# design 1

Design 1, logic cells by family:
Scale bar: 20 µm.
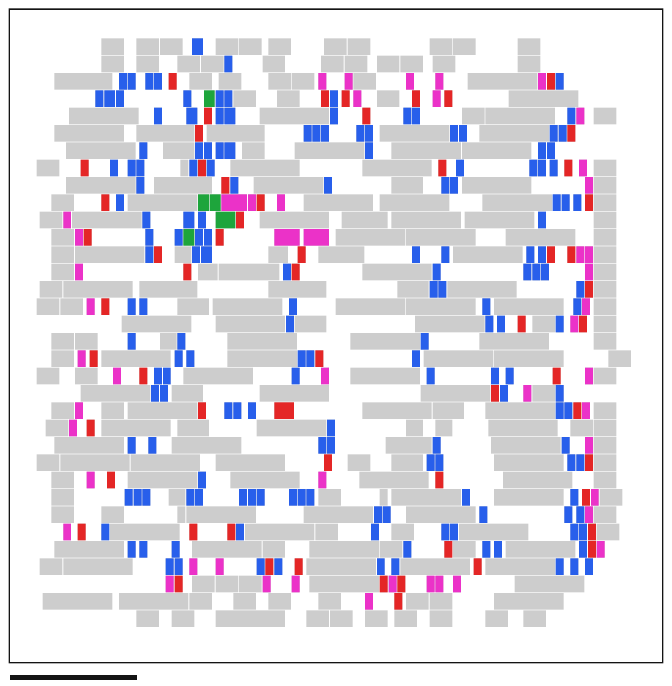
Design 1, close-up of the layout:
Scale bar: 10 µm. Region (57, 6) to (97, 46) µm. Cells in grey, sequential cells in the stronger grey; small squares are vias.
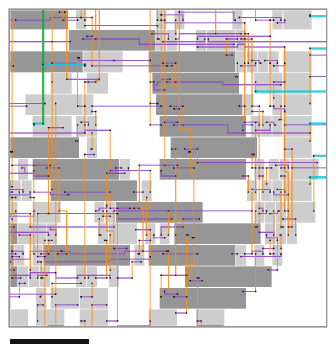
$ cat config.mk
export PLATFORM = sky130hd
export DESIGN_NAME = alu_writeback
export DESIGN_NICKNAME = d
export VERILOG_FILES = /design/src/rtl/pu_types.sv /design/src/rtl/wb_skid_fifo.sv /design/src/rtl/alu_writeback.sv
export SDC_FILE = /design/constraint.sdc
export NUM_CORES = 1
export LEC_CHECK = 0
export ABC_AREA = 1
export ABC_CLOCK_PERIOD_IN_PS = 3200
export CAP_MARGIN = 20
export CORE_MARGIN = 4
export CORE_UTILIZATION = 46
export CTS_BUF_LIST = sky130_fd_sc_hd__clkbuf_8
export CTS_CLUSTER_SIZE = 28
export DETAILED_ROUTE_END_ITERATION = 8
export PLACE_DENSITY_LB_ADDON = 0.12
export SLEW_MARGIN = 40
export SYNTH_ARGS = -nofsm -noshare
export SYNTH_HDL_FRONTEND = slang
export SYNTH_HIERARCHICAL = 1
export SYNTH_SLANG_ARGS = --single-unit
$ cat constraint.sdc
create_clock -name clk -period 3.2 [get_ports clk]
set_input_delay 0.32 -clock clk [delete_from_list [all_inputs] [get_ports clk]]
set_output_delay 0.32 -clock clk [all_outputs]
set_load 0.01 [all_outputs]
$ cat src/rtl/pu_types.sv
// Shared processing-unit types: machine word, XER bits, writeback entry and
// skid-buffer occupancy states.
package pu_types;

    typedef logic [31:0] word_t;

    typedef struct packed {
        logic so;
        logic ov;
        logic ca;
    } xer_t;

    typedef struct packed {
        word_t      data;
        logic [4:0] addr;
        logic [2:0] crf;
        logic [3:0] cr_data;
        logic       rc;
    } wb_entry_t;

    typedef enum logic [1:0] {
        EMPTY = 2'd0,
        ONE   = 2'd1,
        FULL  = 2'd2
    } fifo_count_e;

    // XER image after one ALU op; SO accumulates this op's overflow when oe is set.
    function automatic xer_t xer_after_op(xer_t cur, logic oe, logic ov,
                                          logic ca_en, logic cout);
        xer_t nxt;
        nxt.so = cur.so | (oe & ov);
        nxt.ov = oe ? ov : cur.ov;
        nxt.ca = ca_en ? cout : cur.ca;
        return nxt;
    endfunction

endpackage

$ cat src/rtl/wb_skid_fifo.sv
// Two-entry writeback skid buffer: in-order storage with push/pop and an
// occupancy state machine (EMPTY/ONE/FULL).
module wb_skid_fifo
    import pu_types::*;
#(
    parameter int DEPTH = 2
) (
    input  logic        clk,
    input  logic        reset,
    input  logic        push_i,
    input  wb_entry_t   entry_i,
    input  logic        pop_i,
    output wb_entry_t   head_o,
    output fifo_count_e count_o
);

    localparam int PTR_W = (DEPTH > 1) ? $clog2(DEPTH) : 1;

    fifo_count_e      count_q, count_d;
    logic [PTR_W-1:0] wr_ptr_q, rd_ptr_q;
    wb_entry_t        mem_q [DEPTH];
    logic             push_ok, pop_ok;

    // A full buffer never takes a push, even when it pops on the same edge.
    assign push_ok = push_i && (count_q != FULL);
    assign pop_ok  = pop_i && (count_q != EMPTY);

    // NOTE: sequential state uses non-blocking assignments so every flop samples pre-edge values.
    always_ff @(posedge clk or negedge reset) begin
        if (!reset) begin
            count_q  <= EMPTY;
            wr_ptr_q <= '0;
            rd_ptr_q <= '0;
        end else begin
            count_q <= count_d;
            if (push_ok) wr_ptr_q <= wr_ptr_q + 1'b1;
            if (pop_ok)  rd_ptr_q <= rd_ptr_q + 1'b1;
        end
    end

    // NOTE: storage is not reset; occupancy gates every read, so stale contents are never visible.
    always_ff @(posedge clk) begin
        if (push_ok) mem_q[wr_ptr_q] <= entry_i;
    end

    // NOTE: combinational blocks assign a default first so no path infers a latch.
    always_comb begin
        count_d = count_q;
        case (count_q)
            EMPTY:   if (push_ok) count_d = ONE;
            ONE: begin
                if (push_ok && !pop_ok)      count_d = FULL;
                else if (pop_ok && !push_ok) count_d = EMPTY;
            end
            FULL:    if (pop_ok) count_d = ONE;
            default: count_d = EMPTY;
        endcase
    end

    always_comb begin
        count_o = count_q;
        head_o  = mem_q[rd_ptr_q];
    end

endmodule

$ cat src/rtl/alu_writeback.sv
// ALU writeback stage: buffers results for the GPR/CR write port and keeps
// the architectural XER (SO/OV/CA) up to date at op acceptance.
module alu_writeback
    import pu_types::*;
#(
    parameter int DEPTH = 2
) (
    input  logic        clk,
    input  logic        reset,
    input  logic        in_valid,
    output logic        in_ready,
    input  word_t       res,
    input  logic        lt,
    input  logic        gt,
    input  logic        eq,
    input  logic        ov,
    input  logic        cout,
    input  logic [4:0]  dest,
    input  logic [2:0]  crf,
    input  logic        rc,
    input  logic        oe,
    input  logic        ca_en,
    output logic        wb_valid,
    input  logic        wb_ready,
    output logic [4:0]  wb_addr,
    output word_t       wb_data,
    output logic        cr_we,
    output logic [2:0]  cr_field,
    output logic [3:0]  cr_data,
    input  logic        xer_we,
    input  logic [2:0]  xer_wdata,
    output logic        xer_so,
    output logic        xer_ov,
    output logic        xer_ca
);

    xer_t        xer_q, xer_d, op_xer;
    wb_entry_t   new_entry, head;
    fifo_count_e count;
    logic        accept, pop;

    assign in_ready = (count != FULL);
    assign wb_valid = (count != EMPTY);
    assign accept   = in_valid && in_ready;
    assign pop      = wb_valid && wb_ready;

    // The op's CR copy of SO always reflects its own overflow, even when an
    // mtxer on the same edge overrides the architectural XER.
    always_comb begin
        op_xer            = xer_after_op(xer_q, oe, ov, ca_en, cout);
        new_entry.data    = res;
        new_entry.addr    = dest;
        new_entry.crf     = crf;
        new_entry.cr_data = {lt, gt, eq, op_xer.so};
        new_entry.rc      = rc;
    end

    always_comb begin
        xer_d = xer_q;
        if (xer_we)      xer_d = xer_t'(xer_wdata);
        else if (accept) xer_d = op_xer;
    end

    always_ff @(posedge clk or negedge reset) begin
        if (!reset) xer_q <= '0;
        else        xer_q <= xer_d;
    end

    wb_skid_fifo #(
        .DEPTH (DEPTH)
    ) u_fifo (
        .clk     (clk),
        .reset   (reset),
        .push_i  (accept),
        .entry_i (new_entry),
        .pop_i   (pop),
        .head_o  (head),
        .count_o (count)
    );

    always_comb begin
        wb_addr  = '0;
        wb_data  = '0;
        cr_field = '0;
        cr_data  = '0;
        cr_we    = 1'b0;
        if (wb_valid) begin
            wb_addr  = head.addr;
            wb_data  = head.data;
            cr_field = head.crf;
            cr_data  = head.cr_data;
            cr_we    = head.rc;
        end
    end

    assign xer_so = xer_q.so;
    assign xer_ov = xer_q.ov;
    assign xer_ca = xer_q.ca;

endmodule

==> CHANGELOG.md <==
### Physical design

* Non-filler cells in the finished layout at 610
* Largest area contributor in the netlist: edfxtp_1
* Area fraction of clock buffers and clock inverters at between 3 and 4%
* Met2 WL at ~4100 µm
* Worst EP arrival at approximately 2.2 ns
* Worst path cell trace: inv_6, nand2_1, nand2_1, inv_1, nor2_1, clkdlybuf4s50_1
* Synth Flop Type: edfxtp_1
* Log Warnings at 27
* Clock latency on the worst-skew pair at 0.34 ns
* Aggregate global routing overflow at 0
* FILL cells at 730
* Nature of the critical path endpoint: primary output
* WHS at about 0.26 ns
* IO Pins at 106
* Outcome: finished, final reports clean
* Worst-Margin Slew at 0.620 ns
* Critical path launch point: u_fifo/rd_ptr_q
Notes on 'logic cells by family' of design 1 above:
legend:
  green:
    family: aoi and oai cells
    cells: 5
  magenta:
    family: nor cells
    cells: 49
    most_used: nor2_1
    where: spread over the die
  blue:
    family: nand cells
    cells: 165
    most_used: nand2_1
    where: spread over the die
  red:
    family: inv cells
    cells: 58
    most_used: inv_1
    where: spread over the die

Notes on 'close-up of the layout' of design 1 above:
legend:
  orange:
    layer: M2
  green:
    layer: M4
  cyan:
    layer: M3
  purple:
    layer: M1
most frequent: nand2_1 (34), clkdlybuf4s50_1 (21), edfxtp_1 (18)
cells with their middle in the window: 103
netlist names of flops here include: u_fifo/mem_q (18)
sequential cells in the window: 18


# design 2

Design 2, floorplan with the power grid:
Pins as bars on the die edge.
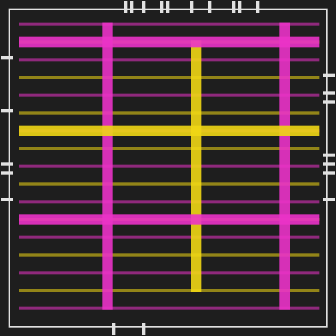
Design 2, logic cells by family:
Scale bar: 10 µm.
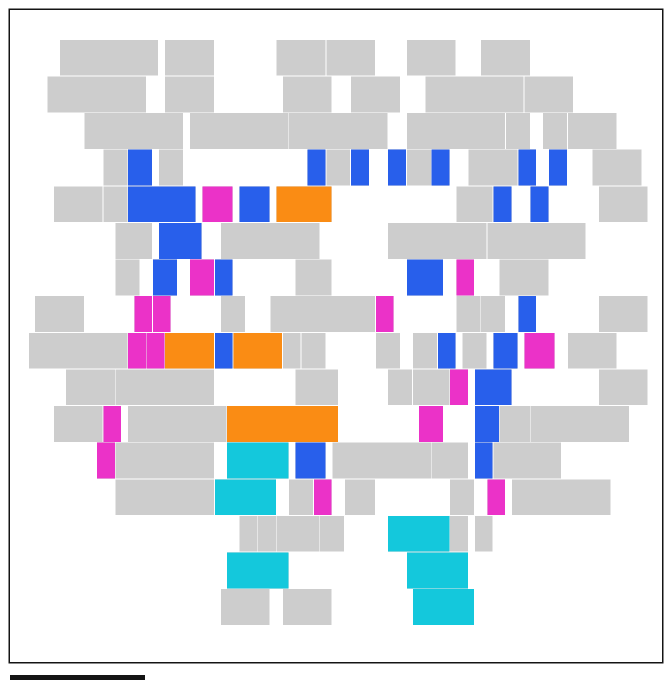
## src/rtl/shift_pkg.sv

```systemverilog
// shift_pkg: select codes, FSM states and command record shared by the shift sequencer.
package shift_pkg;
    localparam logic [2:0] SEL_HOLD = 3'd0;
    localparam logic [2:0] SEL_ROTR = 3'd1;
    localparam logic [2:0] SEL_ROTL = 3'd2;
    localparam logic [2:0] SEL_SHR  = 3'd3;
    localparam logic [2:0] SEL_SHL  = 3'd4;
    localparam logic [2:0] SEL_ASR  = 3'd5;
    localparam logic [2:0] SEL_SHL2 = 3'd6;
    localparam logic [2:0] SEL_LOAD = 3'd7;
    localparam int CNT_MAX_W = 16;

    typedef enum logic [1:0] {ST_IDLE, ST_LOAD, ST_RUN, ST_DONE} seq_state_e;

    typedef struct packed {
        logic                 load_en;
        logic [0:3]           load_val;
        logic [2:0]           op;
        logic [CNT_MAX_W-1:0] count;
    } shift_cmd_t;

    // A captured LOAD opcode must never repeat a parallel load during RUN.
    function automatic logic [2:0] sel_for(seq_state_e st, logic [2:0] op);
        return st == ST_LOAD ? SEL_LOAD : (st == ST_RUN && op != SEL_LOAD) ? op : SEL_HOLD;
    endfunction
endpackage

```

## src/rtl/shift_cmd_buf.sv

```systemverilog
// shift_cmd_buf: one-entry command holding slot with valid flag, filled while the sequencer is busy.
module shift_cmd_buf
    import shift_pkg::*;
(
    input  logic       Clock,
    input  logic       Reset,
    input  logic       push_i,
    input  shift_cmd_t cmd_i,
    input  logic       pop_i,
    output logic       valid_o,
    output shift_cmd_t cmd_o
);
    logic       valid_q, valid_d;
    shift_cmd_t cmd_q, cmd_d;

    always_comb begin
        valid_d = (push_i && !valid_q) ? 1'b1 : pop_i ? 1'b0 : valid_q;
        cmd_d   = (push_i && !valid_q) ? cmd_i : cmd_q;
    end

    always_ff @(posedge Clock) begin
        if (Reset) begin
            valid_q <= 1'b0;
            cmd_q   <= '0;
        end else begin
            valid_q <= valid_d;
            cmd_q   <= cmd_d;
        end
    end

    assign valid_o = valid_q;
    assign cmd_o   = cmd_q;
endmodule

```

## src/rtl/shift_sequencer.sv

```systemverilog
// shift_sequencer: issues load/shift/hold select cycles to a 4-bit universal shift register.
// Define SHIFT_SEQ_CMDBUF_EN to add a one-entry command buffer accepted while busy.
module shift_sequencer
    import shift_pkg::*;
#(
    parameter int CNT_W = 4
) (
    input  logic             Clock,
    input  logic             Reset,
    input  logic             Start,
    input  logic             LoadEn,
    input  logic [0:3]       LoadVal,
    input  logic [2:0]       Op,
    input  logic [CNT_W-1:0] Count,
    output logic [2:0]       S,
    output logic [0:3]       L,
    output logic             Busy,
    output logic             Done
);
    seq_state_e       state_q, state_d;
    logic [CNT_W-1:0] cnt_q, cnt_d;
    logic [0:3]       l_q, l_d;
    logic [2:0]       op_q, op_d, s_q;
    logic             busy_q, done_q;
    logic             pend_v;
    shift_cmd_t       in_cmd, pend_cmd, src;

    assign in_cmd = '{LoadEn, LoadVal, Op, CNT_MAX_W'(Count)};

`ifdef SHIFT_SEQ_CMDBUF_EN
    shift_cmd_buf u_buf (
        .Clock   (Clock),
        .Reset   (Reset),
        .push_i  (Start && busy_q && !pend_v),
        .cmd_i   (in_cmd),
        .pop_i   (pend_v && (state_q == ST_IDLE || state_q == ST_DONE)),
        .valid_o (pend_v),
        .cmd_o   (pend_cmd)
    );
`else
    assign pend_v   = 1'b0;
    assign pend_cmd = '0;
`endif

    always_comb begin
        src     = pend_v ? pend_cmd : in_cmd;
        state_d = state_q;
        cnt_d   = cnt_q;
        l_d     = l_q;
        op_d    = op_q;
        if ((state_q == ST_IDLE && (Start || pend_v)) || (state_q == ST_DONE && pend_v)) begin
            state_d = src.load_en ? ST_LOAD : (src.count != '0) ? ST_RUN : ST_DONE;
            cnt_d   = src.count[CNT_W-1:0];
            l_d     = src.load_val;
            op_d    = src.op;
        end else if (state_q == ST_LOAD) begin
            state_d = (cnt_q != '0) ? ST_RUN : ST_DONE;
        end else if (state_q == ST_RUN) begin
            // Compare before decrementing so a full-scale count cannot wrap.
            state_d = (cnt_q == CNT_W'(1)) ? ST_DONE : ST_RUN;
            cnt_d   = cnt_q - CNT_W'(1);
        end else if (state_q == ST_DONE) begin
            state_d = ST_IDLE;
        end
    end

    always_ff @(posedge Clock) begin
        if (Reset) begin
            state_q <= ST_IDLE;
            cnt_q   <= '0;
            l_q     <= '0;
            op_q    <= SEL_HOLD;
            s_q     <= SEL_HOLD;
            busy_q  <= 1'b0;
            done_q  <= 1'b0;
        end else begin
            state_q <= state_d;
            cnt_q   <= cnt_d;
            l_q     <= l_d;
            op_q    <= op_d;
            s_q     <= sel_for(state_d, op_d);
            busy_q  <= state_d != ST_IDLE;
            done_q  <= state_d == ST_DONE;
        end
    end

    assign S    = s_q;
    assign L    = l_q;
    assign Busy = busy_q;
    assign Done = done_q;
endmodule
```

## config.mk

```make
export PLATFORM = sky130hd
export DESIGN_NAME = shift_sequencer
export DESIGN_NICKNAME = d
export VERILOG_FILES = /design/src/rtl/shift_pkg.sv /design/src/rtl/shift_cmd_buf.sv /design/src/rtl/shift_sequencer.sv
export SDC_FILE = /design/constraint.sdc
export NUM_CORES = 1
export LEC_CHECK = 0
export CAP_MARGIN = 20
export CORE_UTILIZATION = 40
export DETAILED_ROUTE_END_ITERATION = 10
export HOLD_SLACK_MARGIN = 0.15
export PLACE_DENSITY = 0.69
export SYNTH_ARGS = -nofsm -noshare
export SYNTH_HDL_FRONTEND = slang
export SYNTH_SLANG_ARGS = --single-unit
```

## constraint.sdc

```tcl
create_clock -name Clock -period 2 [get_ports Clock]
set_input_delay 0.3 -clock Clock [delete_from_list [all_inputs] [get_ports Clock]]
set_output_delay 0.3 -clock Clock [all_outputs]
set_load 0.03 [all_outputs]
```

==> CHANGELOG.md <==
### Physical design

* Yosys Warn Count at 0
* Area of placed instances at 1120 µm²
* Final Setup Violations at 0
* Outcome: finished, final reports clean
* Synthesized area per cell at roughly 8.6 µm²
* Die H at 48.4 µm
* Met3 Resource Use GR at 5.66%
* Comb area share at 40.4%
* Area Growth Syn to Fin at 33.7%
* GR Layer Usage met1 at 17.2%
* Synth Flop Type: dfxtp_1
* GR peak layer: met2
* Top Family by Delay on Critical Path: simple AND/OR/NAND/NOR gates
* Inverters at 5
* Plain + repair buffers at 24
* Cell Type Count at 28
* Largest net degree at the start of global routing at 19
* Cycle use final at 85.4%
## Picture notes: 'floorplan with the power grid' of design 2
legend:
  magenta:
    net: VSS
  yellow:
    net: VDD
met1 rails: 17
rows: 16

## Picture notes: 'logic cells by family' of design 2
legend:
  orange:
    family: mux cells
    cells: 4
    most_used: mux2i_1
    where: middle
  cyan:
    family: fa/ha/maj cells
    cells: 6
    most_used: ha_1
    where: bottom middle
  magenta:
    family: nor cells
    cells: 15
    most_used: nor2_1
  blue:
    family: nand cells
    cells: 23
    most_used: nand2_1


# design 3

<file path="config.mk">
export PLATFORM = sky130hd
export DESIGN_NAME = aclint_memory_flat
export DESIGN_NICKNAME = d
export VERILOG_FILES = /design/src/rtl/aclint_memory_if.sv /design/src/rtl/aclint_memory.sv /design/src/flat_wrapper.sv
export SDC_FILE = /design/constraint.sdc
export NUM_CORES = 1
export LEC_CHECK = 0
export ABC_AREA = 1
export CORE_MARGIN = 10
export CORE_UTILIZATION = 58
export CTS_CLUSTER_DIAMETER = 80
export CTS_CLUSTER_SIZE = 25
export DETAILED_ROUTE_END_ITERATION = 10
export PLACE_DENSITY = 0.86
export RECOVER_POWER = 25
export SETUP_SLACK_MARGIN = 0.5
export SLEW_MARGIN = 20
export SYNTH_ARGS = -nofsm -noshare
export SYNTH_HDL_FRONTEND = slang
export SYNTH_SLANG_ARGS = --single-unit
</file>
<file path="constraint.sdc">
create_clock -name clk -period 5.6 [get_ports clk]
set_input_delay 0.84 -clock clk [delete_from_list [all_inputs] [get_ports clk]]
set_output_delay 0.84 -clock clk [all_outputs]
set_load 0.01 [all_outputs]
</file>
<file path="src/rtl/aclint_memory_if.sv">
// Timer/software-interrupt signals from the ACLINT to the CSR unit's mip/time logic.
interface aclint_if;
    logic [63:0] mtime;
    logic        mtip;
    logic        msip;

    modport master (output mtime, output mtip, output msip);
    modport slave  (input  mtime, input  mtip, input  msip);
endinterface

</file>
<file path="src/rtl/aclint_memory.sv">
// Memory-mapped ACLINT (MSWI + MTIMER) for hart 0.
// Holds msip, mtimecmp and mtime behind a single-outstanding bus slave that
// answers every accepted request exactly one cycle later.
module aclint_memory #(
    parameter int unsigned PRESCALE = 1
) (
    input  logic        clk,
    input  logic        rst,
    input  logic        req_valid,
    output logic        req_ready,
    input  logic [15:0] req_addr,
    input  logic        req_wen,
    input  logic [63:0] req_wdata,
    input  logic [7:0]  req_wmask,
    output logic        resp_valid,
    output logic [63:0] resp_rdata,
    aclint_if.master    aclint
);

    localparam int unsigned    CNT_W    = (PRESCALE > 1) ? $clog2(PRESCALE) : 1;
    localparam logic [CNT_W-1:0] CNT_LAST = CNT_W'(PRESCALE - 1);

    // Doubleword indices (byte offset >> 3) of the mapped registers.
    localparam logic [12:0] IDX_MSIP     = 13'h0000;
    localparam logic [12:0] IDX_MTIMECMP = 13'h0800;
    localparam logic [12:0] IDX_MTIME    = 13'h17FF;

    logic [63:0]      mtime;
    logic [63:0]      mtimecmp;
    logic             msip;
    logic [CNT_W-1:0] count;

    logic [12:0] idx;
    logic        accept;
    logic        wr;
    logic        tick;
    logic        mtime_wr;
    logic        mtimecmp_wr;
    logic        msip_wr;
    logic [63:0] wmask_bits;
    logic [63:0] read_data;
    logic [2:0]  unused_addr_lsbs;

    // The low address bits only select bytes inside a doubleword; lanes come from the mask.
    assign unused_addr_lsbs = req_addr[2:0];

    assign idx         = req_addr[15:3];
    assign req_ready   = !resp_valid;
    assign accept      = req_valid && req_ready;
    assign wr          = accept && req_wen;
    assign tick        = (count == CNT_LAST);
    assign mtime_wr    = wr && (idx == IDX_MTIME);
    assign mtimecmp_wr = wr && (idx == IDX_MTIMECMP);
    assign msip_wr     = wr && (idx == IDX_MSIP) && req_wmask[0];

    // Expand the byte enables into a per-bit merge mask.
    always_comb begin
        wmask_bits = '0;
        for (int b = 0; b < 8; b++) begin
            wmask_bits[b*8 +: 8] = {8{req_wmask[b]}};
        end
    end

    // Read mux over the register contents as they stand before the accepting edge.
    always_comb begin
        read_data = '0;
        case (idx)
            IDX_MSIP:     read_data = {63'd0, msip};
            IDX_MTIMECMP: read_data = mtimecmp;
            IDX_MTIME:    read_data = mtime;
            default:      read_data = '0;
        endcase
    end

    // Prescale counter; a bus write to mtime restarts the tick period.
    always_ff @(posedge clk or negedge rst) begin
        if (!rst) begin
            count <= '0;
        end else if (mtime_wr || tick) begin
            count <= '0;
        end else begin
            count <= count + CNT_W'(1);
        end
    end

    // mtime: a bus write takes priority over (and swallows) a coincident tick.
    always_ff @(posedge clk or negedge rst) begin
        if (!rst) begin
            mtime <= '0;
        end else if (mtime_wr) begin
            mtime <= (mtime & ~wmask_bits) | (req_wdata & wmask_bits);
        end else if (tick) begin
            mtime <= mtime + 64'd1;
        end
    end

    // mtimecmp resets to all-ones so no timer interrupt is pending out of reset.
    always_ff @(posedge clk or negedge rst) begin
        if (!rst) begin
            mtimecmp <= '1;
        end else if (mtimecmp_wr) begin
            mtimecmp <= (mtimecmp & ~wmask_bits) | (req_wdata & wmask_bits);
        end
    end

    // msip holds only bit 0 of byte lane 0; all other bits are hardwired zero.
    always_ff @(posedge clk or negedge rst) begin
        if (!rst) begin
            msip <= 1'b0;
        end else if (msip_wr) begin
            msip <= req_wdata[0];
        end
    end

    // Fixed one-cycle response; writes and unmapped offsets return zero data.
    always_ff @(posedge clk or negedge rst) begin
        if (!rst) begin
            resp_valid <= 1'b0;
            resp_rdata <= '0;
        end else begin
            resp_valid <= accept;
            resp_rdata <= (accept && !req_wen) ? read_data : 64'd0;
        end
    end

    assign aclint.mtime = mtime;
    assign aclint.msip  = msip;
    assign aclint.mtip  = (mtime >= mtimecmp);

endmodule

</file>
<file path="src/flat_wrapper.sv">
// flat-port wrapper written by rule: the top's interface ports become plain ports
module aclint_memory_flat 
#(
    parameter int unsigned PRESCALE = 1
)
  (clk, rst, req_valid, req_ready, req_addr, req_wen, req_wdata, req_wmask, resp_valid, resp_rdata, aclint_mtime, aclint_mtip, aclint_msip);
  aclint_if aclint_i ();
  input  logic clk;
  input  logic rst;
  input  logic req_valid;
  output logic req_ready;
  input  logic [15:0] req_addr;
  input  logic req_wen;
  input  logic [63:0] req_wdata;
  input  logic [7:0] req_wmask;
  output logic resp_valid;
  output logic [63:0] resp_rdata;
  output wire logic [$bits(aclint_i.mtime)-1:0] aclint_mtime;
  output wire logic [$bits(aclint_i.mtip)-1:0] aclint_mtip;
  output wire logic [$bits(aclint_i.msip)-1:0] aclint_msip;
  assign aclint_mtime = aclint_i.mtime;
  assign aclint_mtip = aclint_i.mtip;
  assign aclint_msip = aclint_i.msip;
  aclint_memory #(.PRESCALE(PRESCALE)) u_core (.clk(clk), .rst(rst), .req_valid(req_valid), .req_ready(req_ready), .req_addr(req_addr), .req_wen(req_wen), .req_wdata(req_wdata), .req_wmask(req_wmask), .resp_valid(resp_valid), .resp_rdata(resp_rdata), .aclint(aclint_i));
endmodule
</file>
Design 3, logic cells by family:
Scale bar: 50 µm.
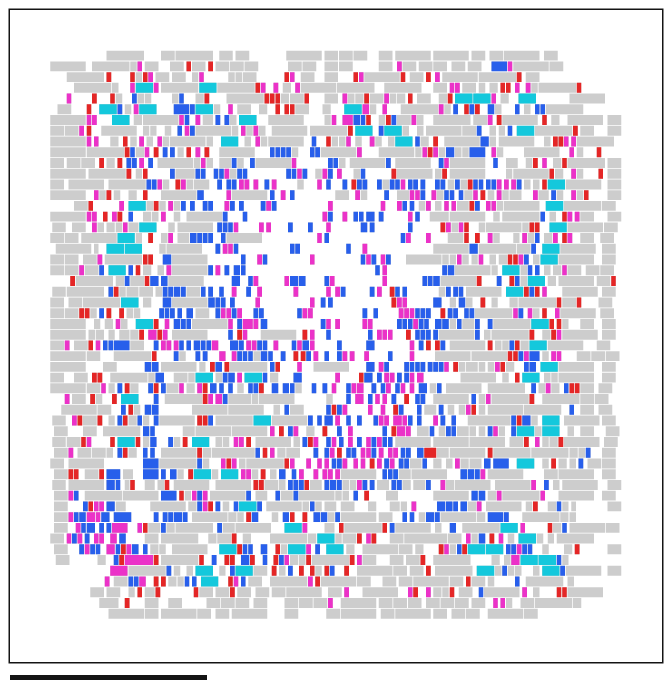
legend:
  magenta:
    family: nor cells
    cells: 337
    most_used: nor2_1
    where: spread over the die
  cyan:
    family: fa/ha/maj cells
    cells: 65
    most_used: ha_1
    where: spread over the die
  blue:
    family: nand cells
    cells: 509
    most_used: nand2_1
  red:
    family: inv cells
    cells: 237
    most_used: inv_1
    where: spread over the die

==> CHANGELOG.md <==
### Physical design

* Outcome: finished with violations
* Failing checks: max-capacitance violations, max-slew violations
* Top sig layer: met4
* Rel. slew slack at -100%
* Pwr top: sequential cells
* Comb_multi_in at 1248
* Vias in the first global route at 12400
* Area of the mapped netlist at 12200 µm²
* Die area at 27300 µm²
* CORE AREA at 20900 µm²
* Final worst setup slack at ~1.6 ns
* Max-cap violation count at 2
* CTS max path bufs at 2
* CP max stage delay at 0.59 ns
* GR peak layer: met2
* Post-Place Cells at approximately 2200
* Final Max Slew Viols at 109
* Worst EP arrival at about 3.2 ns
* Worst-Margin Slew at 3.01 ns
* CP startpoint kind: flip-flop
* Non-filler cells in the finished layout at 2214
* Per-cell routed wire length at 19.1 µm
* Row Count at roughly 53
* Top cells by count: nand2_1 (416), nor2_1 (316), inv_1 (229)
* Flip-flops at 195
* Switching pwr at ~1.2 mW
* Ant. Diodes at 0

# design 4

Design 4, the metal 1 layer:
Scale bar: 20 µm. Supply wires on this layer in grey.
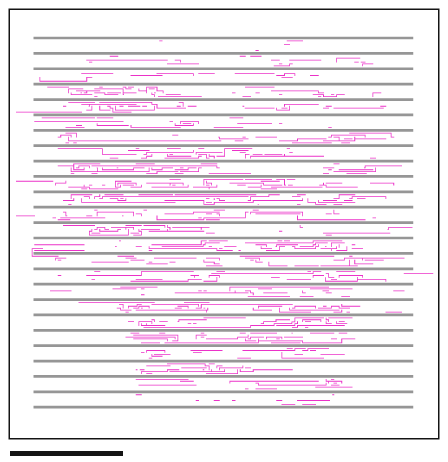
Design 4, logic cells by family:
Scale bar: 20 µm.
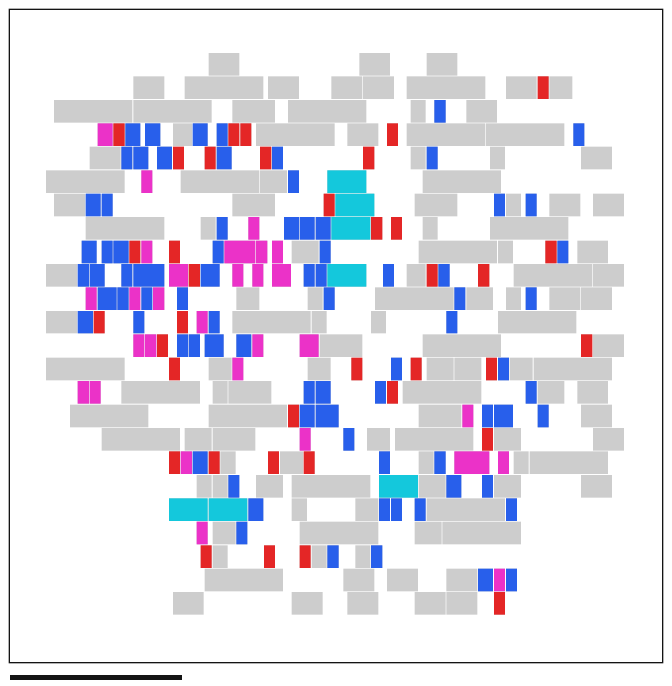
Design 4, congestion heat map:
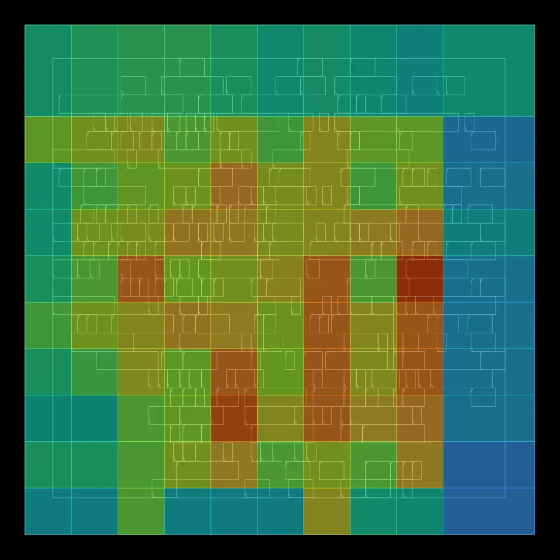
**src/rtl/prog_loader_pkg.sv**
```systemverilog
// Shared widths, command target codes and FSM state encodings for the program loader.
package prog_loader_pkg;

   localparam int unsigned DATA_W = 8;
   localparam int unsigned ADDR_W = 8;
   localparam int unsigned CNT_W  = 6;
   localparam int unsigned ST_W   = 4;

   localparam logic [1:0] TGT_ACC = 2'b00;
   localparam logic [1:0] TGT_MEM = 2'b01;
   localparam logic [1:0] TGT_END = 2'b10;

   localparam logic [ST_W-1:0] ST_IDLE   = 4'd0;
   localparam logic [ST_W-1:0] ST_CMD    = 4'd1;
   localparam logic [ST_W-1:0] ST_ACCD   = 4'd2;
   localparam logic [ST_W-1:0] ST_STRB_A = 4'd3;
   localparam logic [ST_W-1:0] ST_ADDR   = 4'd4;
   localparam logic [ST_W-1:0] ST_MDAT   = 4'd5;
   localparam logic [ST_W-1:0] ST_STRB_M = 4'd6;
   localparam logic [ST_W-1:0] ST_DONE   = 4'd7;
   localparam logic [ST_W-1:0] ST_ERR    = 4'd8;

endpackage

```
**src/rtl/prog_loader_addr_ctr.sv**
```systemverilog
// Loadable wrapping up-counter holding the program RAM write address.
module prog_loader_addr_ctr
   import prog_loader_pkg::*;
(
   input  logic              CLK,
   input  logic              RESET,
   input  logic              ld_i,
   input  logic [ADDR_W-1:0] ld_val_i,
   input  logic              inc_i,
   output logic [ADDR_W-1:0] cnt_o
);

   logic [ADDR_W-1:0] cnt_q, cnt_d;

   // Load has priority; increment wraps naturally at the top of the address space.
   always_comb begin
      cnt_d = cnt_q;
      if (ld_i)
         cnt_d = ld_val_i;
      else if (inc_i)
         cnt_d = ADDR_W'(cnt_q + 1'b1);
   end

   always_ff @(posedge CLK or posedge RESET) begin
      if (RESET) cnt_q <= '0;
      else       cnt_q <= cnt_d;
   end

   assign cnt_o = cnt_q;

endmodule

```
**src/rtl/prog_loader.sv**
```systemverilog
// Byte-stream driven loader: writes the Accumulator and program RAM through one-cycle
// strobes, holding the CPU halted for the duration of a session.
module prog_loader
   import prog_loader_pkg::*;
(
   input  logic              CLK,
   input  logic              RESET,
   input  logic              start,
   input  logic [DATA_W-1:0] in_data,
   input  logic              in_valid,
   output logic              in_ready,
   output logic [DATA_W-1:0] prog_data,
   output logic [ADDR_W-1:0] prog_addr,
   output logic              acc_load,
   output logic              mem_load,
   output logic              halt_cpu,
   output logic              busy,
   output logic              done,
   output logic              err
);

   logic [ST_W-1:0]   state_q, state_d;
   logic [DATA_W-1:0] data_q, data_d;
   logic [CNT_W-1:0]  cnt_q, cnt_d;
   logic              addr_ld, addr_inc, xfer;
   logic              in_ready_q, in_ready_d;
   logic              acc_q, acc_d, mem_q, mem_d;
   logic              halt_q, halt_d, busy_q, busy_d;
   logic              done_q, done_d, err_q, err_d;

   prog_loader_addr_ctr u_addr_ctr (
      .CLK      (CLK),
      .RESET    (RESET),
      .ld_i     (addr_ld),
      .ld_val_i (in_data[ADDR_W-1:0]),
      .inc_i    (addr_inc),
      .cnt_o    (prog_addr)
   );

   assign xfer = in_valid & in_ready_q;

   // Next state plus datapath controls; every output flop is decoded from the next state.
   always_comb begin
      state_d  = state_q;
      data_d   = data_q;
      cnt_d    = cnt_q;
      err_d    = err_q;
      addr_ld  = 1'b0;
      addr_inc = 1'b0;
      case (state_q)
         ST_IDLE: begin
            if (start) begin
               state_d = ST_CMD;
               err_d   = 1'b0;
            end
         end
         ST_CMD: begin
            if (xfer) begin
               case (in_data[DATA_W-1 -: 2])
                  TGT_ACC: state_d = ST_ACCD;
                  TGT_MEM: begin
                     state_d = ST_ADDR;
                     cnt_d   = in_data[CNT_W-1:0];
                  end
                  TGT_END: state_d = ST_DONE;
                  default: begin
                     state_d = ST_ERR;
                     err_d   = 1'b1;
                  end
               endcase
            end
         end
         ST_ACCD: begin
            if (xfer) begin
               data_d  = in_data;
               state_d = ST_STRB_A;
            end
         end
         ST_STRB_A: state_d = ST_CMD;
         ST_ADDR: begin
            if (xfer) begin
               addr_ld = 1'b1;
               state_d = ST_MDAT;
            end
         end
         ST_MDAT: begin
            if (xfer) begin
               data_d  = in_data;
               state_d = ST_STRB_M;
            end
         end
         ST_STRB_M: begin
            addr_inc = 1'b1;
            if (cnt_q == '0) begin
               state_d = ST_CMD;
            end else begin
               cnt_d   = CNT_W'(cnt_q - 1'b1);
               state_d = ST_MDAT;
            end
         end
         ST_DONE: state_d = ST_IDLE;
         ST_ERR:  state_d = ST_IDLE;
         default: state_d = ST_IDLE;
      endcase

      in_ready_d = (state_d == ST_CMD) || (state_d == ST_ACCD) ||
                   (state_d == ST_ADDR) || (state_d == ST_MDAT);
      acc_d      = (state_d == ST_STRB_A);
      mem_d      = (state_d == ST_STRB_M);
      done_d     = (state_d == ST_DONE);
      busy_d     = (state_d != ST_IDLE);
      halt_d     = busy_d && (state_d != ST_DONE) && (state_d != ST_ERR);
   end

   always_ff @(posedge CLK or posedge RESET) begin
      if (RESET) begin
         state_q    <= ST_IDLE;
         data_q     <= '0;
         cnt_q      <= '0;
         in_ready_q <= 1'b0;
         acc_q      <= 1'b0;
         mem_q      <= 1'b0;
         halt_q     <= 1'b0;
         busy_q     <= 1'b0;
         done_q     <= 1'b0;
         err_q      <= 1'b0;
      end else begin
         state_q    <= state_d;
         data_q     <= data_d;
         cnt_q      <= cnt_d;
         in_ready_q <= in_ready_d;
         acc_q      <= acc_d;
         mem_q      <= mem_d;
         halt_q     <= halt_d;
         busy_q     <= busy_d;
         done_q     <= done_d;
         err_q      <= err_d;
      end
   end

   assign in_ready  = in_ready_q;
   assign prog_data = data_q;
   assign acc_load  = acc_q;
   assign mem_load  = mem_q;
   assign halt_cpu  = halt_q;
   assign busy      = busy_q;
   assign done      = done_q;
   assign err       = err_q;

endmodule

```
**config.mk**
```make
export PLATFORM = sky130hd
export DESIGN_NAME = prog_loader
export DESIGN_NICKNAME = d
export VERILOG_FILES = /design/src/rtl/prog_loader_pkg.sv /design/src/rtl/prog_loader_addr_ctr.sv /design/src/rtl/prog_loader.sv
export SDC_FILE = /design/constraint.sdc
export NUM_CORES = 1
export LEC_CHECK = 0
export ABC_AREA = 1
export CORE_MARGIN = 4
export CORE_UTILIZATION = 40
export CTS_CLUSTER_SIZE = 24
export DETAILED_ROUTE_END_ITERATION = 7
export SLEW_MARGIN = 20
export SYNTH_ARGS = -nofsm -noshare
export SYNTH_HDL_FRONTEND = slang
export SYNTH_SLANG_ARGS = --single-unit
```
**constraint.sdc**
```tcl
create_clock -name CLK -period 3.2 [get_ports CLK]
set_input_delay 0.64 -clock CLK [delete_from_list [all_inputs] [get_ports CLK]]
set_output_delay 0.64 -clock CLK [all_outputs]
set_load 0.02 [all_outputs]
```
==> CHANGELOG.md <==
### Physical design

* Comb area at 832 µm²
* Hold Path Sink: prog_data[6]
* Comb group at 1.23 mW
* RSZ-0062 raised after global routing: no
* Switching pwr at 1.02 mW
* Routability Congestion at between 0.7 and 0.8
* Main logic family: simple AND/OR/NAND/NOR gates
* Final worst setup slack at 1.12 ns
* Clock latency on the worst-skew pair at 0.28 ns
* Fmax at 481 MHz
* Largest net degree at the start of global routing at 34
* Final wirelength at 4120 µm
* Number of cells on the critical path at 13
* Post-CTS setup buffers at 0
* Outcome: finished, final reports clean
* Crit path max-delay cell type: clkdlybuf4s50_1
## Picture notes: 'the metal 1 layer' of design 4
main direction: horizontal
longest straight run: 26.9 µm

## Picture notes: 'logic cells by family' of design 4
legend:
  cyan:
    family: fa/ha/maj cells
    cells: 7
    most_used: ha_1
  blue:
    family: nand cells
    cells: 79
    most_used: nand2_1
  red:
    family: inv cells
    cells: 37
    most_used: inv_1
  magenta:
    family: nor cells
    cells: 29
    most_used: nor2_1

## Picture notes: 'congestion heat map' of design 4
met3 Resource Use GR: 4.35%
GRT met2 Usage: 22.7%
Util after Layout: 52.9%
GR peak layer: met1


# design 5

Design 5, the metal 1 layer:
Scale bar: 50 µm. Supply wires on this layer in grey.
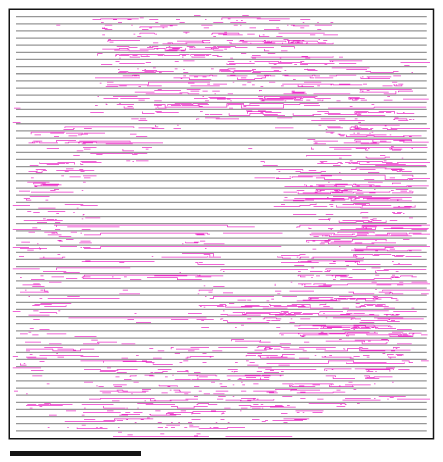
Design 5, metal 3:
Scale bar: 50 µm. Cells faint in the background.
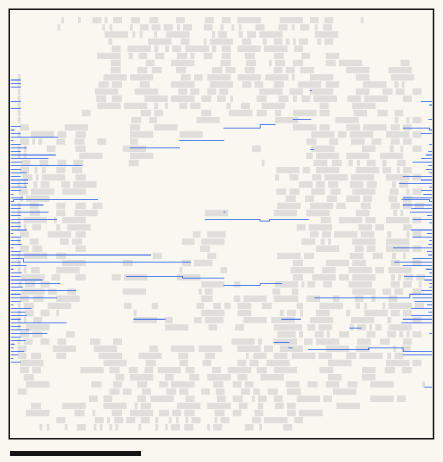
[src/rtl/defines.sv]
// Shared writeback types: ALU/LSU result bundles, predictor update record,
// write-source select and the LSU result queue depth.
package defines;

  localparam int unsigned WB_LSU_FIFO_DEPTH = 2;

  typedef struct packed {
    logic        do_branch;
    logic [31:0] branch_target;
    logic [31:0] control_flow_pc;
    logic        icache_invalidate;
    logic        register_write;
    logic [4:0]  rd;
    logic [31:0] exe_result;
  } alu_wb_inf_t;

  typedef struct packed {
    logic        register_write;
    logic [4:0]  rd;
    logic [31:0] result;
  } lsu_wb_inf_t;

  typedef struct packed {
    logic        valid;
    logic [31:0] pc;
    logic [31:0] target;
  } btp_update_t;

  typedef enum logic [1:0] {
    WB_SRC_NONE,
    WB_SRC_ALU,
    WB_SRC_LSU
  } wb_src_e;

  // x0 is hardwired; a write to it is consumed but never reaches the file.
  function automatic logic writes_reg(input logic register_write, input logic [4:0] rd);
    return register_write && (rd != '0);
  endfunction

endpackage

[src/rtl/wb_fifo.sv]
// Small in-order FIFO for queued load results; exposes its registered
// occupancy so the producer handshake can be derived from a flop.
module wb_fifo #(
  parameter int unsigned WIDTH = 38,
  parameter int unsigned DEPTH = 2,
  localparam int unsigned PTR_W = (DEPTH > 1) ? $clog2(DEPTH) : 1,
  localparam int unsigned CNT_W = $clog2(DEPTH + 1)
) (
  input  logic             clk,
  input  logic             rst_n,
  input  logic             push,
  input  logic [WIDTH-1:0] push_data,
  input  logic             pop,
  output logic [WIDTH-1:0] head_data,
  output logic [CNT_W-1:0] count
);

  logic [WIDTH-1:0] mem [DEPTH];
  logic [PTR_W-1:0] rd_ptr;
  logic [PTR_W-1:0] wr_ptr;
  logic             do_push;
  logic             do_pop;

  function automatic logic [PTR_W-1:0] next_ptr(input logic [PTR_W-1:0] p);
    return (p == PTR_W'(DEPTH - 1)) ? '0 : p + PTR_W'(1);
  endfunction

  assign do_push   = push && (count != CNT_W'(DEPTH));
  assign do_pop    = pop && (count != '0);
  assign head_data = mem[rd_ptr];

  always_ff @(posedge clk or negedge rst_n) begin
    if (!rst_n) begin
      rd_ptr <= '0;
      wr_ptr <= '0;
      count  <= '0;
      for (int unsigned i = 0; i < DEPTH; i++) begin
        mem[i] <= '0;
      end
    end else begin
      if (do_push) begin
        mem[wr_ptr] <= push_data;
        wr_ptr      <= next_ptr(wr_ptr);
      end
      if (do_pop) begin
        rd_ptr <= next_ptr(rd_ptr);
      end
      unique case ({do_push, do_pop})
        2'b10:   count <= count + CNT_W'(1);
        2'b01:   count <= count - CNT_W'(1);
        default: count <= count;
      endcase
    end
  end

endmodule

[src/rtl/writeback.sv]
// Writeback stage: ALU-priority register-file write port, queued LSU results,
// redirect flops and optional predictor training (macro WB_BTP_UPDATE_EN).
module writeback
  import defines::*;
(
  input  logic        clk,
  input  logic        rst,
  input  logic        alu_valid,
  input  alu_wb_inf_t alu_wb_inf,
  input  logic        lsu_valid,
  input  lsu_wb_inf_t lsu_wb_inf,
  output logic        lsu_ready,
  output logic        rf_write_en,
  output logic [4:0]  rf_rd,
  output logic [31:0] rf_data,
  output logic        wb_do_branch,
  output logic [31:0] wb_branch_target,
  output logic        wb_icache_invalidate,
  output logic        btp_update_valid,
  output logic [31:0] btp_update_pc,
  output logic [31:0] btp_update_target
);

  localparam int unsigned CNT_W = $clog2(WB_LSU_FIFO_DEPTH + 1);

  logic             alu_req;
  logic             redirect;
  logic             active;
  logic             fifo_push;
  logic             fifo_pop;
  logic [CNT_W-1:0] fifo_count;
  lsu_wb_inf_t      fifo_head;
  wb_src_e          src;

  assign alu_req  = alu_valid && alu_wb_inf.register_write;
  assign redirect = alu_valid && alu_wb_inf.do_branch;

  // Held low through reset and for the edge that releases it.
  always_ff @(posedge clk or negedge rst) begin
    if (!rst) active <= 1'b0;
    else      active <= 1'b1;
  end

  assign lsu_ready = active && (fifo_count < CNT_W'(WB_LSU_FIFO_DEPTH));
  assign fifo_push = lsu_valid && lsu_ready;

  // Only registered entries are eligible, so a load never bypasses the queue.
  always_comb begin
    src = WB_SRC_NONE;
    if (alu_req)                 src = WB_SRC_ALU;
    else if (fifo_count != '0)   src = WB_SRC_LSU;
  end

  assign fifo_pop = (src == WB_SRC_LSU);

  wb_fifo #(
    .WIDTH ($bits(lsu_wb_inf_t)),
    .DEPTH (WB_LSU_FIFO_DEPTH)
  ) u_fifo (
    .clk       (clk),
    .rst_n     (rst),
    .push      (fifo_push),
    .push_data (lsu_wb_inf),
    .pop       (fifo_pop),
    .head_data (fifo_head),
    .count     (fifo_count)
  );

  always_ff @(posedge clk or negedge rst) begin
    if (!rst) begin
      rf_write_en <= 1'b0;
      rf_rd       <= '0;
      rf_data     <= '0;
    end else begin
      unique case (src)
        WB_SRC_ALU: begin
          rf_write_en <= writes_reg(alu_wb_inf.register_write, alu_wb_inf.rd);
          rf_rd       <= alu_wb_inf.rd;
          rf_data     <= alu_wb_inf.exe_result;
        end
        WB_SRC_LSU: begin
          rf_write_en <= writes_reg(fifo_head.register_write, fifo_head.rd);
          rf_rd       <= fifo_head.rd;
          rf_data     <= fifo_head.result;
        end
        default: rf_write_en <= 1'b0;
      endcase
    end
  end

  always_ff @(posedge clk or negedge rst) begin
    if (!rst) begin
      wb_do_branch         <= 1'b0;
      wb_icache_invalidate <= 1'b0;
      wb_branch_target     <= '0;
    end else begin
      wb_do_branch         <= redirect;
      wb_icache_invalidate <= redirect && alu_wb_inf.icache_invalidate;
      if (redirect) wb_branch_target <= alu_wb_inf.branch_target;
    end
  end

`ifdef WB_BTP_UPDATE_EN
  btp_update_t btp_q;
  logic        btp_train;

  assign btp_train = redirect && !alu_wb_inf.icache_invalidate;

  always_ff @(posedge clk or negedge rst) begin
    if (!rst) begin
      btp_q <= '0;
    end else begin
      btp_q.valid <= btp_train;
      if (btp_train) begin
        btp_q.pc     <= alu_wb_inf.control_flow_pc;
        btp_q.target <= alu_wb_inf.branch_target;
      end
    end
  end

  assign btp_update_valid  = btp_q.valid;
  assign btp_update_pc     = btp_q.pc;
  assign btp_update_target = btp_q.target;
`else
  logic unused_btp_pc;

  assign unused_btp_pc     = ^alu_wb_inf.control_flow_pc;
  assign btp_update_valid  = 1'b0;
  assign btp_update_pc     = '0;
  assign btp_update_target = '0;
`endif

endmodule

[config.mk]
export PLATFORM = sky130hd
export DESIGN_NAME = writeback
export DESIGN_NICKNAME = d
export VERILOG_FILES = /design/src/rtl/defines.sv /design/src/rtl/wb_fifo.sv /design/src/rtl/writeback.sv
export SDC_FILE = /design/constraint.sdc
export NUM_CORES = 1
export LEC_CHECK = 0
export CELL_PAD_IN_SITES_DETAIL_PLACEMENT = 1
export CELL_PAD_IN_SITES_GLOBAL_PLACEMENT = 2
export CORE_AREA = 2 2 159 161
export CTS_BUF_LIST = sky130_fd_sc_hd__clkbuf_16
export CTS_CLUSTER_DIAMETER = 120
export DETAILED_ROUTE_END_ITERATION = 10
export DIE_AREA = 0 0 161 163
export PLACE_DENSITY = 0.88
export SKIP_LAST_GASP = 1
export SLEW_MARGIN = 10
export SYNTH_ARGS = -nofsm -noshare
export SYNTH_HDL_FRONTEND = slang
export SYNTH_SLANG_ARGS = --single-unit
[constraint.sdc]
create_clock -name clk -period 4.3 [get_ports clk]
set_input_delay 1.075 -clock clk [delete_from_list [all_inputs] [get_ports clk]]
set_output_delay 1.075 -clock clk [all_outputs]
set_load 0.005 [all_outputs]
==> CHANGELOG.md <==
### Physical design

* Outcome: finished, final reports clean
* XOR-XNOR Cells, Area Fraction at 0.607%
* Share of cells above drive strength 1 at approximately a quarter
* Post-synth EDFFs at 0
* CTS max path bufs at 2
* Clock share of power at 23.8%
* IO Pins at roughly 280
* Post-synth area from yosys stat at just over 7000 µm²
* Setup tns final at 0 ns
* Top cells by count: dfrtp_1 (153), mux2_2 (106), buf_4 (71)
* Worst r2r src: u_fifo.count[1]
* Log Warnings at 58
* Util after Layout at 39.3%
* GR peak layer: met2
* # Cells Yosys at 528
* Critical Path RT at 3.22 ns
* Synth top cell by count: dfrtp_1
* Rel. slew slack at 28.3%
Notes on 'the metal 1 layer' of design 5 above:
main direction: horizontal
nets with wire on the layer: 708
longest straight run: 68.8 µm

Notes on 'metal 3' of design 5 above:
share of all routed wire: 6.6%
longest straight run: 63.7 µm
nets with wire on the layer: 132
main direction: horizontal
wire length on this layer: 1160 µm


# design 6

**src/rtl/tx_seq_frame_gen_pkg.sv**
```systemverilog
// Shared definitions for the loss-measurement test-frame generator and its RX detector:
// FSM encodings, default aux wrap point and the payload field layout.
package tx_seq_frame_gen_pkg;

  typedef enum logic [1:0] {
    ST_IDLE = 2'd0,
    ST_SEND = 2'd1,
    ST_GAP  = 2'd2,
    ST_DONE = 2'd3
  } state_t;

  localparam logic [15:0] DEFAULT_MAXAUX = 16'h0fff;

  // Byte found at payload offset idx. Aux is tested first so it wins if the fields overlap;
  // the RX detector decodes with this same function so both sides agree on positions.
  function automatic logic [7:0] field_byte(input int unsigned idx,
                                            input int unsigned aux_pos,
                                            input int unsigned seg_pos,
                                            input logic [15:0] aux,
                                            input logic [15:0] seg);
    logic [7:0] b;
    if (idx == aux_pos)          b = aux[15:8];
    else if (idx == aux_pos + 1) b = aux[7:0];
    else if (idx == seg_pos)     b = seg[15:8];
    else if (idx == seg_pos + 1) b = seg[7:0];
    else                         b = idx[7:0];
    return b;
  endfunction

endpackage

```
**src/rtl/tx_seq_frame_gen_seq_counter_2d.sv**
```systemverilog
// Nested seg/aux sequence counter: seg wraps at the latched segment count and carries into aux,
// which wraps after MAXAUX. Shared with the RX side for expected-sequence tracking.
module seq_counter_2d
  import tx_seq_frame_gen_pkg::*;
#(
  parameter logic [15:0] MAXAUX = DEFAULT_MAXAUX
) (
  input  logic        clk,
  input  logic        rst,
  input  logic        load_max,
  input  logic [15:0] seg_max_in,
  input  logic        advance,
  output logic [15:0] seg,
  output logic [15:0] aux
);

  logic [15:0] seg_max;

  // NOTE: state registers use non-blocking assignments so every flop samples pre-edge values.
  always_ff @(posedge clk) begin
    if (rst) begin
      seg     <= '0;
      aux     <= '0;
      seg_max <= 16'd1;
    end else begin
      // A zero segment count would never wrap, so it is treated as one segment per aux.
      if (load_max) seg_max <= (seg_max_in == 16'd0) ? 16'd1 : seg_max_in;
      if (advance) begin
        if (seg == seg_max - 16'd1) begin
          seg <= '0;
          aux <= (aux == MAXAUX) ? 16'd0 : aux + 16'd1;
        end else begin
          seg <= seg + 16'd1;
        end
      end
    end
  end

endmodule

```
**src/rtl/tx_seq_frame_gen.sv**
```systemverilog
// Test-frame generator: emits fixed-length payload frames carrying seg/aux sequence fields,
// separated by idle gaps, optionally stopping after frame_limit frames.
module tx_seq_frame_gen
  import tx_seq_frame_gen_pkg::*;
#(
  parameter int unsigned PAYLOAD_LEN = 64,
  parameter int unsigned AUX_POS     = 0,
  parameter int unsigned SEG_POS     = 2,
  parameter int unsigned GAP_CYCLES  = 12,
  parameter logic [15:0] MAXAUX      = DEFAULT_MAXAUX
) (
  input  logic        clk,
  input  logic        rst,
  input  logic        enable,
  input  logic [31:0] frame_limit,
  input  logic [15:0] segment_number_max,
  output logic        tx_valid,
  input  logic        tx_ready,
  output logic [7:0]  tx_data,
  output logic        tx_last,
  output logic [15:0] seg_out,
  output logic [15:0] aux_out,
  output logic [31:0] frames_sent,
  output logic        done,
  output logic [1:0]  state
);

  localparam int unsigned IDX_W = $clog2(PAYLOAD_LEN);
  localparam int unsigned GAP_W = $clog2(GAP_CYCLES + 1);
  localparam logic [IDX_W-1:0] LAST_IDX = IDX_W'(PAYLOAD_LEN - 1);
  localparam logic [GAP_W-1:0] GAP_LAST = GAP_W'(GAP_CYCLES - 1);

  if (PAYLOAD_LEN < 4) begin : g_bad_len
    $error("PAYLOAD_LEN must be at least 4");
  end
  if (GAP_CYCLES < 1) begin : g_bad_gap
    $error("GAP_CYCLES must be at least 1");
  end
  if (AUX_POS + 1 >= PAYLOAD_LEN) begin : g_bad_aux
    $error("aux field does not fit in the payload");
  end
  if (SEG_POS + 1 >= PAYLOAD_LEN) begin : g_bad_seg
    $error("seg field does not fit in the payload");
  end

  state_t           state_q, state_d;
  logic [IDX_W-1:0] idx_q, idx_d, idx_nxt;
  logic [GAP_W-1:0] gap_q, gap_d;
  logic             tx_valid_d, tx_last_d, done_d;
  logic [7:0]       tx_data_d;
  logic [31:0]      frames_d;
  logic             load_max, advance, start;

  seq_counter_2d #(.MAXAUX(MAXAUX)) u_seq (
    .clk        (clk),
    .rst        (rst),
    .load_max   (load_max),
    .seg_max_in (segment_number_max),
    .advance    (advance),
    .seg        (seg_out),
    .aux        (aux_out)
  );

  assign idx_nxt = idx_q + IDX_W'(1);
  assign state   = state_q;

  // NOTE: every signal gets a default before the case so no path leaves it unassigned (no latches).
  always_comb begin
    state_d    = state_q;
    idx_d      = idx_q;
    gap_d      = gap_q;
    tx_valid_d = tx_valid;
    tx_data_d  = tx_data;
    tx_last_d  = tx_last;
    done_d     = done;
    frames_d   = frames_sent;
    load_max   = 1'b0;
    advance    = 1'b0;
    start      = 1'b0;

    unique case (state_q)
      ST_IDLE: start = enable;
      ST_SEND: begin
        // tx_valid is always high here, so tx_ready alone marks acceptance.
        if (tx_ready) begin
          if (idx_q == LAST_IDX) begin
            advance    = 1'b1;
            frames_d   = frames_sent + 32'd1;
            idx_d      = '0;
            gap_d      = '0;
            tx_valid_d = 1'b0;
            tx_last_d  = 1'b0;
            state_d    = ST_GAP;
          end else begin
            idx_d     = idx_nxt;
            tx_data_d = field_byte(32'(idx_nxt), AUX_POS, SEG_POS, aux_out, seg_out);
            tx_last_d = (idx_nxt == LAST_IDX);
          end
        end
      end
      ST_GAP: begin
        if (gap_q == GAP_LAST) begin
          if (frame_limit != 32'd0 && frames_sent >= frame_limit) begin
            state_d = ST_DONE;
            done_d  = 1'b1;
          end else if (enable) begin
            start = 1'b1;
          end else begin
            state_d = ST_IDLE;
          end
        end else begin
          gap_d = gap_q + GAP_W'(1);
        end
      end
      ST_DONE: ;
      default: ;
    endcase

    // Frame start: seg/aux already reflect the previous frame's advance.
    if (start) begin
      state_d    = ST_SEND;
      load_max   = 1'b1;
      idx_d      = '0;
      tx_valid_d = 1'b1;
      tx_last_d  = 1'b0;
      tx_data_d  = field_byte(32'd0, AUX_POS, SEG_POS, aux_out, seg_out);
    end
  end

  always_ff @(posedge clk) begin
    if (rst) begin
      state_q     <= ST_IDLE;
      idx_q       <= '0;
      gap_q       <= '0;
      tx_valid    <= 1'b0;
      tx_data     <= '0;
      tx_last     <= 1'b0;
      done        <= 1'b0;
      frames_sent <= '0;
    end else begin
      state_q     <= state_d;
      idx_q       <= idx_d;
      gap_q       <= gap_d;
      tx_valid    <= tx_valid_d;
      tx_data     <= tx_data_d;
      tx_last     <= tx_last_d;
      done        <= done_d;
      frames_sent <= frames_d;
    end
  end

endmodule

```
**config.mk**
```make
export PLATFORM = sky130hd
export DESIGN_NAME = tx_seq_frame_gen
export DESIGN_NICKNAME = d
export VERILOG_FILES = /design/src/rtl/tx_seq_frame_gen_pkg.sv /design/src/rtl/tx_seq_frame_gen_seq_counter_2d.sv /design/src/rtl/tx_seq_frame_gen.sv
export SDC_FILE = /design/constraint.sdc
export NUM_CORES = 1
export LEC_CHECK = 0
export ABC_AREA = 1
export CAP_MARGIN = 20
export CORE_MARGIN = 2
export CORE_UTILIZATION = 54
export CTS_CLUSTER_DIAMETER = 60
export CTS_CLUSTER_SIZE = 10
export DETAILED_ROUTE_END_ITERATION = 8
export PLACE_DENSITY = 0.78
export SLEW_MARGIN = 20
export SYNTH_ARGS = -nofsm -noshare
export SYNTH_HDL_FRONTEND = slang
export SYNTH_SLANG_ARGS = --single-unit
```
**constraint.sdc**
```tcl
create_clock -name clk -period 2.8 [get_ports clk]
set_input_delay 0.56 -clock clk [delete_from_list [all_inputs] [get_ports clk]]
set_output_delay 0.56 -clock clk [all_outputs]
set_load 0.05 [all_outputs]
```
Design 6, the metal 1 layer:
Scale bar: 20 µm. Supply wires on this layer in grey.
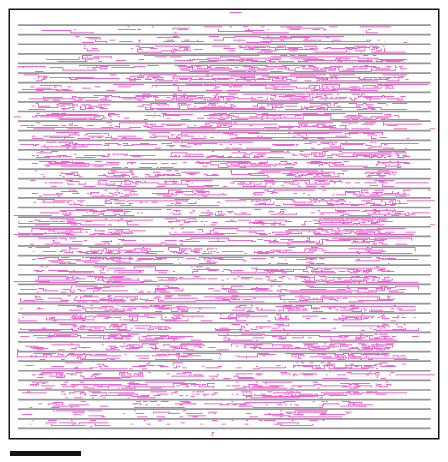
share of all routed wire: 43%
main direction: horizontal
wire length on this layer: 9110 µm
longest straight run: 32.7 µm

Design 6, congestion heat map:
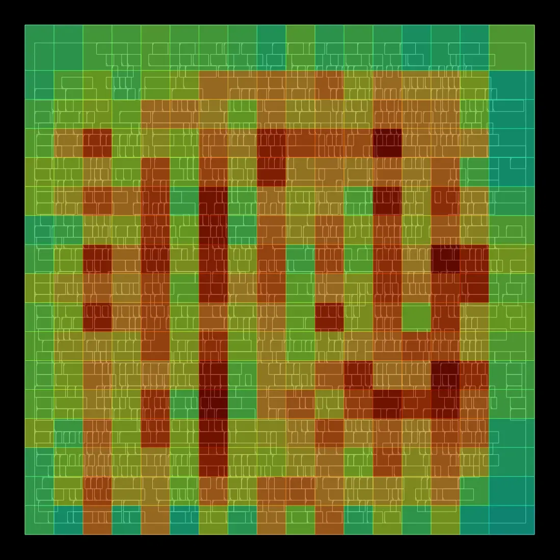
Util after Layout: 71.6%
per-cell routed wire length: 14.3 µm
GR peak layer: met2
GR Layer Usage met1: 36.7%

==> CHANGELOG.md <==
### Physical design

* Reg2Reg Setup Slack at 0.33 ns
* Most used logic cell in the final layout: nand2_1
* Final Hold Fails at 0
* Clkbuf count at 13
* Vias at 7910
* Largest area contributor in the netlist: dfxtp_1
* Worst slack at placement at -0.299 ns
* VDD IR-drop max at ~390 µV
* Clock Pin Slew Worst Setup and Hold Paths at 0.07 ns
* Main logic family: simple AND/OR/NAND/NOR gates
* WL met1 at ~9100 µm
* Drt pass-1 iters at 5
* Area fraction of clock buffers and clock inverters at 3.40%
* Ant. Diodes at 0
* # Cells Yosys at roughly 1200
* Initial antenna violation count at 0
* Comb pwr share at a little under a fifth
* Largest net degree at the start of global routing at 36
* Final Skew at just under 0.009 ns
* Final worst setup slack at between 0.1 and 0.15 ns
* Log Warnings at 30
* Area Growth Syn to Fin at 28.8%
* RSZ-0062 raised after global routing: no
* Outcome: finished, final reports clean
* Largest register FFs at 32

# design 7

==> config.mk <==
export PLATFORM = sky130hd
export DESIGN_NAME = pdl_race_reader_flat
export DESIGN_NICKNAME = d
export VERILOG_FILES = /design/src/rtl/pdl_race_reader_if.sv /design/src/rtl/pdl_race_reader.sv /design/src/flat_wrapper.sv
export SDC_FILE = /design/constraint.sdc
export NUM_CORES = 1
export LEC_CHECK = 0
export CAP_MARGIN = 20
export CORE_MARGIN = 4
export CORE_UTILIZATION = 52
export DETAILED_ROUTE_END_ITERATION = 8
export GPL_ROUTABILITY_DRIVEN = 0
export MAX_ROUTING_LAYER = met4
export PLACE_DENSITY = 0.79
export SLEW_MARGIN = 40
export SYNTH_ARGS = -nofsm -noshare
export SYNTH_HDL_FRONTEND = slang
export SYNTH_SLANG_ARGS = --single-unit
==> constraint.sdc <==
create_clock -name clk -period 2.8 [get_ports clk]
set_clock_uncertainty 0.2 [all_clocks]
set_input_delay 0.42 -clock clk [delete_from_list [all_inputs] [get_ports clk]]
set_output_delay 0.42 -clock clk [all_outputs]
set_load 0.05 [all_outputs]
==> src/rtl/pdl_race_reader_if.sv <==
// ============================================================================
// Module      : pdl_race_reader_if
// Description : Challenge/response handshake and PDL/arbiter signal bundle.
// Revision    : 1.0 - initial release
// ============================================================================
`default_nettype none

interface pdl_race_reader_if #(
    parameter int N_BITS = 8
);
    logic                  ch_valid;
    logic                  ch_ready;
    logic [2*N_BITS-1:0]   ch_data;
    logic [1:0]            pdl_sel;
    logic                  launch;
    logic                  arb_in;
    logic                  resp_valid;
    logic                  resp_ready;
    logic [N_BITS-1:0]     resp_data;
    logic [N_BITS-1:0]     resp_unstable;

    // Controller side
    modport slave (
        input  ch_valid, ch_data, arb_in, resp_ready,
        output ch_ready, pdl_sel, launch, resp_valid, resp_data, resp_unstable
    );

    // Challenge source / response consumer / PDL model side
    modport master (
        output ch_valid, ch_data, arb_in, resp_ready,
        input  ch_ready, pdl_sel, launch, resp_valid, resp_data, resp_unstable
    );
endinterface

`default_nettype wire

==> src/rtl/pdl_race_reader.sv <==
// ============================================================================
// Module      : pdl_race_reader
// Description : PDL-pair race controller; majority-votes N_VOTES races per bit.
// Revision    : 1.0 - initial release
// ============================================================================
`default_nettype none

module pdl_race_reader #(
    parameter int N_BITS        = 8,
    parameter int N_VOTES       = 5,
    parameter int SETTLE_CYCLES = 4
) (
    input  wire logic          clk,
    input  wire logic          rst_n,
    pdl_race_reader_if.slave   bus
);

    localparam int c_BIT_W   = (N_BITS > 1) ? $clog2(N_BITS) : 1;
    localparam int c_VOTE_W  = $clog2(N_VOTES + 1);
    localparam int c_CNT_W   = $clog2(SETTLE_CYCLES);

    localparam logic [c_BIT_W-1:0]  c_LAST_BIT = c_BIT_W'(N_BITS - 1);
    localparam logic [c_VOTE_W-1:0] c_VOTES    = c_VOTE_W'(N_VOTES);
    localparam logic [c_VOTE_W-1:0] c_HALF     = c_VOTE_W'(N_VOTES / 2);
    localparam logic [c_CNT_W-1:0]  c_CNT_LAST = c_CNT_W'(SETTLE_CYCLES - 1);

    typedef enum logic [2:0] {
        S_IDLE    = 3'd0,
        S_SETUP   = 3'd1,
        S_LAUNCH  = 3'd2,
        S_RECOVER = 3'd3,
        S_DONE    = 3'd4
    } state_t;

    state_t                 r_state;
    state_t                 w_next;

    logic [2*N_BITS-1:0]    r_chal;
    logic [c_BIT_W-1:0]     r_bit;
    logic [c_VOTE_W-1:0]    r_votes;
    logic [c_VOTE_W-1:0]    r_ones;
    logic [c_CNT_W-1:0]     r_cnt;
    logic [1:0]             r_pdl_sel;
    logic                   r_sync1;
    logic                   r_sync2;
    logic [N_BITS-1:0]      r_resp_data;
    logic [N_BITS-1:0]      r_resp_unstable;

    logic                   w_last;
    logic                   w_last_bit;
    logic                   w_votes_done;
    logic [c_BIT_W-1:0]     w_bit_inc;
    logic [2*N_BITS-1:0]    w_chal_shift;
    logic                   w_ch_ready;
    logic                   w_launch;
    logic                   w_resp_valid;

    assign w_last       = (r_cnt == c_CNT_LAST);
    assign w_last_bit   = (r_bit == c_LAST_BIT);
    assign w_votes_done = (r_votes == c_VOTES);
    assign w_bit_inc    = r_bit + c_BIT_W'(1);
    assign w_chal_shift = r_chal >> {w_bit_inc, 1'b0};

    always_ff @(posedge clk or negedge rst_n) begin
        if (!rst_n) begin
            r_state <= S_IDLE;
        end else begin
            r_state <= w_next;
        end
    end

    always_comb begin
        w_next       = r_state;
        w_ch_ready   = 1'b0;
        w_launch     = 1'b0;
        w_resp_valid = 1'b0;
        case (r_state)
            S_IDLE: begin
                w_ch_ready = 1'b1;
                if (bus.ch_valid) w_next = S_SETUP;
            end
            S_SETUP: begin
                if (w_last) w_next = S_LAUNCH;
            end
            S_LAUNCH: begin
                w_launch = 1'b1;
                if (w_last) w_next = S_RECOVER;
            end
            S_RECOVER: begin
                if (w_last) begin
                    if (!w_votes_done)   w_next = S_LAUNCH;
                    else if (w_last_bit) w_next = S_DONE;
                    else                 w_next = S_SETUP;
                end
            end
            S_DONE: begin
                w_resp_valid = 1'b1;
                if (bus.resp_ready) w_next = S_IDLE;
            end
            default: w_next = S_IDLE;
        endcase
    end

    // Timer restarts on every state change and parks at its last value.
    always_ff @(posedge clk or negedge rst_n) begin
        if (!rst_n) begin
            r_cnt <= '0;
        end else if (w_next != r_state) begin
            r_cnt <= '0;
        end else if (!w_last) begin
            r_cnt <= r_cnt + c_CNT_W'(1);
        end
    end

    always_ff @(posedge clk or negedge rst_n) begin
        if (!rst_n) begin
            r_sync1 <= 1'b0;
            r_sync2 <= 1'b0;
        end else begin
            r_sync1 <= bus.arb_in;
            r_sync2 <= r_sync1;
        end
    end

    always_ff @(posedge clk or negedge rst_n) begin
        if (!rst_n) begin
            r_chal          <= '0;
            r_bit           <= '0;
            r_votes         <= '0;
            r_ones          <= '0;
            r_pdl_sel       <= 2'b00;
            r_resp_data     <= '0;
            r_resp_unstable <= '0;
        end else begin
            case (r_state)
                S_IDLE: begin
                    if (bus.ch_valid) begin
                        r_chal    <= bus.ch_data;
                        r_bit     <= '0;
                        r_votes   <= '0;
                        r_ones    <= '0;
                        r_pdl_sel <= bus.ch_data[1:0];
                    end
                end
                S_LAUNCH: begin
                    if (w_last) begin
                        r_ones  <= r_ones + c_VOTE_W'(r_sync2);
                        r_votes <= r_votes + c_VOTE_W'(1);
                    end
                end
                S_RECOVER: begin
                    if (w_last && w_votes_done) begin
                        r_resp_data[r_bit]     <= (r_ones > c_HALF);
                        r_resp_unstable[r_bit] <= (r_ones != '0) && (r_ones != c_VOTES);
                        r_ones                 <= '0;
                        r_votes                <= '0;
                        if (!w_last_bit) begin
                            r_bit     <= w_bit_inc;
                            r_pdl_sel <= w_chal_shift[1:0];
                        end
                    end
                end
                default: ;
            endcase
        end
    end

    assign bus.ch_ready      = w_ch_ready;
    assign bus.launch        = w_launch;
    assign bus.resp_valid    = w_resp_valid;
    assign bus.pdl_sel       = r_pdl_sel;
    assign bus.resp_data     = r_resp_data;
    assign bus.resp_unstable = r_resp_unstable;

endmodule

`default_nettype wire

==> src/flat_wrapper.sv <==
// flat-port wrapper written by rule: the top's interface ports become plain ports
module pdl_race_reader_flat 
#(
    parameter int N_BITS        = 8,
    parameter int N_VOTES       = 5,
    parameter int SETTLE_CYCLES = 4
)
  (clk, rst_n, bus_ch_valid, bus_ch_data, bus_arb_in, bus_resp_ready, bus_ch_ready, bus_pdl_sel, bus_launch, bus_resp_valid, bus_resp_data, bus_resp_unstable);
  pdl_race_reader_if #(.N_BITS(N_BITS)) bus_i ();
  input  wire logic clk;
  input  wire logic rst_n;
  input wire logic [$bits(bus_i.ch_valid)-1:0] bus_ch_valid;
  input wire logic [$bits(bus_i.ch_data)-1:0] bus_ch_data;
  input wire logic [$bits(bus_i.arb_in)-1:0] bus_arb_in;
  input wire logic [$bits(bus_i.resp_ready)-1:0] bus_resp_ready;
  output wire logic [$bits(bus_i.ch_ready)-1:0] bus_ch_ready;
  output wire logic [$bits(bus_i.pdl_sel)-1:0] bus_pdl_sel;
  output wire logic [$bits(bus_i.launch)-1:0] bus_launch;
  output wire logic [$bits(bus_i.resp_valid)-1:0] bus_resp_valid;
  output wire logic [$bits(bus_i.resp_data)-1:0] bus_resp_data;
  output wire logic [$bits(bus_i.resp_unstable)-1:0] bus_resp_unstable;
  assign bus_i.ch_valid = bus_ch_valid;
  assign bus_i.ch_data = bus_ch_data;
  assign bus_i.arb_in = bus_arb_in;
  assign bus_i.resp_ready = bus_resp_ready;
  assign bus_ch_ready = bus_i.ch_ready;
  assign bus_pdl_sel = bus_i.pdl_sel;
  assign bus_launch = bus_i.launch;
  assign bus_resp_valid = bus_i.resp_valid;
  assign bus_resp_data = bus_i.resp_data;
  assign bus_resp_unstable = bus_i.resp_unstable;
  pdl_race_reader #(.N_BITS(N_BITS), .N_VOTES(N_VOTES), .SETTLE_CYCLES(SETTLE_CYCLES)) u_core (.clk(clk), .rst_n(rst_n), .bus(bus_i));
endmodule
Design 7, the metal 1 layer:
Scale bar: 20 µm. Supply wires on this layer in grey.
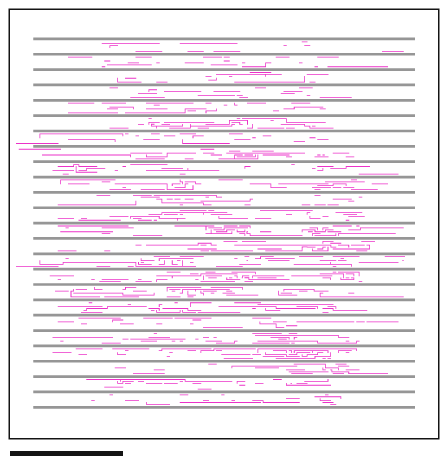
share of all routed wire: 45%
wire length on this layer: 1950 µm
longest straight run: 17.5 µm

==> CHANGELOG.md <==
### Physical design

* Comb group at 0.997 mW
* 1st-iter DRT viols at 80
* Synth Flop Type: dfrtp_1
* Top Family by Delay on Critical Path: buffers and inverters
* Outcome: finished, final reports clean
* Area Growth Syn to Fin at 22.4%
* Largest type area fraction at 52.3%
* Nature of the critical path endpoint: primary output
* Adder Area Share at under 10%
* Inverters at 6
* CTS tree: done
* Flop share of the area at 42.7%
* Main logic family: multiplexers
* VDD IR-drop max at 511 µV
* WHS at between 0.15 and 0.2 ns

# design 8

Design 8, close-up of the layout:
Scale bar: 10 µm. Region (58, 32) to (98, 72) µm. Cells in grey, sequential cells in the stronger grey; small squares are vias.
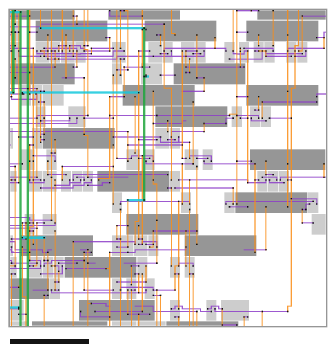
Design 8, metal 3:
Scale bar: 20 µm. Cells faint in the background.
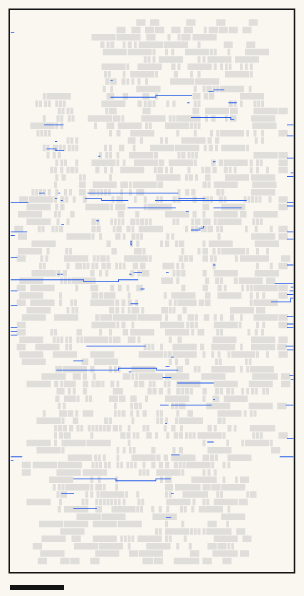
<file path="src/rtl/seg7_scan_capture.sv">
// Receive side of an 8-digit multiplexed seven-segment display: samples AN/Ca,
// decodes each settled digit back to hex and assembles complete 8-digit frames.
module seg7_scan_capture #(
    parameter int unsigned SETTLE_CYCLES  = 16,
    parameter int unsigned TIMEOUT_CYCLES = 1000000
) (
    input  logic        clk,
    input  logic        rst,
    input  logic [7:0]  an_in,
    input  logic [7:0]  ca_in,
    output logic        cap_valid,
    output logic [2:0]  cap_pos,
    output logic [3:0]  cap_code,
    output logic [31:0] digits,
    output logic [7:0]  dp,
    output logic [7:0]  invalid,
    output logic        frame_valid,
    output logic        stalled
);

    localparam int unsigned TW = $clog2(TIMEOUT_CYCLES + 1);

    typedef enum logic [1:0] {StIdle, StSettle, StHeld} state_e;

    state_e r_state, w_state_next;

    logic [7:0]    r_an_m, r_an_s, r_ca_m, r_ca_s;
    logic [7:0]    r_an_p, r_ca_p;
    logic [7:0]    r_cnt;
    logic [TW-1:0] r_idle;
    logic [7:0]    r_mask;
    logic [31:0]   r_slot_code;
    logic [7:0]    r_slot_dp, r_slot_inv;
    logic          r_cap_valid, r_frame_valid, r_stalled;
    logic [2:0]    r_cap_pos;
    logic [3:0]    r_cap_code;
    logic [31:0]   r_digits;
    logic [7:0]    r_dp, r_inv;

    logic [7:0] w_an_lo;
    logic       w_an_valid;
    logic       w_changed;
    logic [2:0] w_pos;
    logic [3:0] w_code;
    logic       w_code_inv;
    logic [6:0] w_pat;
    logic       w_capture;
    logic       w_timeout;
    logic       w_frame_done;
    logic [7:0] w_mask_next;

    assign w_an_lo    = ~r_an_s;
    // Exactly one anode pulled low.
    assign w_an_valid = (w_an_lo != 8'd0) && ((w_an_lo & (w_an_lo - 8'd1)) == 8'd0);
    assign w_changed  = {r_an_s, r_ca_s} != {r_an_p, r_ca_p};
    assign w_pat      = ~r_ca_s[6:0];

    always_comb begin
        w_pos = 3'd0;
        for (int k = 0; k < 8; k++) begin
            if (w_an_lo[k]) w_pos = 3'(k);
        end
    end

    always_comb begin
        w_code     = 4'h0;
        w_code_inv = 1'b0;
        case (w_pat)
            7'h3F: w_code = 4'h0;
            7'h06: w_code = 4'h1;
            7'h5B: w_code = 4'h2;
            7'h4F: w_code = 4'h3;
            7'h66: w_code = 4'h4;
            7'h6D: w_code = 4'h5;
            7'h7D: w_code = 4'h6;
            7'h07: w_code = 4'h7;
            7'h7F: w_code = 4'h8;
            7'h6F: w_code = 4'h9;
            7'h77: w_code = 4'hA;
            7'h7C: w_code = 4'hB;
            7'h39: w_code = 4'hC;
            7'h5E: w_code = 4'hD;
            7'h79: w_code = 4'hE;
            7'h71: w_code = 4'hF;
            default: w_code_inv = 1'b1;
        endcase
    end

    always_comb begin
        w_state_next = r_state;
        w_capture    = 1'b0;
        case (r_state)
            StIdle: begin
                if (w_an_valid) w_state_next = StSettle;
            end
            StSettle: begin
                if (!w_an_valid) begin
                    w_state_next = StIdle;
                end else if (!w_changed && r_cnt == 8'(SETTLE_CYCLES)) begin
                    w_capture    = 1'b1;
                    w_state_next = StHeld;
                end
            end
            StHeld: begin
                if (w_changed) w_state_next = w_an_valid ? StSettle : StIdle;
            end
            default: w_state_next = StIdle;
        endcase
    end

    // A capture in the same cycle pre-empts the timeout.
    assign w_timeout    = !w_capture && (r_idle == TW'(TIMEOUT_CYCLES - 1));
    assign w_frame_done = (r_mask == 8'hFF);

    always_comb begin
        w_mask_next = (w_frame_done || w_timeout) ? 8'h00 : r_mask;
        if (w_capture) w_mask_next[w_pos] = 1'b1;
    end

    always_ff @(posedge clk or posedge rst) begin
        if (rst) begin
            r_an_m <= 8'h00;
            r_an_s <= 8'h00;
            r_ca_m <= 8'h00;
            r_ca_s <= 8'h00;
            r_an_p <= 8'h00;
            r_ca_p <= 8'h00;
        end else begin
            r_an_m <= an_in;
            r_an_s <= r_an_m;
            r_ca_m <= ca_in;
            r_ca_s <= r_ca_m;
            r_an_p <= r_an_s;
            r_ca_p <= r_ca_s;
        end
    end

    always_ff @(posedge clk or posedge rst) begin
        if (rst) begin
            r_state <= StIdle;
            r_cnt   <= 8'd0;
        end else begin
            r_state <= w_state_next;
            if (w_changed) begin
                r_cnt <= 8'd1;
            end else if (r_cnt < 8'(SETTLE_CYCLES)) begin
                r_cnt <= r_cnt + 8'd1;
            end
        end
    end

    always_ff @(posedge clk or posedge rst) begin
        if (rst) begin
            r_idle    <= '0;
            r_stalled <= 1'b0;
        end else if (w_capture) begin
            r_idle    <= '0;
            r_stalled <= 1'b0;
        end else begin
            if (r_idle != TW'(TIMEOUT_CYCLES)) r_idle <= r_idle + 1'b1;
            if (w_timeout) r_stalled <= 1'b1;
        end
    end

    always_ff @(posedge clk or posedge rst) begin
        if (rst) begin
            r_mask        <= 8'h00;
            r_slot_code   <= 32'd0;
            r_slot_dp     <= 8'h00;
            r_slot_inv    <= 8'h00;
            r_cap_valid   <= 1'b0;
            r_cap_pos     <= 3'd0;
            r_cap_code    <= 4'd0;
            r_digits      <= 32'd0;
            r_dp          <= 8'h00;
            r_inv         <= 8'hFF;
            r_frame_valid <= 1'b0;
        end else begin
            r_mask        <= w_mask_next;
            r_cap_valid   <= w_capture;
            r_frame_valid <= w_frame_done;
            if (w_capture) begin
                r_slot_code[{w_pos, 2'b00} +: 4] <= w_code;
                r_slot_dp[w_pos]                 <= ~r_ca_s[7];
                r_slot_inv[w_pos]                <= w_code_inv;
                r_cap_pos                        <= w_pos;
                r_cap_code                       <= w_code;
            end
            if (w_frame_done) begin
                r_digits <= r_slot_code;
                r_dp     <= r_slot_dp;
                r_inv    <= r_slot_inv;
            end
        end
    end

    assign cap_valid   = r_cap_valid;
    assign cap_pos     = r_cap_pos;
    assign cap_code    = r_cap_code;
    assign digits      = r_digits;
    assign dp          = r_dp;
    assign invalid     = r_inv;
    assign frame_valid = r_frame_valid;
    assign stalled     = r_stalled;

endmodule

</file>
<file path="config.mk">
export PLATFORM = sky130hd
export DESIGN_NAME = seg7_scan_capture
export DESIGN_NICKNAME = d
export VERILOG_FILES = /design/src/rtl/seg7_scan_capture.sv
export SDC_FILE = /design/constraint.sdc
export NUM_CORES = 1
export LEC_CHECK = 0
export ABC_AREA = 1
export CAP_MARGIN = 40
export CELL_PAD_IN_SITES_DETAIL_PLACEMENT = 0
export CELL_PAD_IN_SITES_GLOBAL_PLACEMENT = 2
export CORE_ASPECT_RATIO = 2
export CORE_UTILIZATION = 39
export CTS_BUF_LIST = sky130_fd_sc_hd__clkbuf_4
export DETAILED_ROUTE_END_ITERATION = 6
export PLACE_DENSITY = 0.95
export SKIP_LAST_GASP = 1
export SYNTH_ARGS = -nofsm -noshare
export SYNTH_HDL_FRONTEND = slang
export SYNTH_SLANG_ARGS = --single-unit
</file>
<file path="constraint.sdc">
create_clock -name clk -period 17.8 [get_ports clk]
set_input_delay 5.34 -clock clk [delete_from_list [all_inputs] [get_ports clk]]
set_output_delay 5.34 -clock clk [all_outputs]
set_load 0.01 [all_outputs]
</file>
==> CHANGELOG.md <==
### Physical design

* IO Pins at about 76
* WP buf/inv at 1
* Vias at around 6400
* RR Endpoint: r_slot_code[19]
* Hold Startpoint: r_an_m[1]
* Post-synth ARST share at 100%
* Largest area contributor in the netlist: dfrtp_1
* Seq share, synth at 58.6%
* # port buffers at between 70 and 80
* Pwr top: sequential cells
* Worst EP arrival at 1.71 ns
* Net count after synthesis at 1005
* # Cells Yosys at between 900 and 1000
* Root buffer selected by CTS: clkbuf_4
* Outcome: finished, final reports clean
* Die H at between 200 and 250 µm
* Nature of the critical path endpoint: primary output
* Setup tns final at 0 ns
* Reg2Reg Setup Slack at 14.61 ns
* LEAKAGE at ~4.8 nW
## Picture notes: 'close-up of the layout' of design 8
legend:
  cyan:
    layer: M3
  orange:
    layer: M2
  purple:
    layer: M1
  green:
    layer: M4
most frequent: nand2_1 (44), dfrtp_1 (16), nand3_1 (8)
sequential cells in the window: 18
cells with their middle in the window: 88
netlist names of flops here include: r_slot_inv (6), r_slot_dp (5), dp (3)

## Picture notes: 'metal 3' of design 8
wire length on this layer: 517 µm
main direction: horizontal


# design 9

Design 9, metal 3:
Scale bar: 20 µm. Cells faint in the background.
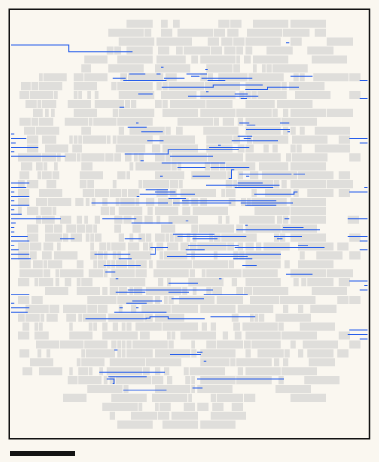
Design 9, congestion heat map:
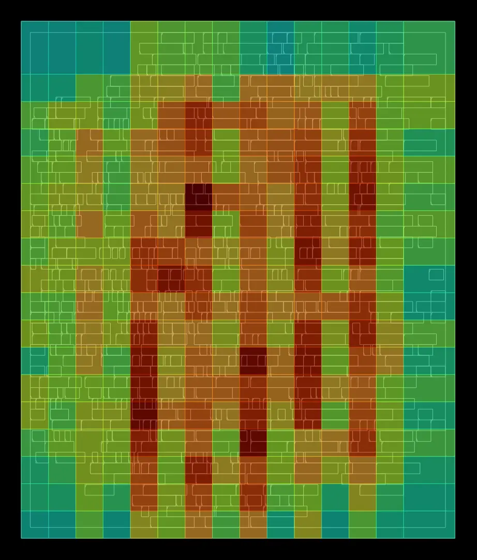
`config.mk`:
```
export PLATFORM = sky130hd
export DESIGN_NAME = stream_demux
export DESIGN_NICKNAME = d
export VERILOG_FILES = /design/src/rtl/stream_demux_pkg.sv /design/src/rtl/stream_demux_fifo.sv /design/src/rtl/stream_demux.sv
export SDC_FILE = /design/constraint.sdc
export NUM_CORES = 1
export LEC_CHECK = 0
export CORE_ASPECT_RATIO = 1.2
export CORE_MARGIN = 2
export CORE_UTILIZATION = 55
export DETAILED_ROUTE_END_ITERATION = 7
export GPL_ROUTABILITY_DRIVEN = 0
export GPL_TIMING_DRIVEN = 0
export HOLD_SLACK_MARGIN = 0.15
export PLACE_DENSITY = 0.75
export SETUP_SLACK_MARGIN = 0.4
export SKIP_CTS_REPAIR_TIMING = 1
export SYNTH_ARGS = -nofsm -noshare
export SYNTH_HDL_FRONTEND = slang
export SYNTH_SLANG_ARGS = --single-unit
```
`constraint.sdc`:
```
create_clock -name clk -period 5.5 [get_ports clk]
set_input_delay 1.1 -clock clk [delete_from_list [all_inputs] [get_ports clk]]
set_output_delay 1.1 -clock clk [all_outputs]
set_load 0.005 [all_outputs]
```
`src/rtl/stream_demux_pkg.sv`:
```
// Shared constants and helpers for the stream_demux block.
// Defaults here seed the top-level parameters.
package stream_demux_pkg;

    localparam int unsigned DEF_BIT_WIDTH   = 8;
    localparam int unsigned DEF_NUM_VECTORS = 4;
    localparam int unsigned DEF_DEPTH       = 4;

    localparam int unsigned SEL_W = $clog2(DEF_NUM_VECTORS);
    localparam int unsigned PTR_W = $clog2(DEF_DEPTH);
    localparam int unsigned CNT_W = PTR_W + 1;

    // Wide enough for any supported channel count; callers truncate to NUM_VECTORS.
    localparam int unsigned MAX_VECTORS = 32;

    function automatic logic [MAX_VECTORS-1:0] onehot_mask(input int unsigned sel,
                                                           input logic        bcast);
        logic [MAX_VECTORS-1:0] m;
        m = bcast ? '1 : (MAX_VECTORS'(1) << sel);
        return m;
    endfunction

endpackage

```
`src/rtl/stream_demux_fifo.sv`:
```
// Single-channel synchronous FIFO used once per output channel of stream_demux.
// Storage is cleared on reset so the head output is never X.
module demux_fifo #(
    parameter int unsigned BIT_WIDTH = 8,
    parameter int unsigned DEPTH     = 4
) (
    input  logic                     clk,
    input  logic                     reset,
    input  logic                     flush,
    input  logic                     wr_en,
    input  logic                     rd_en,
    input  logic [BIT_WIDTH-1:0]     wr_data,
    output logic [$clog2(DEPTH):0]   count,
    output logic [BIT_WIDTH-1:0]     head
);

    localparam int unsigned PW = $clog2(DEPTH);
    localparam int unsigned CW = PW + 1;

    logic [BIT_WIDTH-1:0] mem [DEPTH];
    logic [PW-1:0]        wr_ptr;
    logic [PW-1:0]        rd_ptr;

    always_ff @(posedge clk) begin
        if (reset) begin
            wr_ptr <= '0;
            rd_ptr <= '0;
            count  <= '0;
            for (int unsigned k = 0; k < DEPTH; k++) begin
                mem[k] <= '0;
            end
        end else if (flush) begin
            wr_ptr <= '0;
            rd_ptr <= '0;
            count  <= '0;
        end else begin
            if (wr_en) begin
                mem[wr_ptr] <= wr_data;
                wr_ptr      <= wr_ptr + 1'b1;
            end
            if (rd_en) begin
                rd_ptr <= rd_ptr + 1'b1;
            end
            count <= count + CW'(wr_en) - CW'(rd_en);
        end
    end

    assign head = mem[rd_ptr];

    a_count_range: assert property (@(posedge clk) disable iff (reset)
        count <= CW'(DEPTH));
    a_no_underflow: assert property (@(posedge clk) disable iff (reset)
        !(rd_en && count == '0));
    a_no_overflow: assert property (@(posedge clk) disable iff (reset)
        !(wr_en && count == CW'(DEPTH)));

endmodule

```
`src/rtl/stream_demux.sv`:
```
// Buffered valid/ready demux: routes or broadcasts one input stream into
// per-channel FIFOs so one stalled consumer does not block the others.
module stream_demux
    import stream_demux_pkg::*;
#(
    parameter int unsigned BIT_WIDTH   = DEF_BIT_WIDTH,
    parameter int unsigned NUM_VECTORS = DEF_NUM_VECTORS,
    parameter int unsigned DEPTH       = DEF_DEPTH
) (
    input  logic                            clk,
    input  logic                            reset,
    input  logic                            flush,
    input  logic                            in_valid,
    output logic                            in_ready,
    input  logic [BIT_WIDTH-1:0]            in_data,
    input  logic [$clog2(NUM_VECTORS)-1:0]  in_sel,
    input  logic                            in_bcast,
    output logic [NUM_VECTORS-1:0]          out_valid,
    input  logic [NUM_VECTORS-1:0]          out_ready,
    output logic [BIT_WIDTH-1:0]            out_data  [NUM_VECTORS],
    output logic [$clog2(DEPTH):0]          out_count [NUM_VECTORS]
);

    localparam int unsigned CW = $clog2(DEPTH) + 1;

    logic [NUM_VECTORS-1:0] mask;
    logic [NUM_VECTORS-1:0] room;
    logic [NUM_VECTORS-1:0] wr_en;
    logic                   push;

    // Readiness uses registered occupancy only, so out_ready never reaches in_ready.
    always_comb begin
        mask = NUM_VECTORS'(onehot_mask(32'(in_sel), in_bcast));
        for (int unsigned i = 0; i < NUM_VECTORS; i++) begin
            room[i] = out_count[i] < CW'(DEPTH);
        end
        in_ready = &(room | ~mask);
        push     = in_valid & in_ready;
        wr_en    = mask & {NUM_VECTORS{push}};
    end

    for (genvar i = 0; i < NUM_VECTORS; i++) begin : g_ch
        demux_fifo #(
            .BIT_WIDTH (BIT_WIDTH),
            .DEPTH     (DEPTH)
        ) u_fifo (
            .clk     (clk),
            .reset   (reset),
            .flush   (flush),
            .wr_en   (wr_en[i]),
            .rd_en   (out_valid[i] & out_ready[i]),
            .wr_data (in_data),
            .count   (out_count[i]),
            .head    (out_data[i])
        );

        assign out_valid[i] = (out_count[i] != '0);
    end

endmodule

```
==> CHANGELOG.md <==
### Physical design

* CP max FO at 10
* Met3 WL at 1240 µm
* Via-to-Cell Ratio at between 6 and 7
* Multiplexer share at 10.7%
* Non-filler cells in the finished layout at 809
* Hold Path Sink: g_ch[1].u_fifo.wr_ptr[0]
* FILL cells at 965
* Post-route ant nets at 0
* Hold Path Cell Cnt at 2
* CORE AREA at 13100 µm²
* Outcome: finished, final reports clean
* Worst path cell trace: clkdlybuf4s50_1, nor2_1, and2_1, clkbuf_1, nand3_1, buf_2, buf_2, o21bai_1
* Cycle use final at 71.4%
* GR Layer Usage met1 at 35.4%
* # Cells Yosys at 545
* Area of placed instances at 8210 µm²
* Flops after synth at 164
* Die H at roughly 130 µm
* Area fraction of clock buffers and clock inverters at 6.53%
About 'metal 3' of design 9:
wire length on this layer: 1240 µm
nets with wire on the layer: 120
main direction: horizontal
longest straight run: 28.5 µm

About 'congestion heat map' of design 9:
per-cell routed wire length: 22.0 µm
GR Util All Layers: 26.5%
Util after Layout: 66.9%
met3 Resource Use GR: 5.41%
GR peak layer: met2


# design 10

File: src/rtl/ram_port_pkg.sv
`default_nettype none
// ============================================================================
//  Module   : ram_port_pkg
//  Purpose  : Shared size encodings, FSM states and width defaults for the
//             ram_port_ctrl block.
//  Revision : 1.0  initial release
// ============================================================================
package ram_port_pkg;

    localparam int C_ADDR_W = 10;
    localparam int C_DATA_W = 32;

    localparam logic [1:0] SZ_BYTE = 2'b00;
    localparam logic [1:0] SZ_HALF = 2'b01;
    localparam logic [1:0] SZ_WORD = 2'b10;

    typedef enum logic [1:0] {
        ST_IDLE   = 2'd0,
        ST_RD     = 2'd1,
        ST_RMW_RD = 2'd2,
        ST_RMW_WR = 2'd3
    } state_t;

    // Lane offset actually used: word accesses are forced aligned, halves to an even byte.
    function automatic logic [1:0] eff_offset(input logic [1:0] size, input logic [1:0] off);
        if (size[1])
            return 2'b00;
        else if (size == SZ_HALF)
            return {off[1], 1'b0};
        else
            return off;
    endfunction

endpackage
`default_nettype wire

File: src/rtl/ram_port_if.sv
`default_nettype none
// ============================================================================
//  Module   : ram_port_if
//  Purpose  : Request, response and RAM-side signal bundle of ram_port_ctrl.
//  Revision : 1.0  initial release
// ============================================================================
interface ram_port_if
    import ram_port_pkg::*;
#(
    parameter int ADDR_W = C_ADDR_W,
    parameter int DATA_W = C_DATA_W
);
    logic              req_valid;
    logic              req_ready;
    logic              req_we;
    logic [1:0]        req_size;
    logic              req_signed;
    logic [31:0]       req_addr;
    logic [DATA_W-1:0] req_wdata;

    logic              rsp_valid;
    logic [DATA_W-1:0] rsp_rdata;
    logic              rsp_err;

    logic              ram_we;
    logic [ADDR_W-1:0] ram_addr;
    logic [DATA_W-1:0] ram_din;
    logic [DATA_W-1:0] ram_dout;

    // Master is the load/store stage plus the RAM itself.
    modport master (
        output req_valid, req_we, req_size, req_signed, req_addr, req_wdata,
        input  req_ready, rsp_valid, rsp_rdata, rsp_err,
        input  ram_we, ram_addr, ram_din,
        output ram_dout
    );

    modport slave (
        input  req_valid, req_we, req_size, req_signed, req_addr, req_wdata,
        output req_ready, rsp_valid, rsp_rdata, rsp_err,
        output ram_we, ram_addr, ram_din,
        input  ram_dout
    );

endinterface
`default_nettype wire

File: src/rtl/ram_lane_unit.sv
`default_nettype none
// ============================================================================
//  Module   : ram_lane_unit
//  Purpose  : Combinational little-endian lane extract/extend for loads and
//             byte/half merge for read-modify-write stores.
//  Revision : 1.0  initial release
// ============================================================================
module ram_lane_unit
    import ram_port_pkg::*;
#(
    parameter int DATA_W = C_DATA_W
) (
    input  wire logic [DATA_W-1:0] i_word,
    input  wire logic [1:0]        i_size,
    input  wire logic              i_signed,
    input  wire logic [1:0]        i_off,
    input  wire logic [DATA_W-1:0] i_wdata,
    output logic      [DATA_W-1:0] o_load,
    output logic      [DATA_W-1:0] o_merged
);

    logic [7:0]  w_byte;
    logic [15:0] w_half;

    always_comb begin
        w_byte = i_word[{i_off, 3'b000} +: 8];
        w_half = i_word[{i_off[1], 4'b0000} +: 16];

        case (i_size)
            SZ_BYTE: o_load = {{(DATA_W-8){i_signed & w_byte[7]}}, w_byte};
            SZ_HALF: o_load = {{(DATA_W-16){i_signed & w_half[15]}}, w_half};
            default: o_load = i_word;
        endcase

        o_merged = i_word;
        case (i_size)
            SZ_BYTE: o_merged[{i_off, 3'b000} +: 8]     = i_wdata[7:0];
            SZ_HALF: o_merged[{i_off[1], 4'b0000} +: 16] = i_wdata[15:0];
            default: o_merged = i_wdata;
        endcase
    end

endmodule
`default_nettype wire

File: src/rtl/ram_port_ctrl.sv
`default_nettype none
// ============================================================================
//  Module   : ram_port_ctrl
//  Purpose  : Byte-addressed load/store front end for the 1024x32 data RAM,
//             with sub-word extract and read-modify-write stores.
//             Optional: RAM_PORT_MISALIGN_TRAP_EN traps misaligned half/word.
//  Revision : 1.0  initial release
// ============================================================================
module ram_port_ctrl
    import ram_port_pkg::*;
#(
    parameter int ADDR_W = C_ADDR_W,
    parameter int DATA_W = C_DATA_W
) (
    input  wire logic   clk,
    input  wire logic   rst_n,
    ram_port_if.slave   bus
);

    state_t            r_state, w_state_nxt;
    logic              r_ram_we, w_ram_we_nxt;
    logic [ADDR_W-1:0] r_ram_addr, w_ram_addr_nxt;
    logic [DATA_W-1:0] r_ram_din, w_ram_din_nxt;
    logic              r_rsp_valid, w_rsp_valid_nxt;
    logic [DATA_W-1:0] r_rsp_rdata, w_rsp_rdata_nxt;
    logic              r_rsp_err, w_rsp_err_nxt;

    logic [1:0]        r_size, w_size_nxt;
    logic [1:0]        r_off, w_off_nxt;
    logic              r_signed, w_signed_nxt;
    logic              r_trap, w_trap_nxt;
    logic [DATA_W-1:0] r_wdata, w_wdata_nxt;

    logic              w_req_ready;
    logic              w_accept;
    logic              w_misalign;
    logic [DATA_W-1:0] w_load_data;
    logic [DATA_W-1:0] w_merged;
    logic              w_unused_addr;

    // A word store completes from IDLE; the pending write blocks a new accept for that cycle.
    assign w_req_ready   = (r_state == ST_IDLE) && !r_ram_we;
    assign w_accept      = bus.req_valid && w_req_ready;
    assign w_unused_addr = &{1'b0, bus.req_addr[31:ADDR_W+2]};

`ifdef RAM_PORT_MISALIGN_TRAP_EN
    assign w_misalign = ((bus.req_size == SZ_HALF) && bus.req_addr[0]) ||
                        (bus.req_size[1] && (bus.req_addr[1:0] != 2'b00));
`else
    assign w_misalign = 1'b0;
`endif

    ram_lane_unit #(.DATA_W(DATA_W)) u_lane (
        .i_word   (bus.ram_dout),
        .i_size   (r_size),
        .i_signed (r_signed),
        .i_off    (r_off),
        .i_wdata  (r_wdata),
        .o_load   (w_load_data),
        .o_merged (w_merged)
    );

    always_comb begin
        w_state_nxt     = r_state;
        w_ram_we_nxt    = 1'b0;
        w_ram_addr_nxt  = r_ram_addr;
        w_ram_din_nxt   = r_ram_din;
        w_rsp_valid_nxt = 1'b0;
        w_rsp_rdata_nxt = r_rsp_rdata;
        w_rsp_err_nxt   = 1'b0;
        w_size_nxt      = r_size;
        w_off_nxt       = r_off;
        w_signed_nxt    = r_signed;
        w_trap_nxt      = r_trap;
        w_wdata_nxt     = r_wdata;

        case (r_state)
            ST_IDLE: begin
                if (r_ram_we) begin
                    w_rsp_valid_nxt = 1'b1;
                    w_rsp_rdata_nxt = '0;
                end else if (w_accept) begin
                    w_size_nxt   = bus.req_size;
                    w_off_nxt    = eff_offset(bus.req_size, bus.req_addr[1:0]);
                    w_signed_nxt = bus.req_signed;
                    w_wdata_nxt  = bus.req_wdata;
                    w_trap_nxt   = w_misalign;
                    if (w_misalign) begin
                        // Trapped access answers through RD without touching the RAM.
                        w_state_nxt = ST_RD;
                    end else begin
                        w_ram_addr_nxt = bus.req_addr[ADDR_W+1:2];
                        if (!bus.req_we) begin
                            w_state_nxt = ST_RD;
                        end else if (!bus.req_size[1]) begin
                            w_state_nxt = ST_RMW_RD;
                        end else begin
                            w_ram_we_nxt  = 1'b1;
                            w_ram_din_nxt = bus.req_wdata;
                        end
                    end
                end
            end
            ST_RD: begin
                w_rsp_valid_nxt = 1'b1;
                w_rsp_rdata_nxt = r_trap ? '0 : w_load_data;
                w_rsp_err_nxt   = r_trap;
                w_state_nxt     = ST_IDLE;
            end
            ST_RMW_RD: begin
                w_ram_din_nxt = w_merged;
                w_ram_we_nxt  = 1'b1;
                w_state_nxt   = ST_RMW_WR;
            end
            ST_RMW_WR: begin
                w_rsp_valid_nxt = 1'b1;
                w_rsp_rdata_nxt = '0;
                w_state_nxt     = ST_IDLE;
            end
            default: w_state_nxt = ST_IDLE;
        endcase
    end

    always_ff @(posedge clk or negedge rst_n) begin
        if (!rst_n) begin
            r_state     <= ST_IDLE;
            r_ram_we    <= 1'b0;
            r_ram_addr  <= '0;
            r_ram_din   <= '0;
            r_rsp_valid <= 1'b0;
            r_rsp_rdata <= '0;
            r_rsp_err   <= 1'b0;
            r_size      <= SZ_BYTE;
            r_off       <= 2'b00;
            r_signed    <= 1'b0;
            r_trap      <= 1'b0;
            r_wdata     <= '0;
        end else begin
            r_state     <= w_state_nxt;
            r_ram_we    <= w_ram_we_nxt;
            r_ram_addr  <= w_ram_addr_nxt;
            r_ram_din   <= w_ram_din_nxt;
            r_rsp_valid <= w_rsp_valid_nxt;
            r_rsp_rdata <= w_rsp_rdata_nxt;
            r_rsp_err   <= w_rsp_err_nxt;
            r_size      <= w_size_nxt;
            r_off       <= w_off_nxt;
            r_signed    <= w_signed_nxt;
            r_trap      <= w_trap_nxt;
            r_wdata     <= w_wdata_nxt;
        end
    end

    assign bus.req_ready = w_req_ready;
    assign bus.rsp_valid = r_rsp_valid;
    assign bus.rsp_rdata = r_rsp_rdata;
    assign bus.rsp_err   = r_rsp_err;
    assign bus.ram_we    = r_ram_we;
    assign bus.ram_addr  = r_ram_addr;
    assign bus.ram_din   = r_ram_din;

endmodule
`default_nettype wire
File: src/flat_wrapper.sv
// flat-port wrapper written by rule: the top's interface ports become plain ports
module ram_port_ctrl_flat import ram_port_pkg::*;
#(
    parameter int ADDR_W = C_ADDR_W,
    parameter int DATA_W = C_DATA_W
)
  (clk, rst_n, bus_req_valid, bus_req_we, bus_req_size, bus_req_signed, bus_req_addr, bus_req_wdata, bus_req_ready, bus_rsp_valid, bus_rsp_rdata, bus_rsp_err, bus_ram_we, bus_ram_addr, bus_ram_din, bus_ram_dout);
  ram_port_if #(.ADDR_W(ADDR_W), .DATA_W(DATA_W)) bus_i ();
  input  wire logic clk;
  input  wire logic rst_n;
  input wire logic [$bits(bus_i.req_valid)-1:0] bus_req_valid;
  input wire logic [$bits(bus_i.req_we)-1:0] bus_req_we;
  input wire logic [$bits(bus_i.req_size)-1:0] bus_req_size;
  input wire logic [$bits(bus_i.req_signed)-1:0] bus_req_signed;
  input wire logic [$bits(bus_i.req_addr)-1:0] bus_req_addr;
  input wire logic [$bits(bus_i.req_wdata)-1:0] bus_req_wdata;
  output wire logic [$bits(bus_i.req_ready)-1:0] bus_req_ready;
  output wire logic [$bits(bus_i.rsp_valid)-1:0] bus_rsp_valid;
  output wire logic [$bits(bus_i.rsp_rdata)-1:0] bus_rsp_rdata;
  output wire logic [$bits(bus_i.rsp_err)-1:0] bus_rsp_err;
  output wire logic [$bits(bus_i.ram_we)-1:0] bus_ram_we;
  output wire logic [$bits(bus_i.ram_addr)-1:0] bus_ram_addr;
  output wire logic [$bits(bus_i.ram_din)-1:0] bus_ram_din;
  input wire logic [$bits(bus_i.ram_dout)-1:0] bus_ram_dout;
  assign bus_i.req_valid = bus_req_valid;
  assign bus_i.req_we = bus_req_we;
  assign bus_i.req_size = bus_req_size;
  assign bus_i.req_signed = bus_req_signed;
  assign bus_i.req_addr = bus_req_addr;
  assign bus_i.req_wdata = bus_req_wdata;
  assign bus_req_ready = bus_i.req_ready;
  assign bus_rsp_valid = bus_i.rsp_valid;
  assign bus_rsp_rdata = bus_i.rsp_rdata;
  assign bus_rsp_err = bus_i.rsp_err;
  assign bus_ram_we = bus_i.ram_we;
  assign bus_ram_addr = bus_i.ram_addr;
  assign bus_ram_din = bus_i.ram_din;
  assign bus_i.ram_dout = bus_ram_dout;
  ram_port_ctrl #(.ADDR_W(ADDR_W), .DATA_W(DATA_W)) u_core (.clk(clk), .rst_n(rst_n), .bus(bus_i));
endmodule
File: config.mk
export PLATFORM = sky130hd
export DESIGN_NAME = ram_port_ctrl_flat
export DESIGN_NICKNAME = d
export VERILOG_FILES = /design/src/rtl/ram_port_pkg.sv /design/src/rtl/ram_port_if.sv /design/src/rtl/ram_lane_unit.sv /design/src/rtl/ram_port_ctrl.sv /design/src/flat_wrapper.sv
export SDC_FILE = /design/constraint.sdc
export NUM_CORES = 1
export LEC_CHECK = 0
export CAP_MARGIN = 25
export CORE_AREA = 3 3 108 110
export DETAILED_ROUTE_END_ITERATION = 8
export DIE_AREA = 0 0 111 113
export DONT_BUFFER_PORTS = 1
export HOLD_SLACK_MARGIN = 0.12
export PLACE_DENSITY = 0.7
export REMOVE_ABC_BUFFERS = 1
export SYNTH_ARGS = -nofsm -noshare
export SYNTH_HDL_FRONTEND = slang
export SYNTH_SLANG_ARGS = --single-unit
File: constraint.sdc
create_clock -name clk -period 3.3 [get_ports clk]
set_input_delay 0.66 -clock clk [delete_from_list [all_inputs] [get_ports clk]]
set_output_delay 0.66 -clock clk [all_outputs]
set_load 0.03 [all_outputs]
Design 10, the metal 1 layer:
Scale bar: 20 µm. Supply wires on this layer in grey.
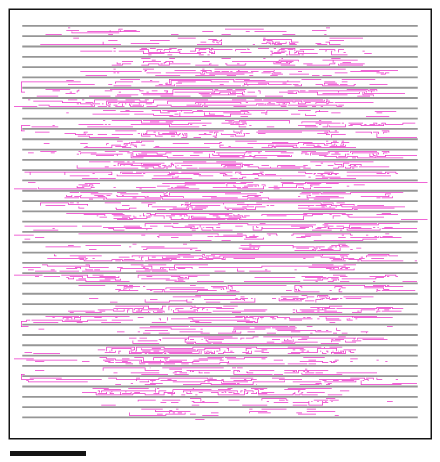
share of all routed wire: 40%
nets with wire on the layer: 553
main direction: horizontal
longest straight run: 36.8 µm

Design 10, metal 3:
Scale bar: 20 µm. Cells faint in the background.
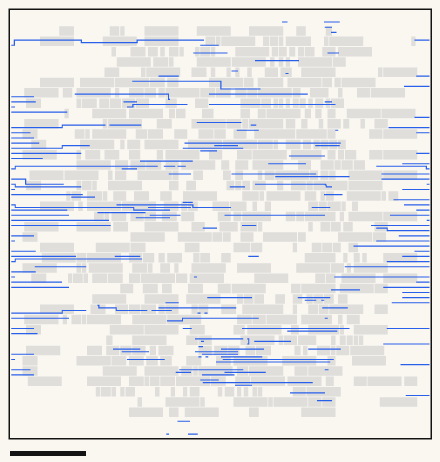
nets with wire on the layer: 133
wire length on this layer: 1820 µm
share of all routed wire: 11%
main direction: horizontal
longest straight run: 40.9 µm

==> CHANGELOG.md <==
### Physical design

* Total Nets Final at 615
* Pwr dens at roughly 1200 nW/µm²
* CTS max path bufs at 2
* Row Count at 38
* WHS at between 0.2 and 0.3 ns
* Routability Congestion at ~0.86
* Number of cells on the critical path at 6
* Inverters at 13
* Worst path cell trace: inv_1, ha_1, nor4b_1, and3_1, a221oi_1, o31ai_1
* Main logic family: AND-OR/OR-AND gates
* Outcome: finished, final reports clean
* Cell Type Count at 43
* GR peak layer: met2
* Flip-flops at 115
* Met3 Resource Use GR at 9.68%
* Fp_density at 54.6%

# design 11

==> config.mk <==
export PLATFORM = sky130hd
export DESIGN_NAME = afe_flag_queue
export DESIGN_NICKNAME = d
export VERILOG_FILES = /design/src/rtl/afe_flag_pkg.sv /design/src/rtl/afe_flag_fifo.sv /design/src/rtl/afe_flag_queue.sv
export SDC_FILE = /design/constraint.sdc
export NUM_CORES = 1
export LEC_CHECK = 0
export CAP_MARGIN = 20
export CORE_MARGIN = 5
export CORE_UTILIZATION = 45
export DETAILED_ROUTE_END_ITERATION = 8
export DONT_BUFFER_PORTS = 1
export GPL_TIMING_DRIVEN = 0
export PLACE_DENSITY_LB_ADDON = 0.2
export SYNTH_ARGS = -nofsm -noshare
export SYNTH_HDL_FRONTEND = slang
export SYNTH_HIERARCHICAL = 1
export SYNTH_SLANG_ARGS = --single-unit
==> constraint.sdc <==
create_clock -name clk_i -period 7.8 [get_ports clk_i]
set_input_delay 1.56 -clock clk_i [delete_from_list [all_inputs] [get_ports clk_i]]
set_output_delay 1.56 -clock clk_i [all_outputs]
set_load 0.005 [all_outputs]
==> src/rtl/afe_flag_pkg.sv <==
// afe_flag_pkg: record layout constants, event FSM states and record assembly.
package afe_flag_pkg;

    localparam int CHID_LSB = 24;
    localparam int FLAG_LSB = 16;
    localparam int PTR_LSB  = 0;

    typedef enum logic [1:0] {
        IDLE     = 2'd0,
        COUNTING = 2'd1,
        PENDING  = 2'd2
    } flag_state_e;

    // Fields arrive zero-extended, so unused record bits stay 0.
    function automatic logic [31:0] make_record(input logic [7:0] chid,
                                                input logic [7:0] flags,
                                                input logic [15:0] ptr);
        logic [31:0] r;
        r = '0;
        r[CHID_LSB +: 8] = chid;
        r[FLAG_LSB +: 8] = flags;
        r[PTR_LSB +: 16] = ptr;
        return r;
    endfunction

endpackage

==> src/rtl/afe_flag_fifo.sv <==
// afe_flag_fifo: synchronous FIFO with flush, full/empty and fill count.
module afe_flag_fifo #(
    parameter int WIDTH = 32,
    parameter int DEPTH = 8
) (
    input  logic                     clk_i,
    input  logic                     rst_ni,
    input  logic                     flush_i,
    input  logic                     push_i,
    input  logic                     pop_i,
    input  logic [WIDTH-1:0]         data_i,
    output logic [WIDTH-1:0]         data_o,
    output logic                     full_o,
    output logic                     empty_o,
    output logic [$clog2(DEPTH):0]   fill_o
);

    localparam int AW = $clog2(DEPTH);

    logic [WIDTH-1:0] mem_q [DEPTH];
    logic [WIDTH-1:0] mem_d [DEPTH];
    logic [AW-1:0]    wr_q, wr_d, rd_q, rd_d;
    logic [AW:0]      fill_q, fill_d;
    logic             do_push, do_pop;

    assign full_o  = fill_q == (AW+1)'(DEPTH);
    assign empty_o = fill_q == '0;
    assign fill_o  = fill_q;
    assign data_o  = mem_q[rd_q];
    assign do_pop  = pop_i & ~empty_o;
    // A pop frees the slot the same-cycle push needs when full.
    assign do_push = push_i & (~full_o | do_pop);

    always_comb begin
        mem_d  = mem_q;
        wr_d   = wr_q;
        rd_d   = rd_q;
        fill_d = fill_q;
        if (flush_i) begin
            wr_d   = '0;
            rd_d   = '0;
            fill_d = '0;
        end else begin
            if (do_push) begin
                mem_d[wr_q] = data_i;
                wr_d        = wr_q + 1'b1;
            end
            rd_d   = do_pop ? rd_q + 1'b1 : rd_q;
            fill_d = fill_q + (AW+1)'(do_push) - (AW+1)'(do_pop);
        end
    end

    always_ff @(posedge clk_i or negedge rst_ni) begin
        if (!rst_ni) begin
            for (int i = 0; i < DEPTH; i++) mem_q[i] <= '0;
            wr_q   <= '0;
            rd_q   <= '0;
            fill_q <= '0;
        end else begin
            mem_q  <= mem_d;
            wr_q   <= wr_d;
            rd_q   <= rd_d;
            fill_q <= fill_d;
        end
    end

endmodule

==> src/rtl/afe_flag_queue.sv <==
// afe_flag_queue: qualifies AFE readout flags per channel, queues flag records
// and raises a threshold event with drop/overflow statistics.
module afe_flag_queue
    import afe_flag_pkg::*;
#(
    parameter int AFE_NUM_CHS    = 8,
    parameter int AFE_CHID_WIDTH = 4,
    parameter int AFE_FLAG_WIDTH = 4,
    parameter int L2_TRANS_SIZE  = 16,
    parameter int FIFO_DEPTH     = 8,
    parameter int CNT_WIDTH      = 6
) (
    input  logic                                  clk_i,
    input  logic                                  rst_ni,
    input  logic                                  smpl_valid_i,
    input  logic [AFE_CHID_WIDTH-1:0]             smpl_chid_i,
    input  logic [AFE_FLAG_WIDTH-1:0]             smpl_flags_i,
    input  logic [L2_TRANS_SIZE-1:0]              smpl_wr_ptr_i,
    input  logic                                  cfg_en_i,
    input  logic [AFE_NUM_CHS-1:0]                cfg_ch_en_i,
    input  logic [AFE_NUM_CHS*AFE_FLAG_WIDTH-1:0] cfg_flag_mask_i,
    input  logic [CNT_WIDTH-1:0]                  cfg_thresh_i,
    input  logic                                  cfg_clr_i,
    input  logic                                  cfg_evt_clr_i,
    output logic                                  flag_valid_o,
    input  logic                                  flag_ready_i,
    output logic [31:0]                           flag_data_o,
    output logic                                  flag_event_o,
    output logic [$clog2(FIFO_DEPTH):0]           fill_o,
    output logic [CNT_WIDTH-1:0]                  drop_cnt_o,
    output logic                                  ovfl_o
);

    logic [AFE_NUM_CHS-1:0] ch_hit;
    logic                   qual, pop, full, empty, accepted, dropped;
    logic [CNT_WIDTH-1:0]   thresh, cnt_inc;
    logic [CNT_WIDTH-1:0]   cnt_q, cnt_d, drop_q, drop_d;
    logic                   ovfl_q, ovfl_d, evt_q, evt_d;
    flag_state_e            state_q, state_d;

    // Per-channel match avoids indexing with an out-of-range chid.
    for (genvar c = 0; c < AFE_NUM_CHS; c++) begin : g_ch
        assign ch_hit[c] = (smpl_chid_i == AFE_CHID_WIDTH'(c)) & cfg_ch_en_i[c]
                         & |(smpl_flags_i & cfg_flag_mask_i[c*AFE_FLAG_WIDTH +: AFE_FLAG_WIDTH]);
    end

    assign qual     = smpl_valid_i & cfg_en_i & |ch_hit;
    assign pop      = flag_valid_o & flag_ready_i;
    assign accepted = qual & (~full | pop) & ~cfg_clr_i;
    assign dropped  = qual & full & ~pop & ~cfg_clr_i;
    assign thresh   = (cfg_thresh_i == '0) ? CNT_WIDTH'(1) : cfg_thresh_i;
    assign cnt_inc  = (accepted && !(&cnt_q)) ? cnt_q + 1'b1 : cnt_q;

    afe_flag_fifo #(.WIDTH(32), .DEPTH(FIFO_DEPTH)) u_fifo (
        .clk_i   (clk_i),
        .rst_ni  (rst_ni),
        .flush_i (cfg_clr_i),
        .push_i  (qual),
        .pop_i   (flag_ready_i),
        .data_i  (make_record(8'(smpl_chid_i), 8'(smpl_flags_i), 16'(smpl_wr_ptr_i))),
        .data_o  (flag_data_o),
        .full_o  (full),
        .empty_o (empty),
        .fill_o  (fill_o)
    );

    assign flag_valid_o = ~empty;
    assign flag_event_o = evt_q;
    assign drop_cnt_o   = drop_q;
    assign ovfl_o       = ovfl_q;

    always_comb begin
        drop_d = drop_q;
        ovfl_d = ovfl_q;
        if (cfg_clr_i) begin
            drop_d = '0;
            ovfl_d = 1'b0;
        end else if (dropped) begin
            drop_d = (&drop_q) ? drop_q : drop_q + 1'b1;
            ovfl_d = 1'b1;
        end
    end

    always_comb begin
        state_d = state_q;
        cnt_d   = cnt_inc;
        evt_d   = 1'b0;
        if (cfg_clr_i) begin
            state_d = IDLE;
            cnt_d   = '0;
        end else if (state_q == PENDING) begin
            if (cfg_evt_clr_i) begin
                cnt_d = CNT_WIDTH'(accepted);
                if (cnt_d >= thresh) evt_d = 1'b1;
                else state_d = accepted ? COUNTING : IDLE;
            end
        end else if (cnt_inc >= thresh) begin
            state_d = PENDING;
            evt_d   = 1'b1;
        end else if (accepted) begin
            state_d = COUNTING;
        end
    end

    always_ff @(posedge clk_i or negedge rst_ni) begin
        if (!rst_ni) begin
            state_q <= IDLE;
            cnt_q   <= '0;
            drop_q  <= '0;
            ovfl_q  <= 1'b0;
            evt_q   <= 1'b0;
        end else begin
            state_q <= state_d;
            cnt_q   <= cnt_d;
            drop_q  <= drop_d;
            ovfl_q  <= ovfl_d;
            evt_q   <= evt_d;
        end
    end

endmodule
Design 11, logic cells by family:
Scale bar: 50 µm.
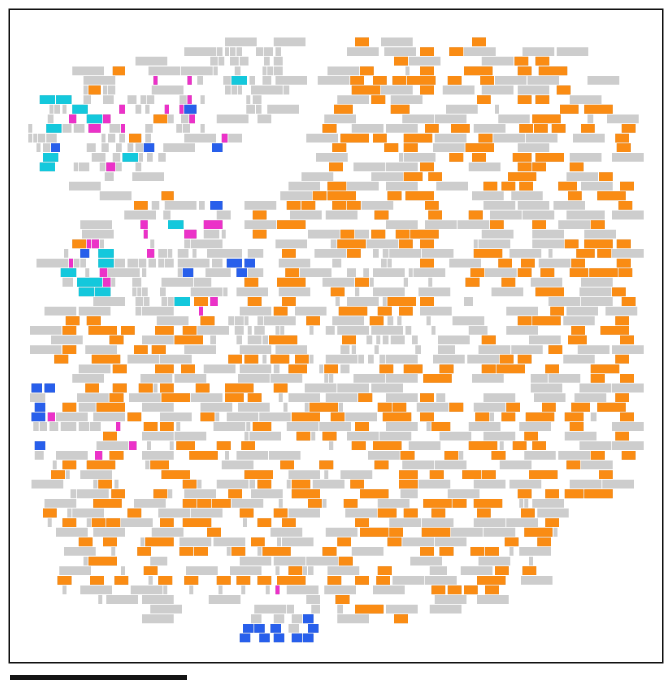
legend:
  magenta:
    family: nor cells
    cells: 30
    most_used: nor2_1
  blue:
    family: non-inverting ao/oa cells
    cells: 25
    most_used: a22o_1
  cyan:
    family: fa/ha/maj cells
    cells: 17
    most_used: ha_1
    where: top left
  orange:
    family: mux cells
    cells: 360
    most_used: mux2_2
    where: spread over the die

==> CHANGELOG.md <==
### Physical design

* Row Count at 63
* Final Hold Fails at 0
* Final wirelength at roughly 31000 µm
* Seq share, synth at 51.5%
* Comb_multi_in at 608
* Nature of the critical path endpoint: flip-flop
* Top cells by count: dfrtp_1 (282), mux2_2 (196), mux2_1 (66)
* Pwr top: sequential cells
* Met2 WL at 14700 µm
* Largest area contributor in the netlist: dfrtp_1
* WHS at 0.485 ns
* Setup tns final at 0 ns
* Plain + repair buffers at 53
* Outcome: finished, final reports clean
* Worst slack at placement at 2.44 ns
* Die area at 34000 µm²
* Final Critical Period at 4.66 ns
* Post-CTS setup buffers at 0
* Comb area share at 42.2%
Design 11, close-up of the layout:
Scale bar: 10 µm. Region (118, 26) to (158, 66) µm. Cells in grey, sequential cells in the stronger grey; small squares are vias.
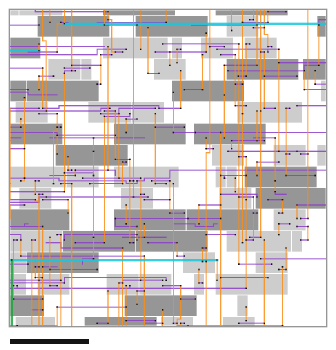
legend:
  cyan:
    layer: M3
  purple:
    layer: M1
  orange:
    layer: M2
  green:
    layer: M4
netlist names of flops here include: u_fifo/mem_q (18)
sequential cells in the window: 18
cells with their middle in the window: 52
most frequent: dfrtp_1 (18), mux2_2 (14)


# design 12

Design 12, logic cells by family:
Scale bar: 20 µm.
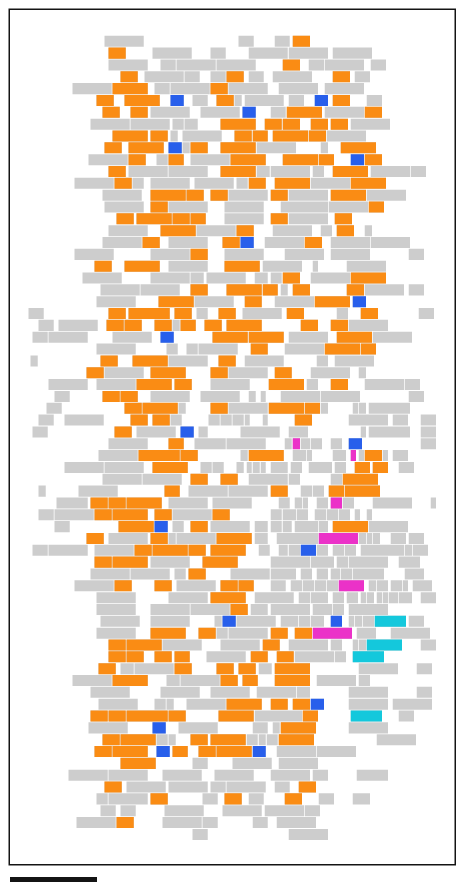
Design 12, close-up of the layout:
Scale bar: 10 µm. Region (57, 29) to (97, 69) µm. Cells in grey, sequential cells in the stronger grey; small squares are vias.
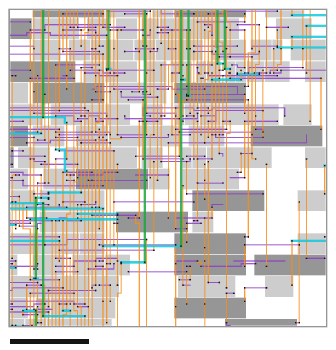
## src/rtl/wb_register_file.sv

```systemverilog
// Eight-entry write-back register file with a per-register pending scoreboard.
// Two registered read ports forward same-edge write-back data.
module wb_register_file #(
  parameter int DW = 16,
  parameter int AW = 3
) (
  input  logic          clk,
  input  logic          reset,
  input  logic          wb_en,
  input  logic [AW-1:0] wb_addr,
  input  logic [DW-1:0] ans_wb,
  input  logic          iss_en,
  input  logic [AW-1:0] iss_addr,
  input  logic [AW-1:0] rd_addr_a,
  input  logic [AW-1:0] rd_addr_b,
  output logic [DW-1:0] rd_data_a,
  output logic [DW-1:0] rd_data_b,
  output logic          rd_ready_a,
  output logic          rd_ready_b,
  output logic [AW:0]   pend_cnt,
  output logic          wb_err
);

  localparam int DEPTH = 1 << AW;

  logic [DW-1:0]    r_regs [DEPTH];
  logic [DEPTH-1:0] r_pending;
  logic [DEPTH-1:0] w_pend_nxt;
  logic [AW:0]      w_pend_cnt;
  logic             w_wb_act;
  logic             w_iss_act;
  logic             w_hit_a;
  logic             w_hit_b;
  logic [DW-1:0]    w_data_a;
  logic [DW-1:0]    w_data_b;
  logic             w_ready_a;
  logic             w_ready_b;

  assign w_wb_act  = wb_en && (wb_addr != '0);
  assign w_iss_act = iss_en && (iss_addr != '0);
  assign w_hit_a   = w_wb_act && (wb_addr == rd_addr_a);
  assign w_hit_b   = w_wb_act && (wb_addr == rd_addr_b);

  // Issue is applied after the clear so a same-edge new producer stays pending.
  always_comb begin
    w_pend_nxt = r_pending;
    if (w_wb_act)  w_pend_nxt[wb_addr]  = 1'b0;
    if (w_iss_act) w_pend_nxt[iss_addr] = 1'b1;
    w_pend_nxt[0] = 1'b0;
  end

  always_comb begin
    w_pend_cnt = '0;
    for (int i = 0; i < DEPTH; i++)
      w_pend_cnt = w_pend_cnt + (AW+1)'(w_pend_nxt[i]);
  end

  always_comb begin
    w_data_a  = '0;
    w_ready_a = 1'b1;
    if (rd_addr_a != '0) begin
      w_data_a  = w_hit_a ? ans_wb : r_regs[rd_addr_a];
      w_ready_a = ~r_pending[rd_addr_a] | w_hit_a;
    end
  end

  always_comb begin
    w_data_b  = '0;
    w_ready_b = 1'b1;
    if (rd_addr_b != '0) begin
      w_data_b  = w_hit_b ? ans_wb : r_regs[rd_addr_b];
      w_ready_b = ~r_pending[rd_addr_b] | w_hit_b;
    end
  end

  always_ff @(posedge clk or negedge reset) begin
    if (!reset) begin
      for (int i = 0; i < DEPTH; i++) r_regs[i] <= '0;
      r_pending  <= '0;
      rd_data_a  <= '0;
      rd_data_b  <= '0;
      rd_ready_a <= 1'b1;
      rd_ready_b <= 1'b1;
      pend_cnt   <= '0;
      wb_err     <= 1'b0;
    end else begin
      if (w_wb_act) r_regs[wb_addr] <= ans_wb;
      r_pending  <= w_pend_nxt;
      rd_data_a  <= w_data_a;
      rd_data_b  <= w_data_b;
      rd_ready_a <= w_ready_a;
      rd_ready_b <= w_ready_b;
      pend_cnt   <= w_pend_cnt;
      if (w_wb_act && !r_pending[wb_addr]) wb_err <= 1'b1;
    end
  end

endmodule

```

## config.mk

```make
export PLATFORM = sky130hd
export DESIGN_NAME = wb_register_file
export DESIGN_NICKNAME = d
export VERILOG_FILES = /design/src/rtl/wb_register_file.sv
export SDC_FILE = /design/constraint.sdc
export NUM_CORES = 1
export LEC_CHECK = 0
export CAP_MARGIN = 25
export CELL_PAD_IN_SITES_DETAIL_PLACEMENT = 0
export CELL_PAD_IN_SITES_GLOBAL_PLACEMENT = 1
export CORE_ASPECT_RATIO = 2
export CORE_MARGIN = 4
export CORE_UTILIZATION = 49
export CTS_BUF_LIST = sky130_fd_sc_hd__clkbuf_16
export DETAILED_ROUTE_END_ITERATION = 10
export PLACE_DENSITY = 0.88
export SYNTH_ARGS = -nofsm -noshare
export SYNTH_HDL_FRONTEND = slang
export SYNTH_SLANG_ARGS = --single-unit
```

## constraint.sdc

```tcl
create_clock -name clk -period 3.25 [get_ports clk]
set_clock_uncertainty 0.15 [all_clocks]
set_input_delay 0.65 -clock clk [delete_from_list [all_inputs] [get_ports clk]]
set_output_delay 0.65 -clock clk [all_outputs]
set_load 0.02 [all_outputs]
```

==> CHANGELOG.md <==
### Physical design

* Pwr Total at roughly 6.7 mW
* Multiplexer share at 35.9%
* Switching pwr at 1.92 mW
* Cycle use final at between 90 and 100%
* Clock share of power at 30.5%
* Hold buffers post-CTS at 0
* Comb group at between 1.5 and 2 mW
* 1st-iter DRT viols at 324
* Design area at ~10000 µm²
* Share of cells above drive strength 1 at 45.2%
* Net count after synthesis at about 600
* Flip-flops at 173
* Worst setup path end: pend_cnt[1]
* Top sig layer: met4
* CORE AREA at 17400 µm²
* Flop share of the area at between 40% and 50%
* Row Count at 68
* Outcome: finished, final reports clean
* AO/OA Area Share at a little under 6%
* Worst path cell trace: clkdlybuf4s50_1, nand2_1, o32ai_4, fa_1, fa_1, fa_2, fa_1
* # port buffers at 69
* Non-filler cells in the finished layout at 868
* CTS max path bufs at 2
* XOR-XNOR Cells, Area Fraction at 0.490%
About 'logic cells by family' of design 12:
legend:
  magenta:
    family: nor cells
    cells: 6
    most_used: nor4bb_4
    where: right middle
  cyan:
    family: fa/ha/maj cells
    cells: 4
    most_used: fa_1
    where: bottom right
  orange:
    family: mux cells
    cells: 211
    most_used: mux2_2
  blue:
    family: non-inverting ao/oa cells
    cells: 18
    most_used: a22o_1

About 'close-up of the layout' of design 12:
legend:
  purple:
    layer: M1
  cyan:
    layer: M3
  orange:
    layer: M2
  green:
    layer: M4
cells with their middle in the window: 85
most frequent: buf_4 (18), dfrtp_1 (11)
netlist names of flops here include: r_pending (4), r_regs (3), pend_cnt (2)
sequential cells in the window: 11



==> gallery <==
Congestion heat map.
shot_01.png
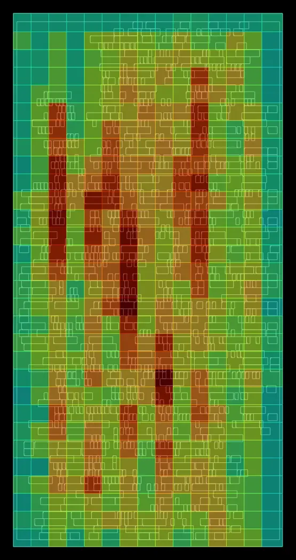
shot_02.png
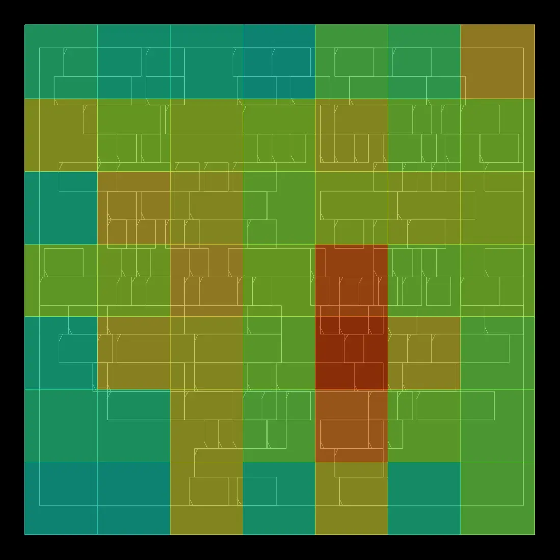
shot_03.png
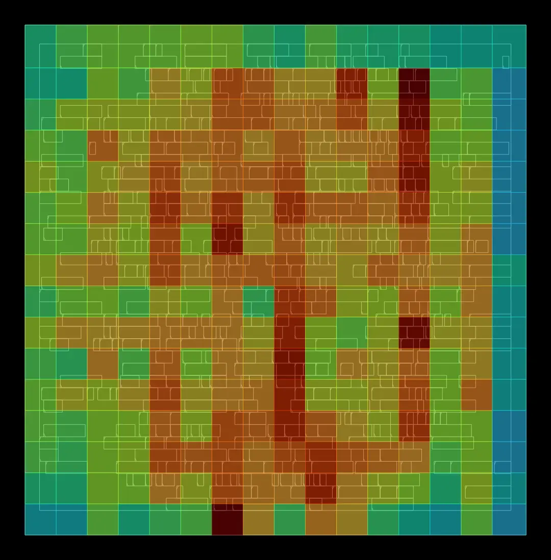
shot_04.png
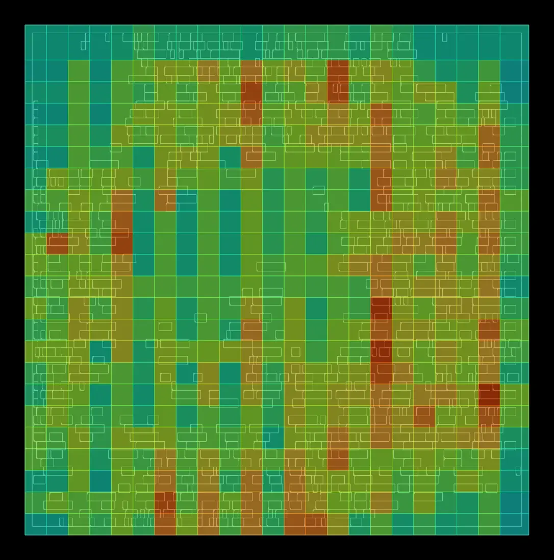
shot_05.png
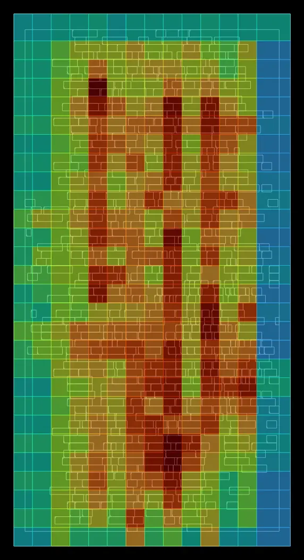
shot_06.png
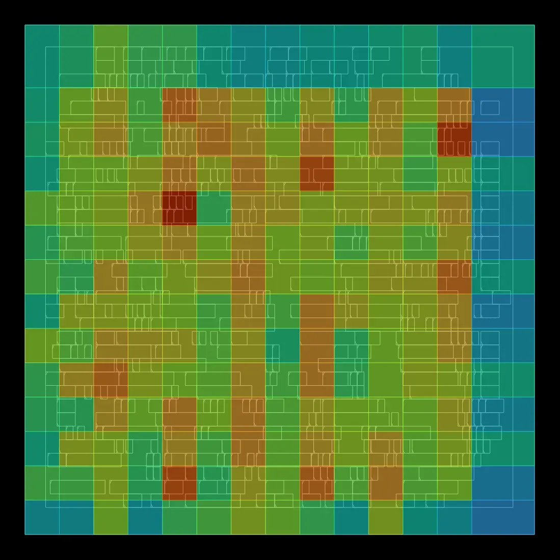
Of these, least wire per cell: shot_02.png
Of these, highest track usage: shot_03.png
For design 5, see shot_04.png.
For design 8, see shot_01.png.
For design 2, see shot_02.png.
For design 10, see shot_03.png.
For design 1, see shot_06.png.
For design 12, see shot_05.png.


## Gallery

Logic cells by family.
panel A
Scale bar: 20 µm.
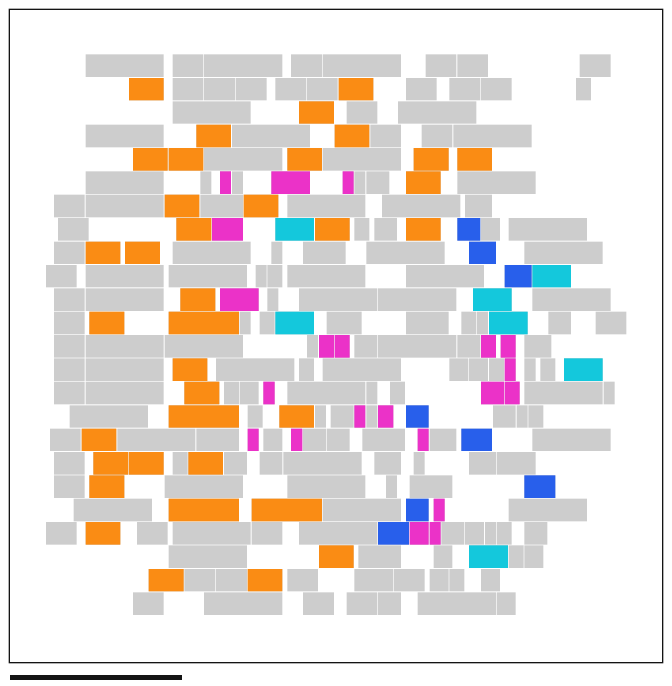
panel B
Scale bar: 20 µm.
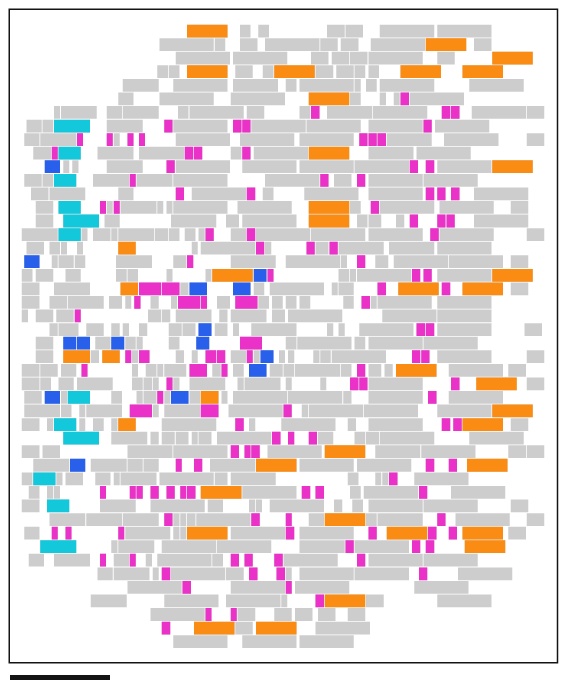
panel C
Scale bar: 20 µm.
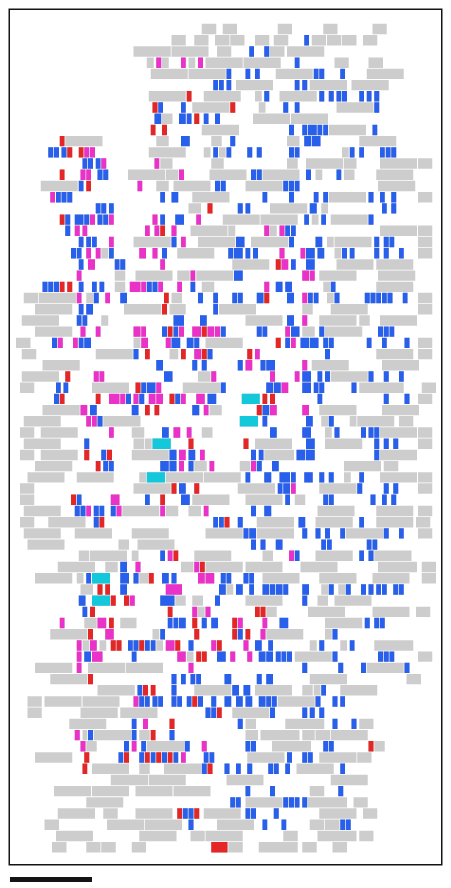
panel D
Scale bar: 50 µm.
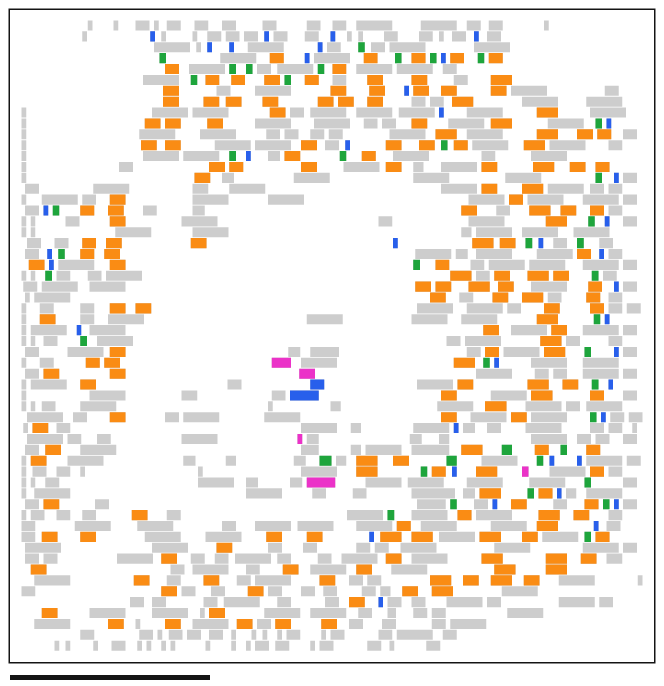
panel E
Scale bar: 20 µm.
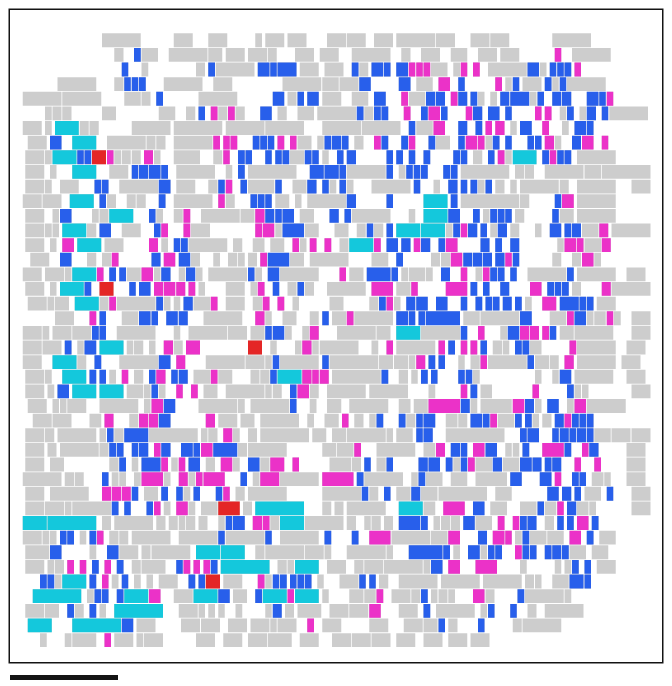
panel F
Scale bar: 20 µm.
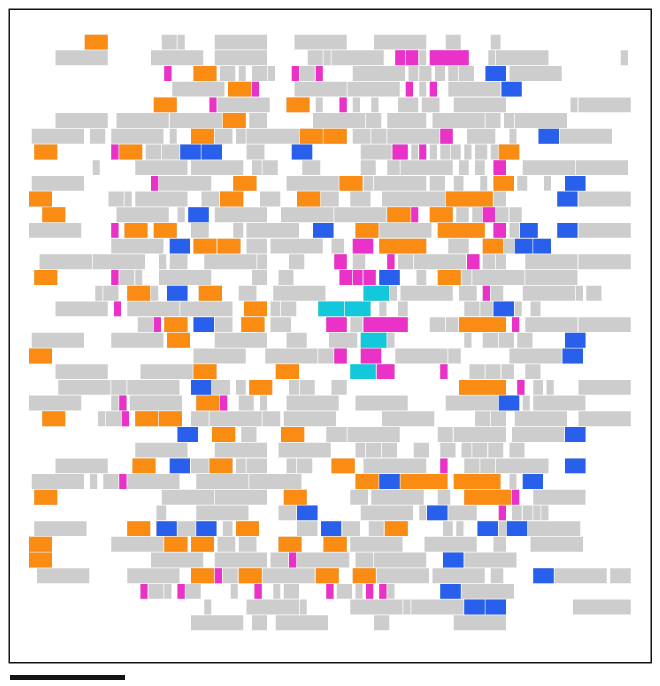
- design 8 = panel C
- design 10 = panel F
- design 6 = panel E
- design 9 = panel B
- design 5 = panel D
- design 7 = panel A
The one with the smallest die is panel A.
The one with the fewest cells is panel A.

Power figures rest on the tool's default switching activity, not on a simulated workload.
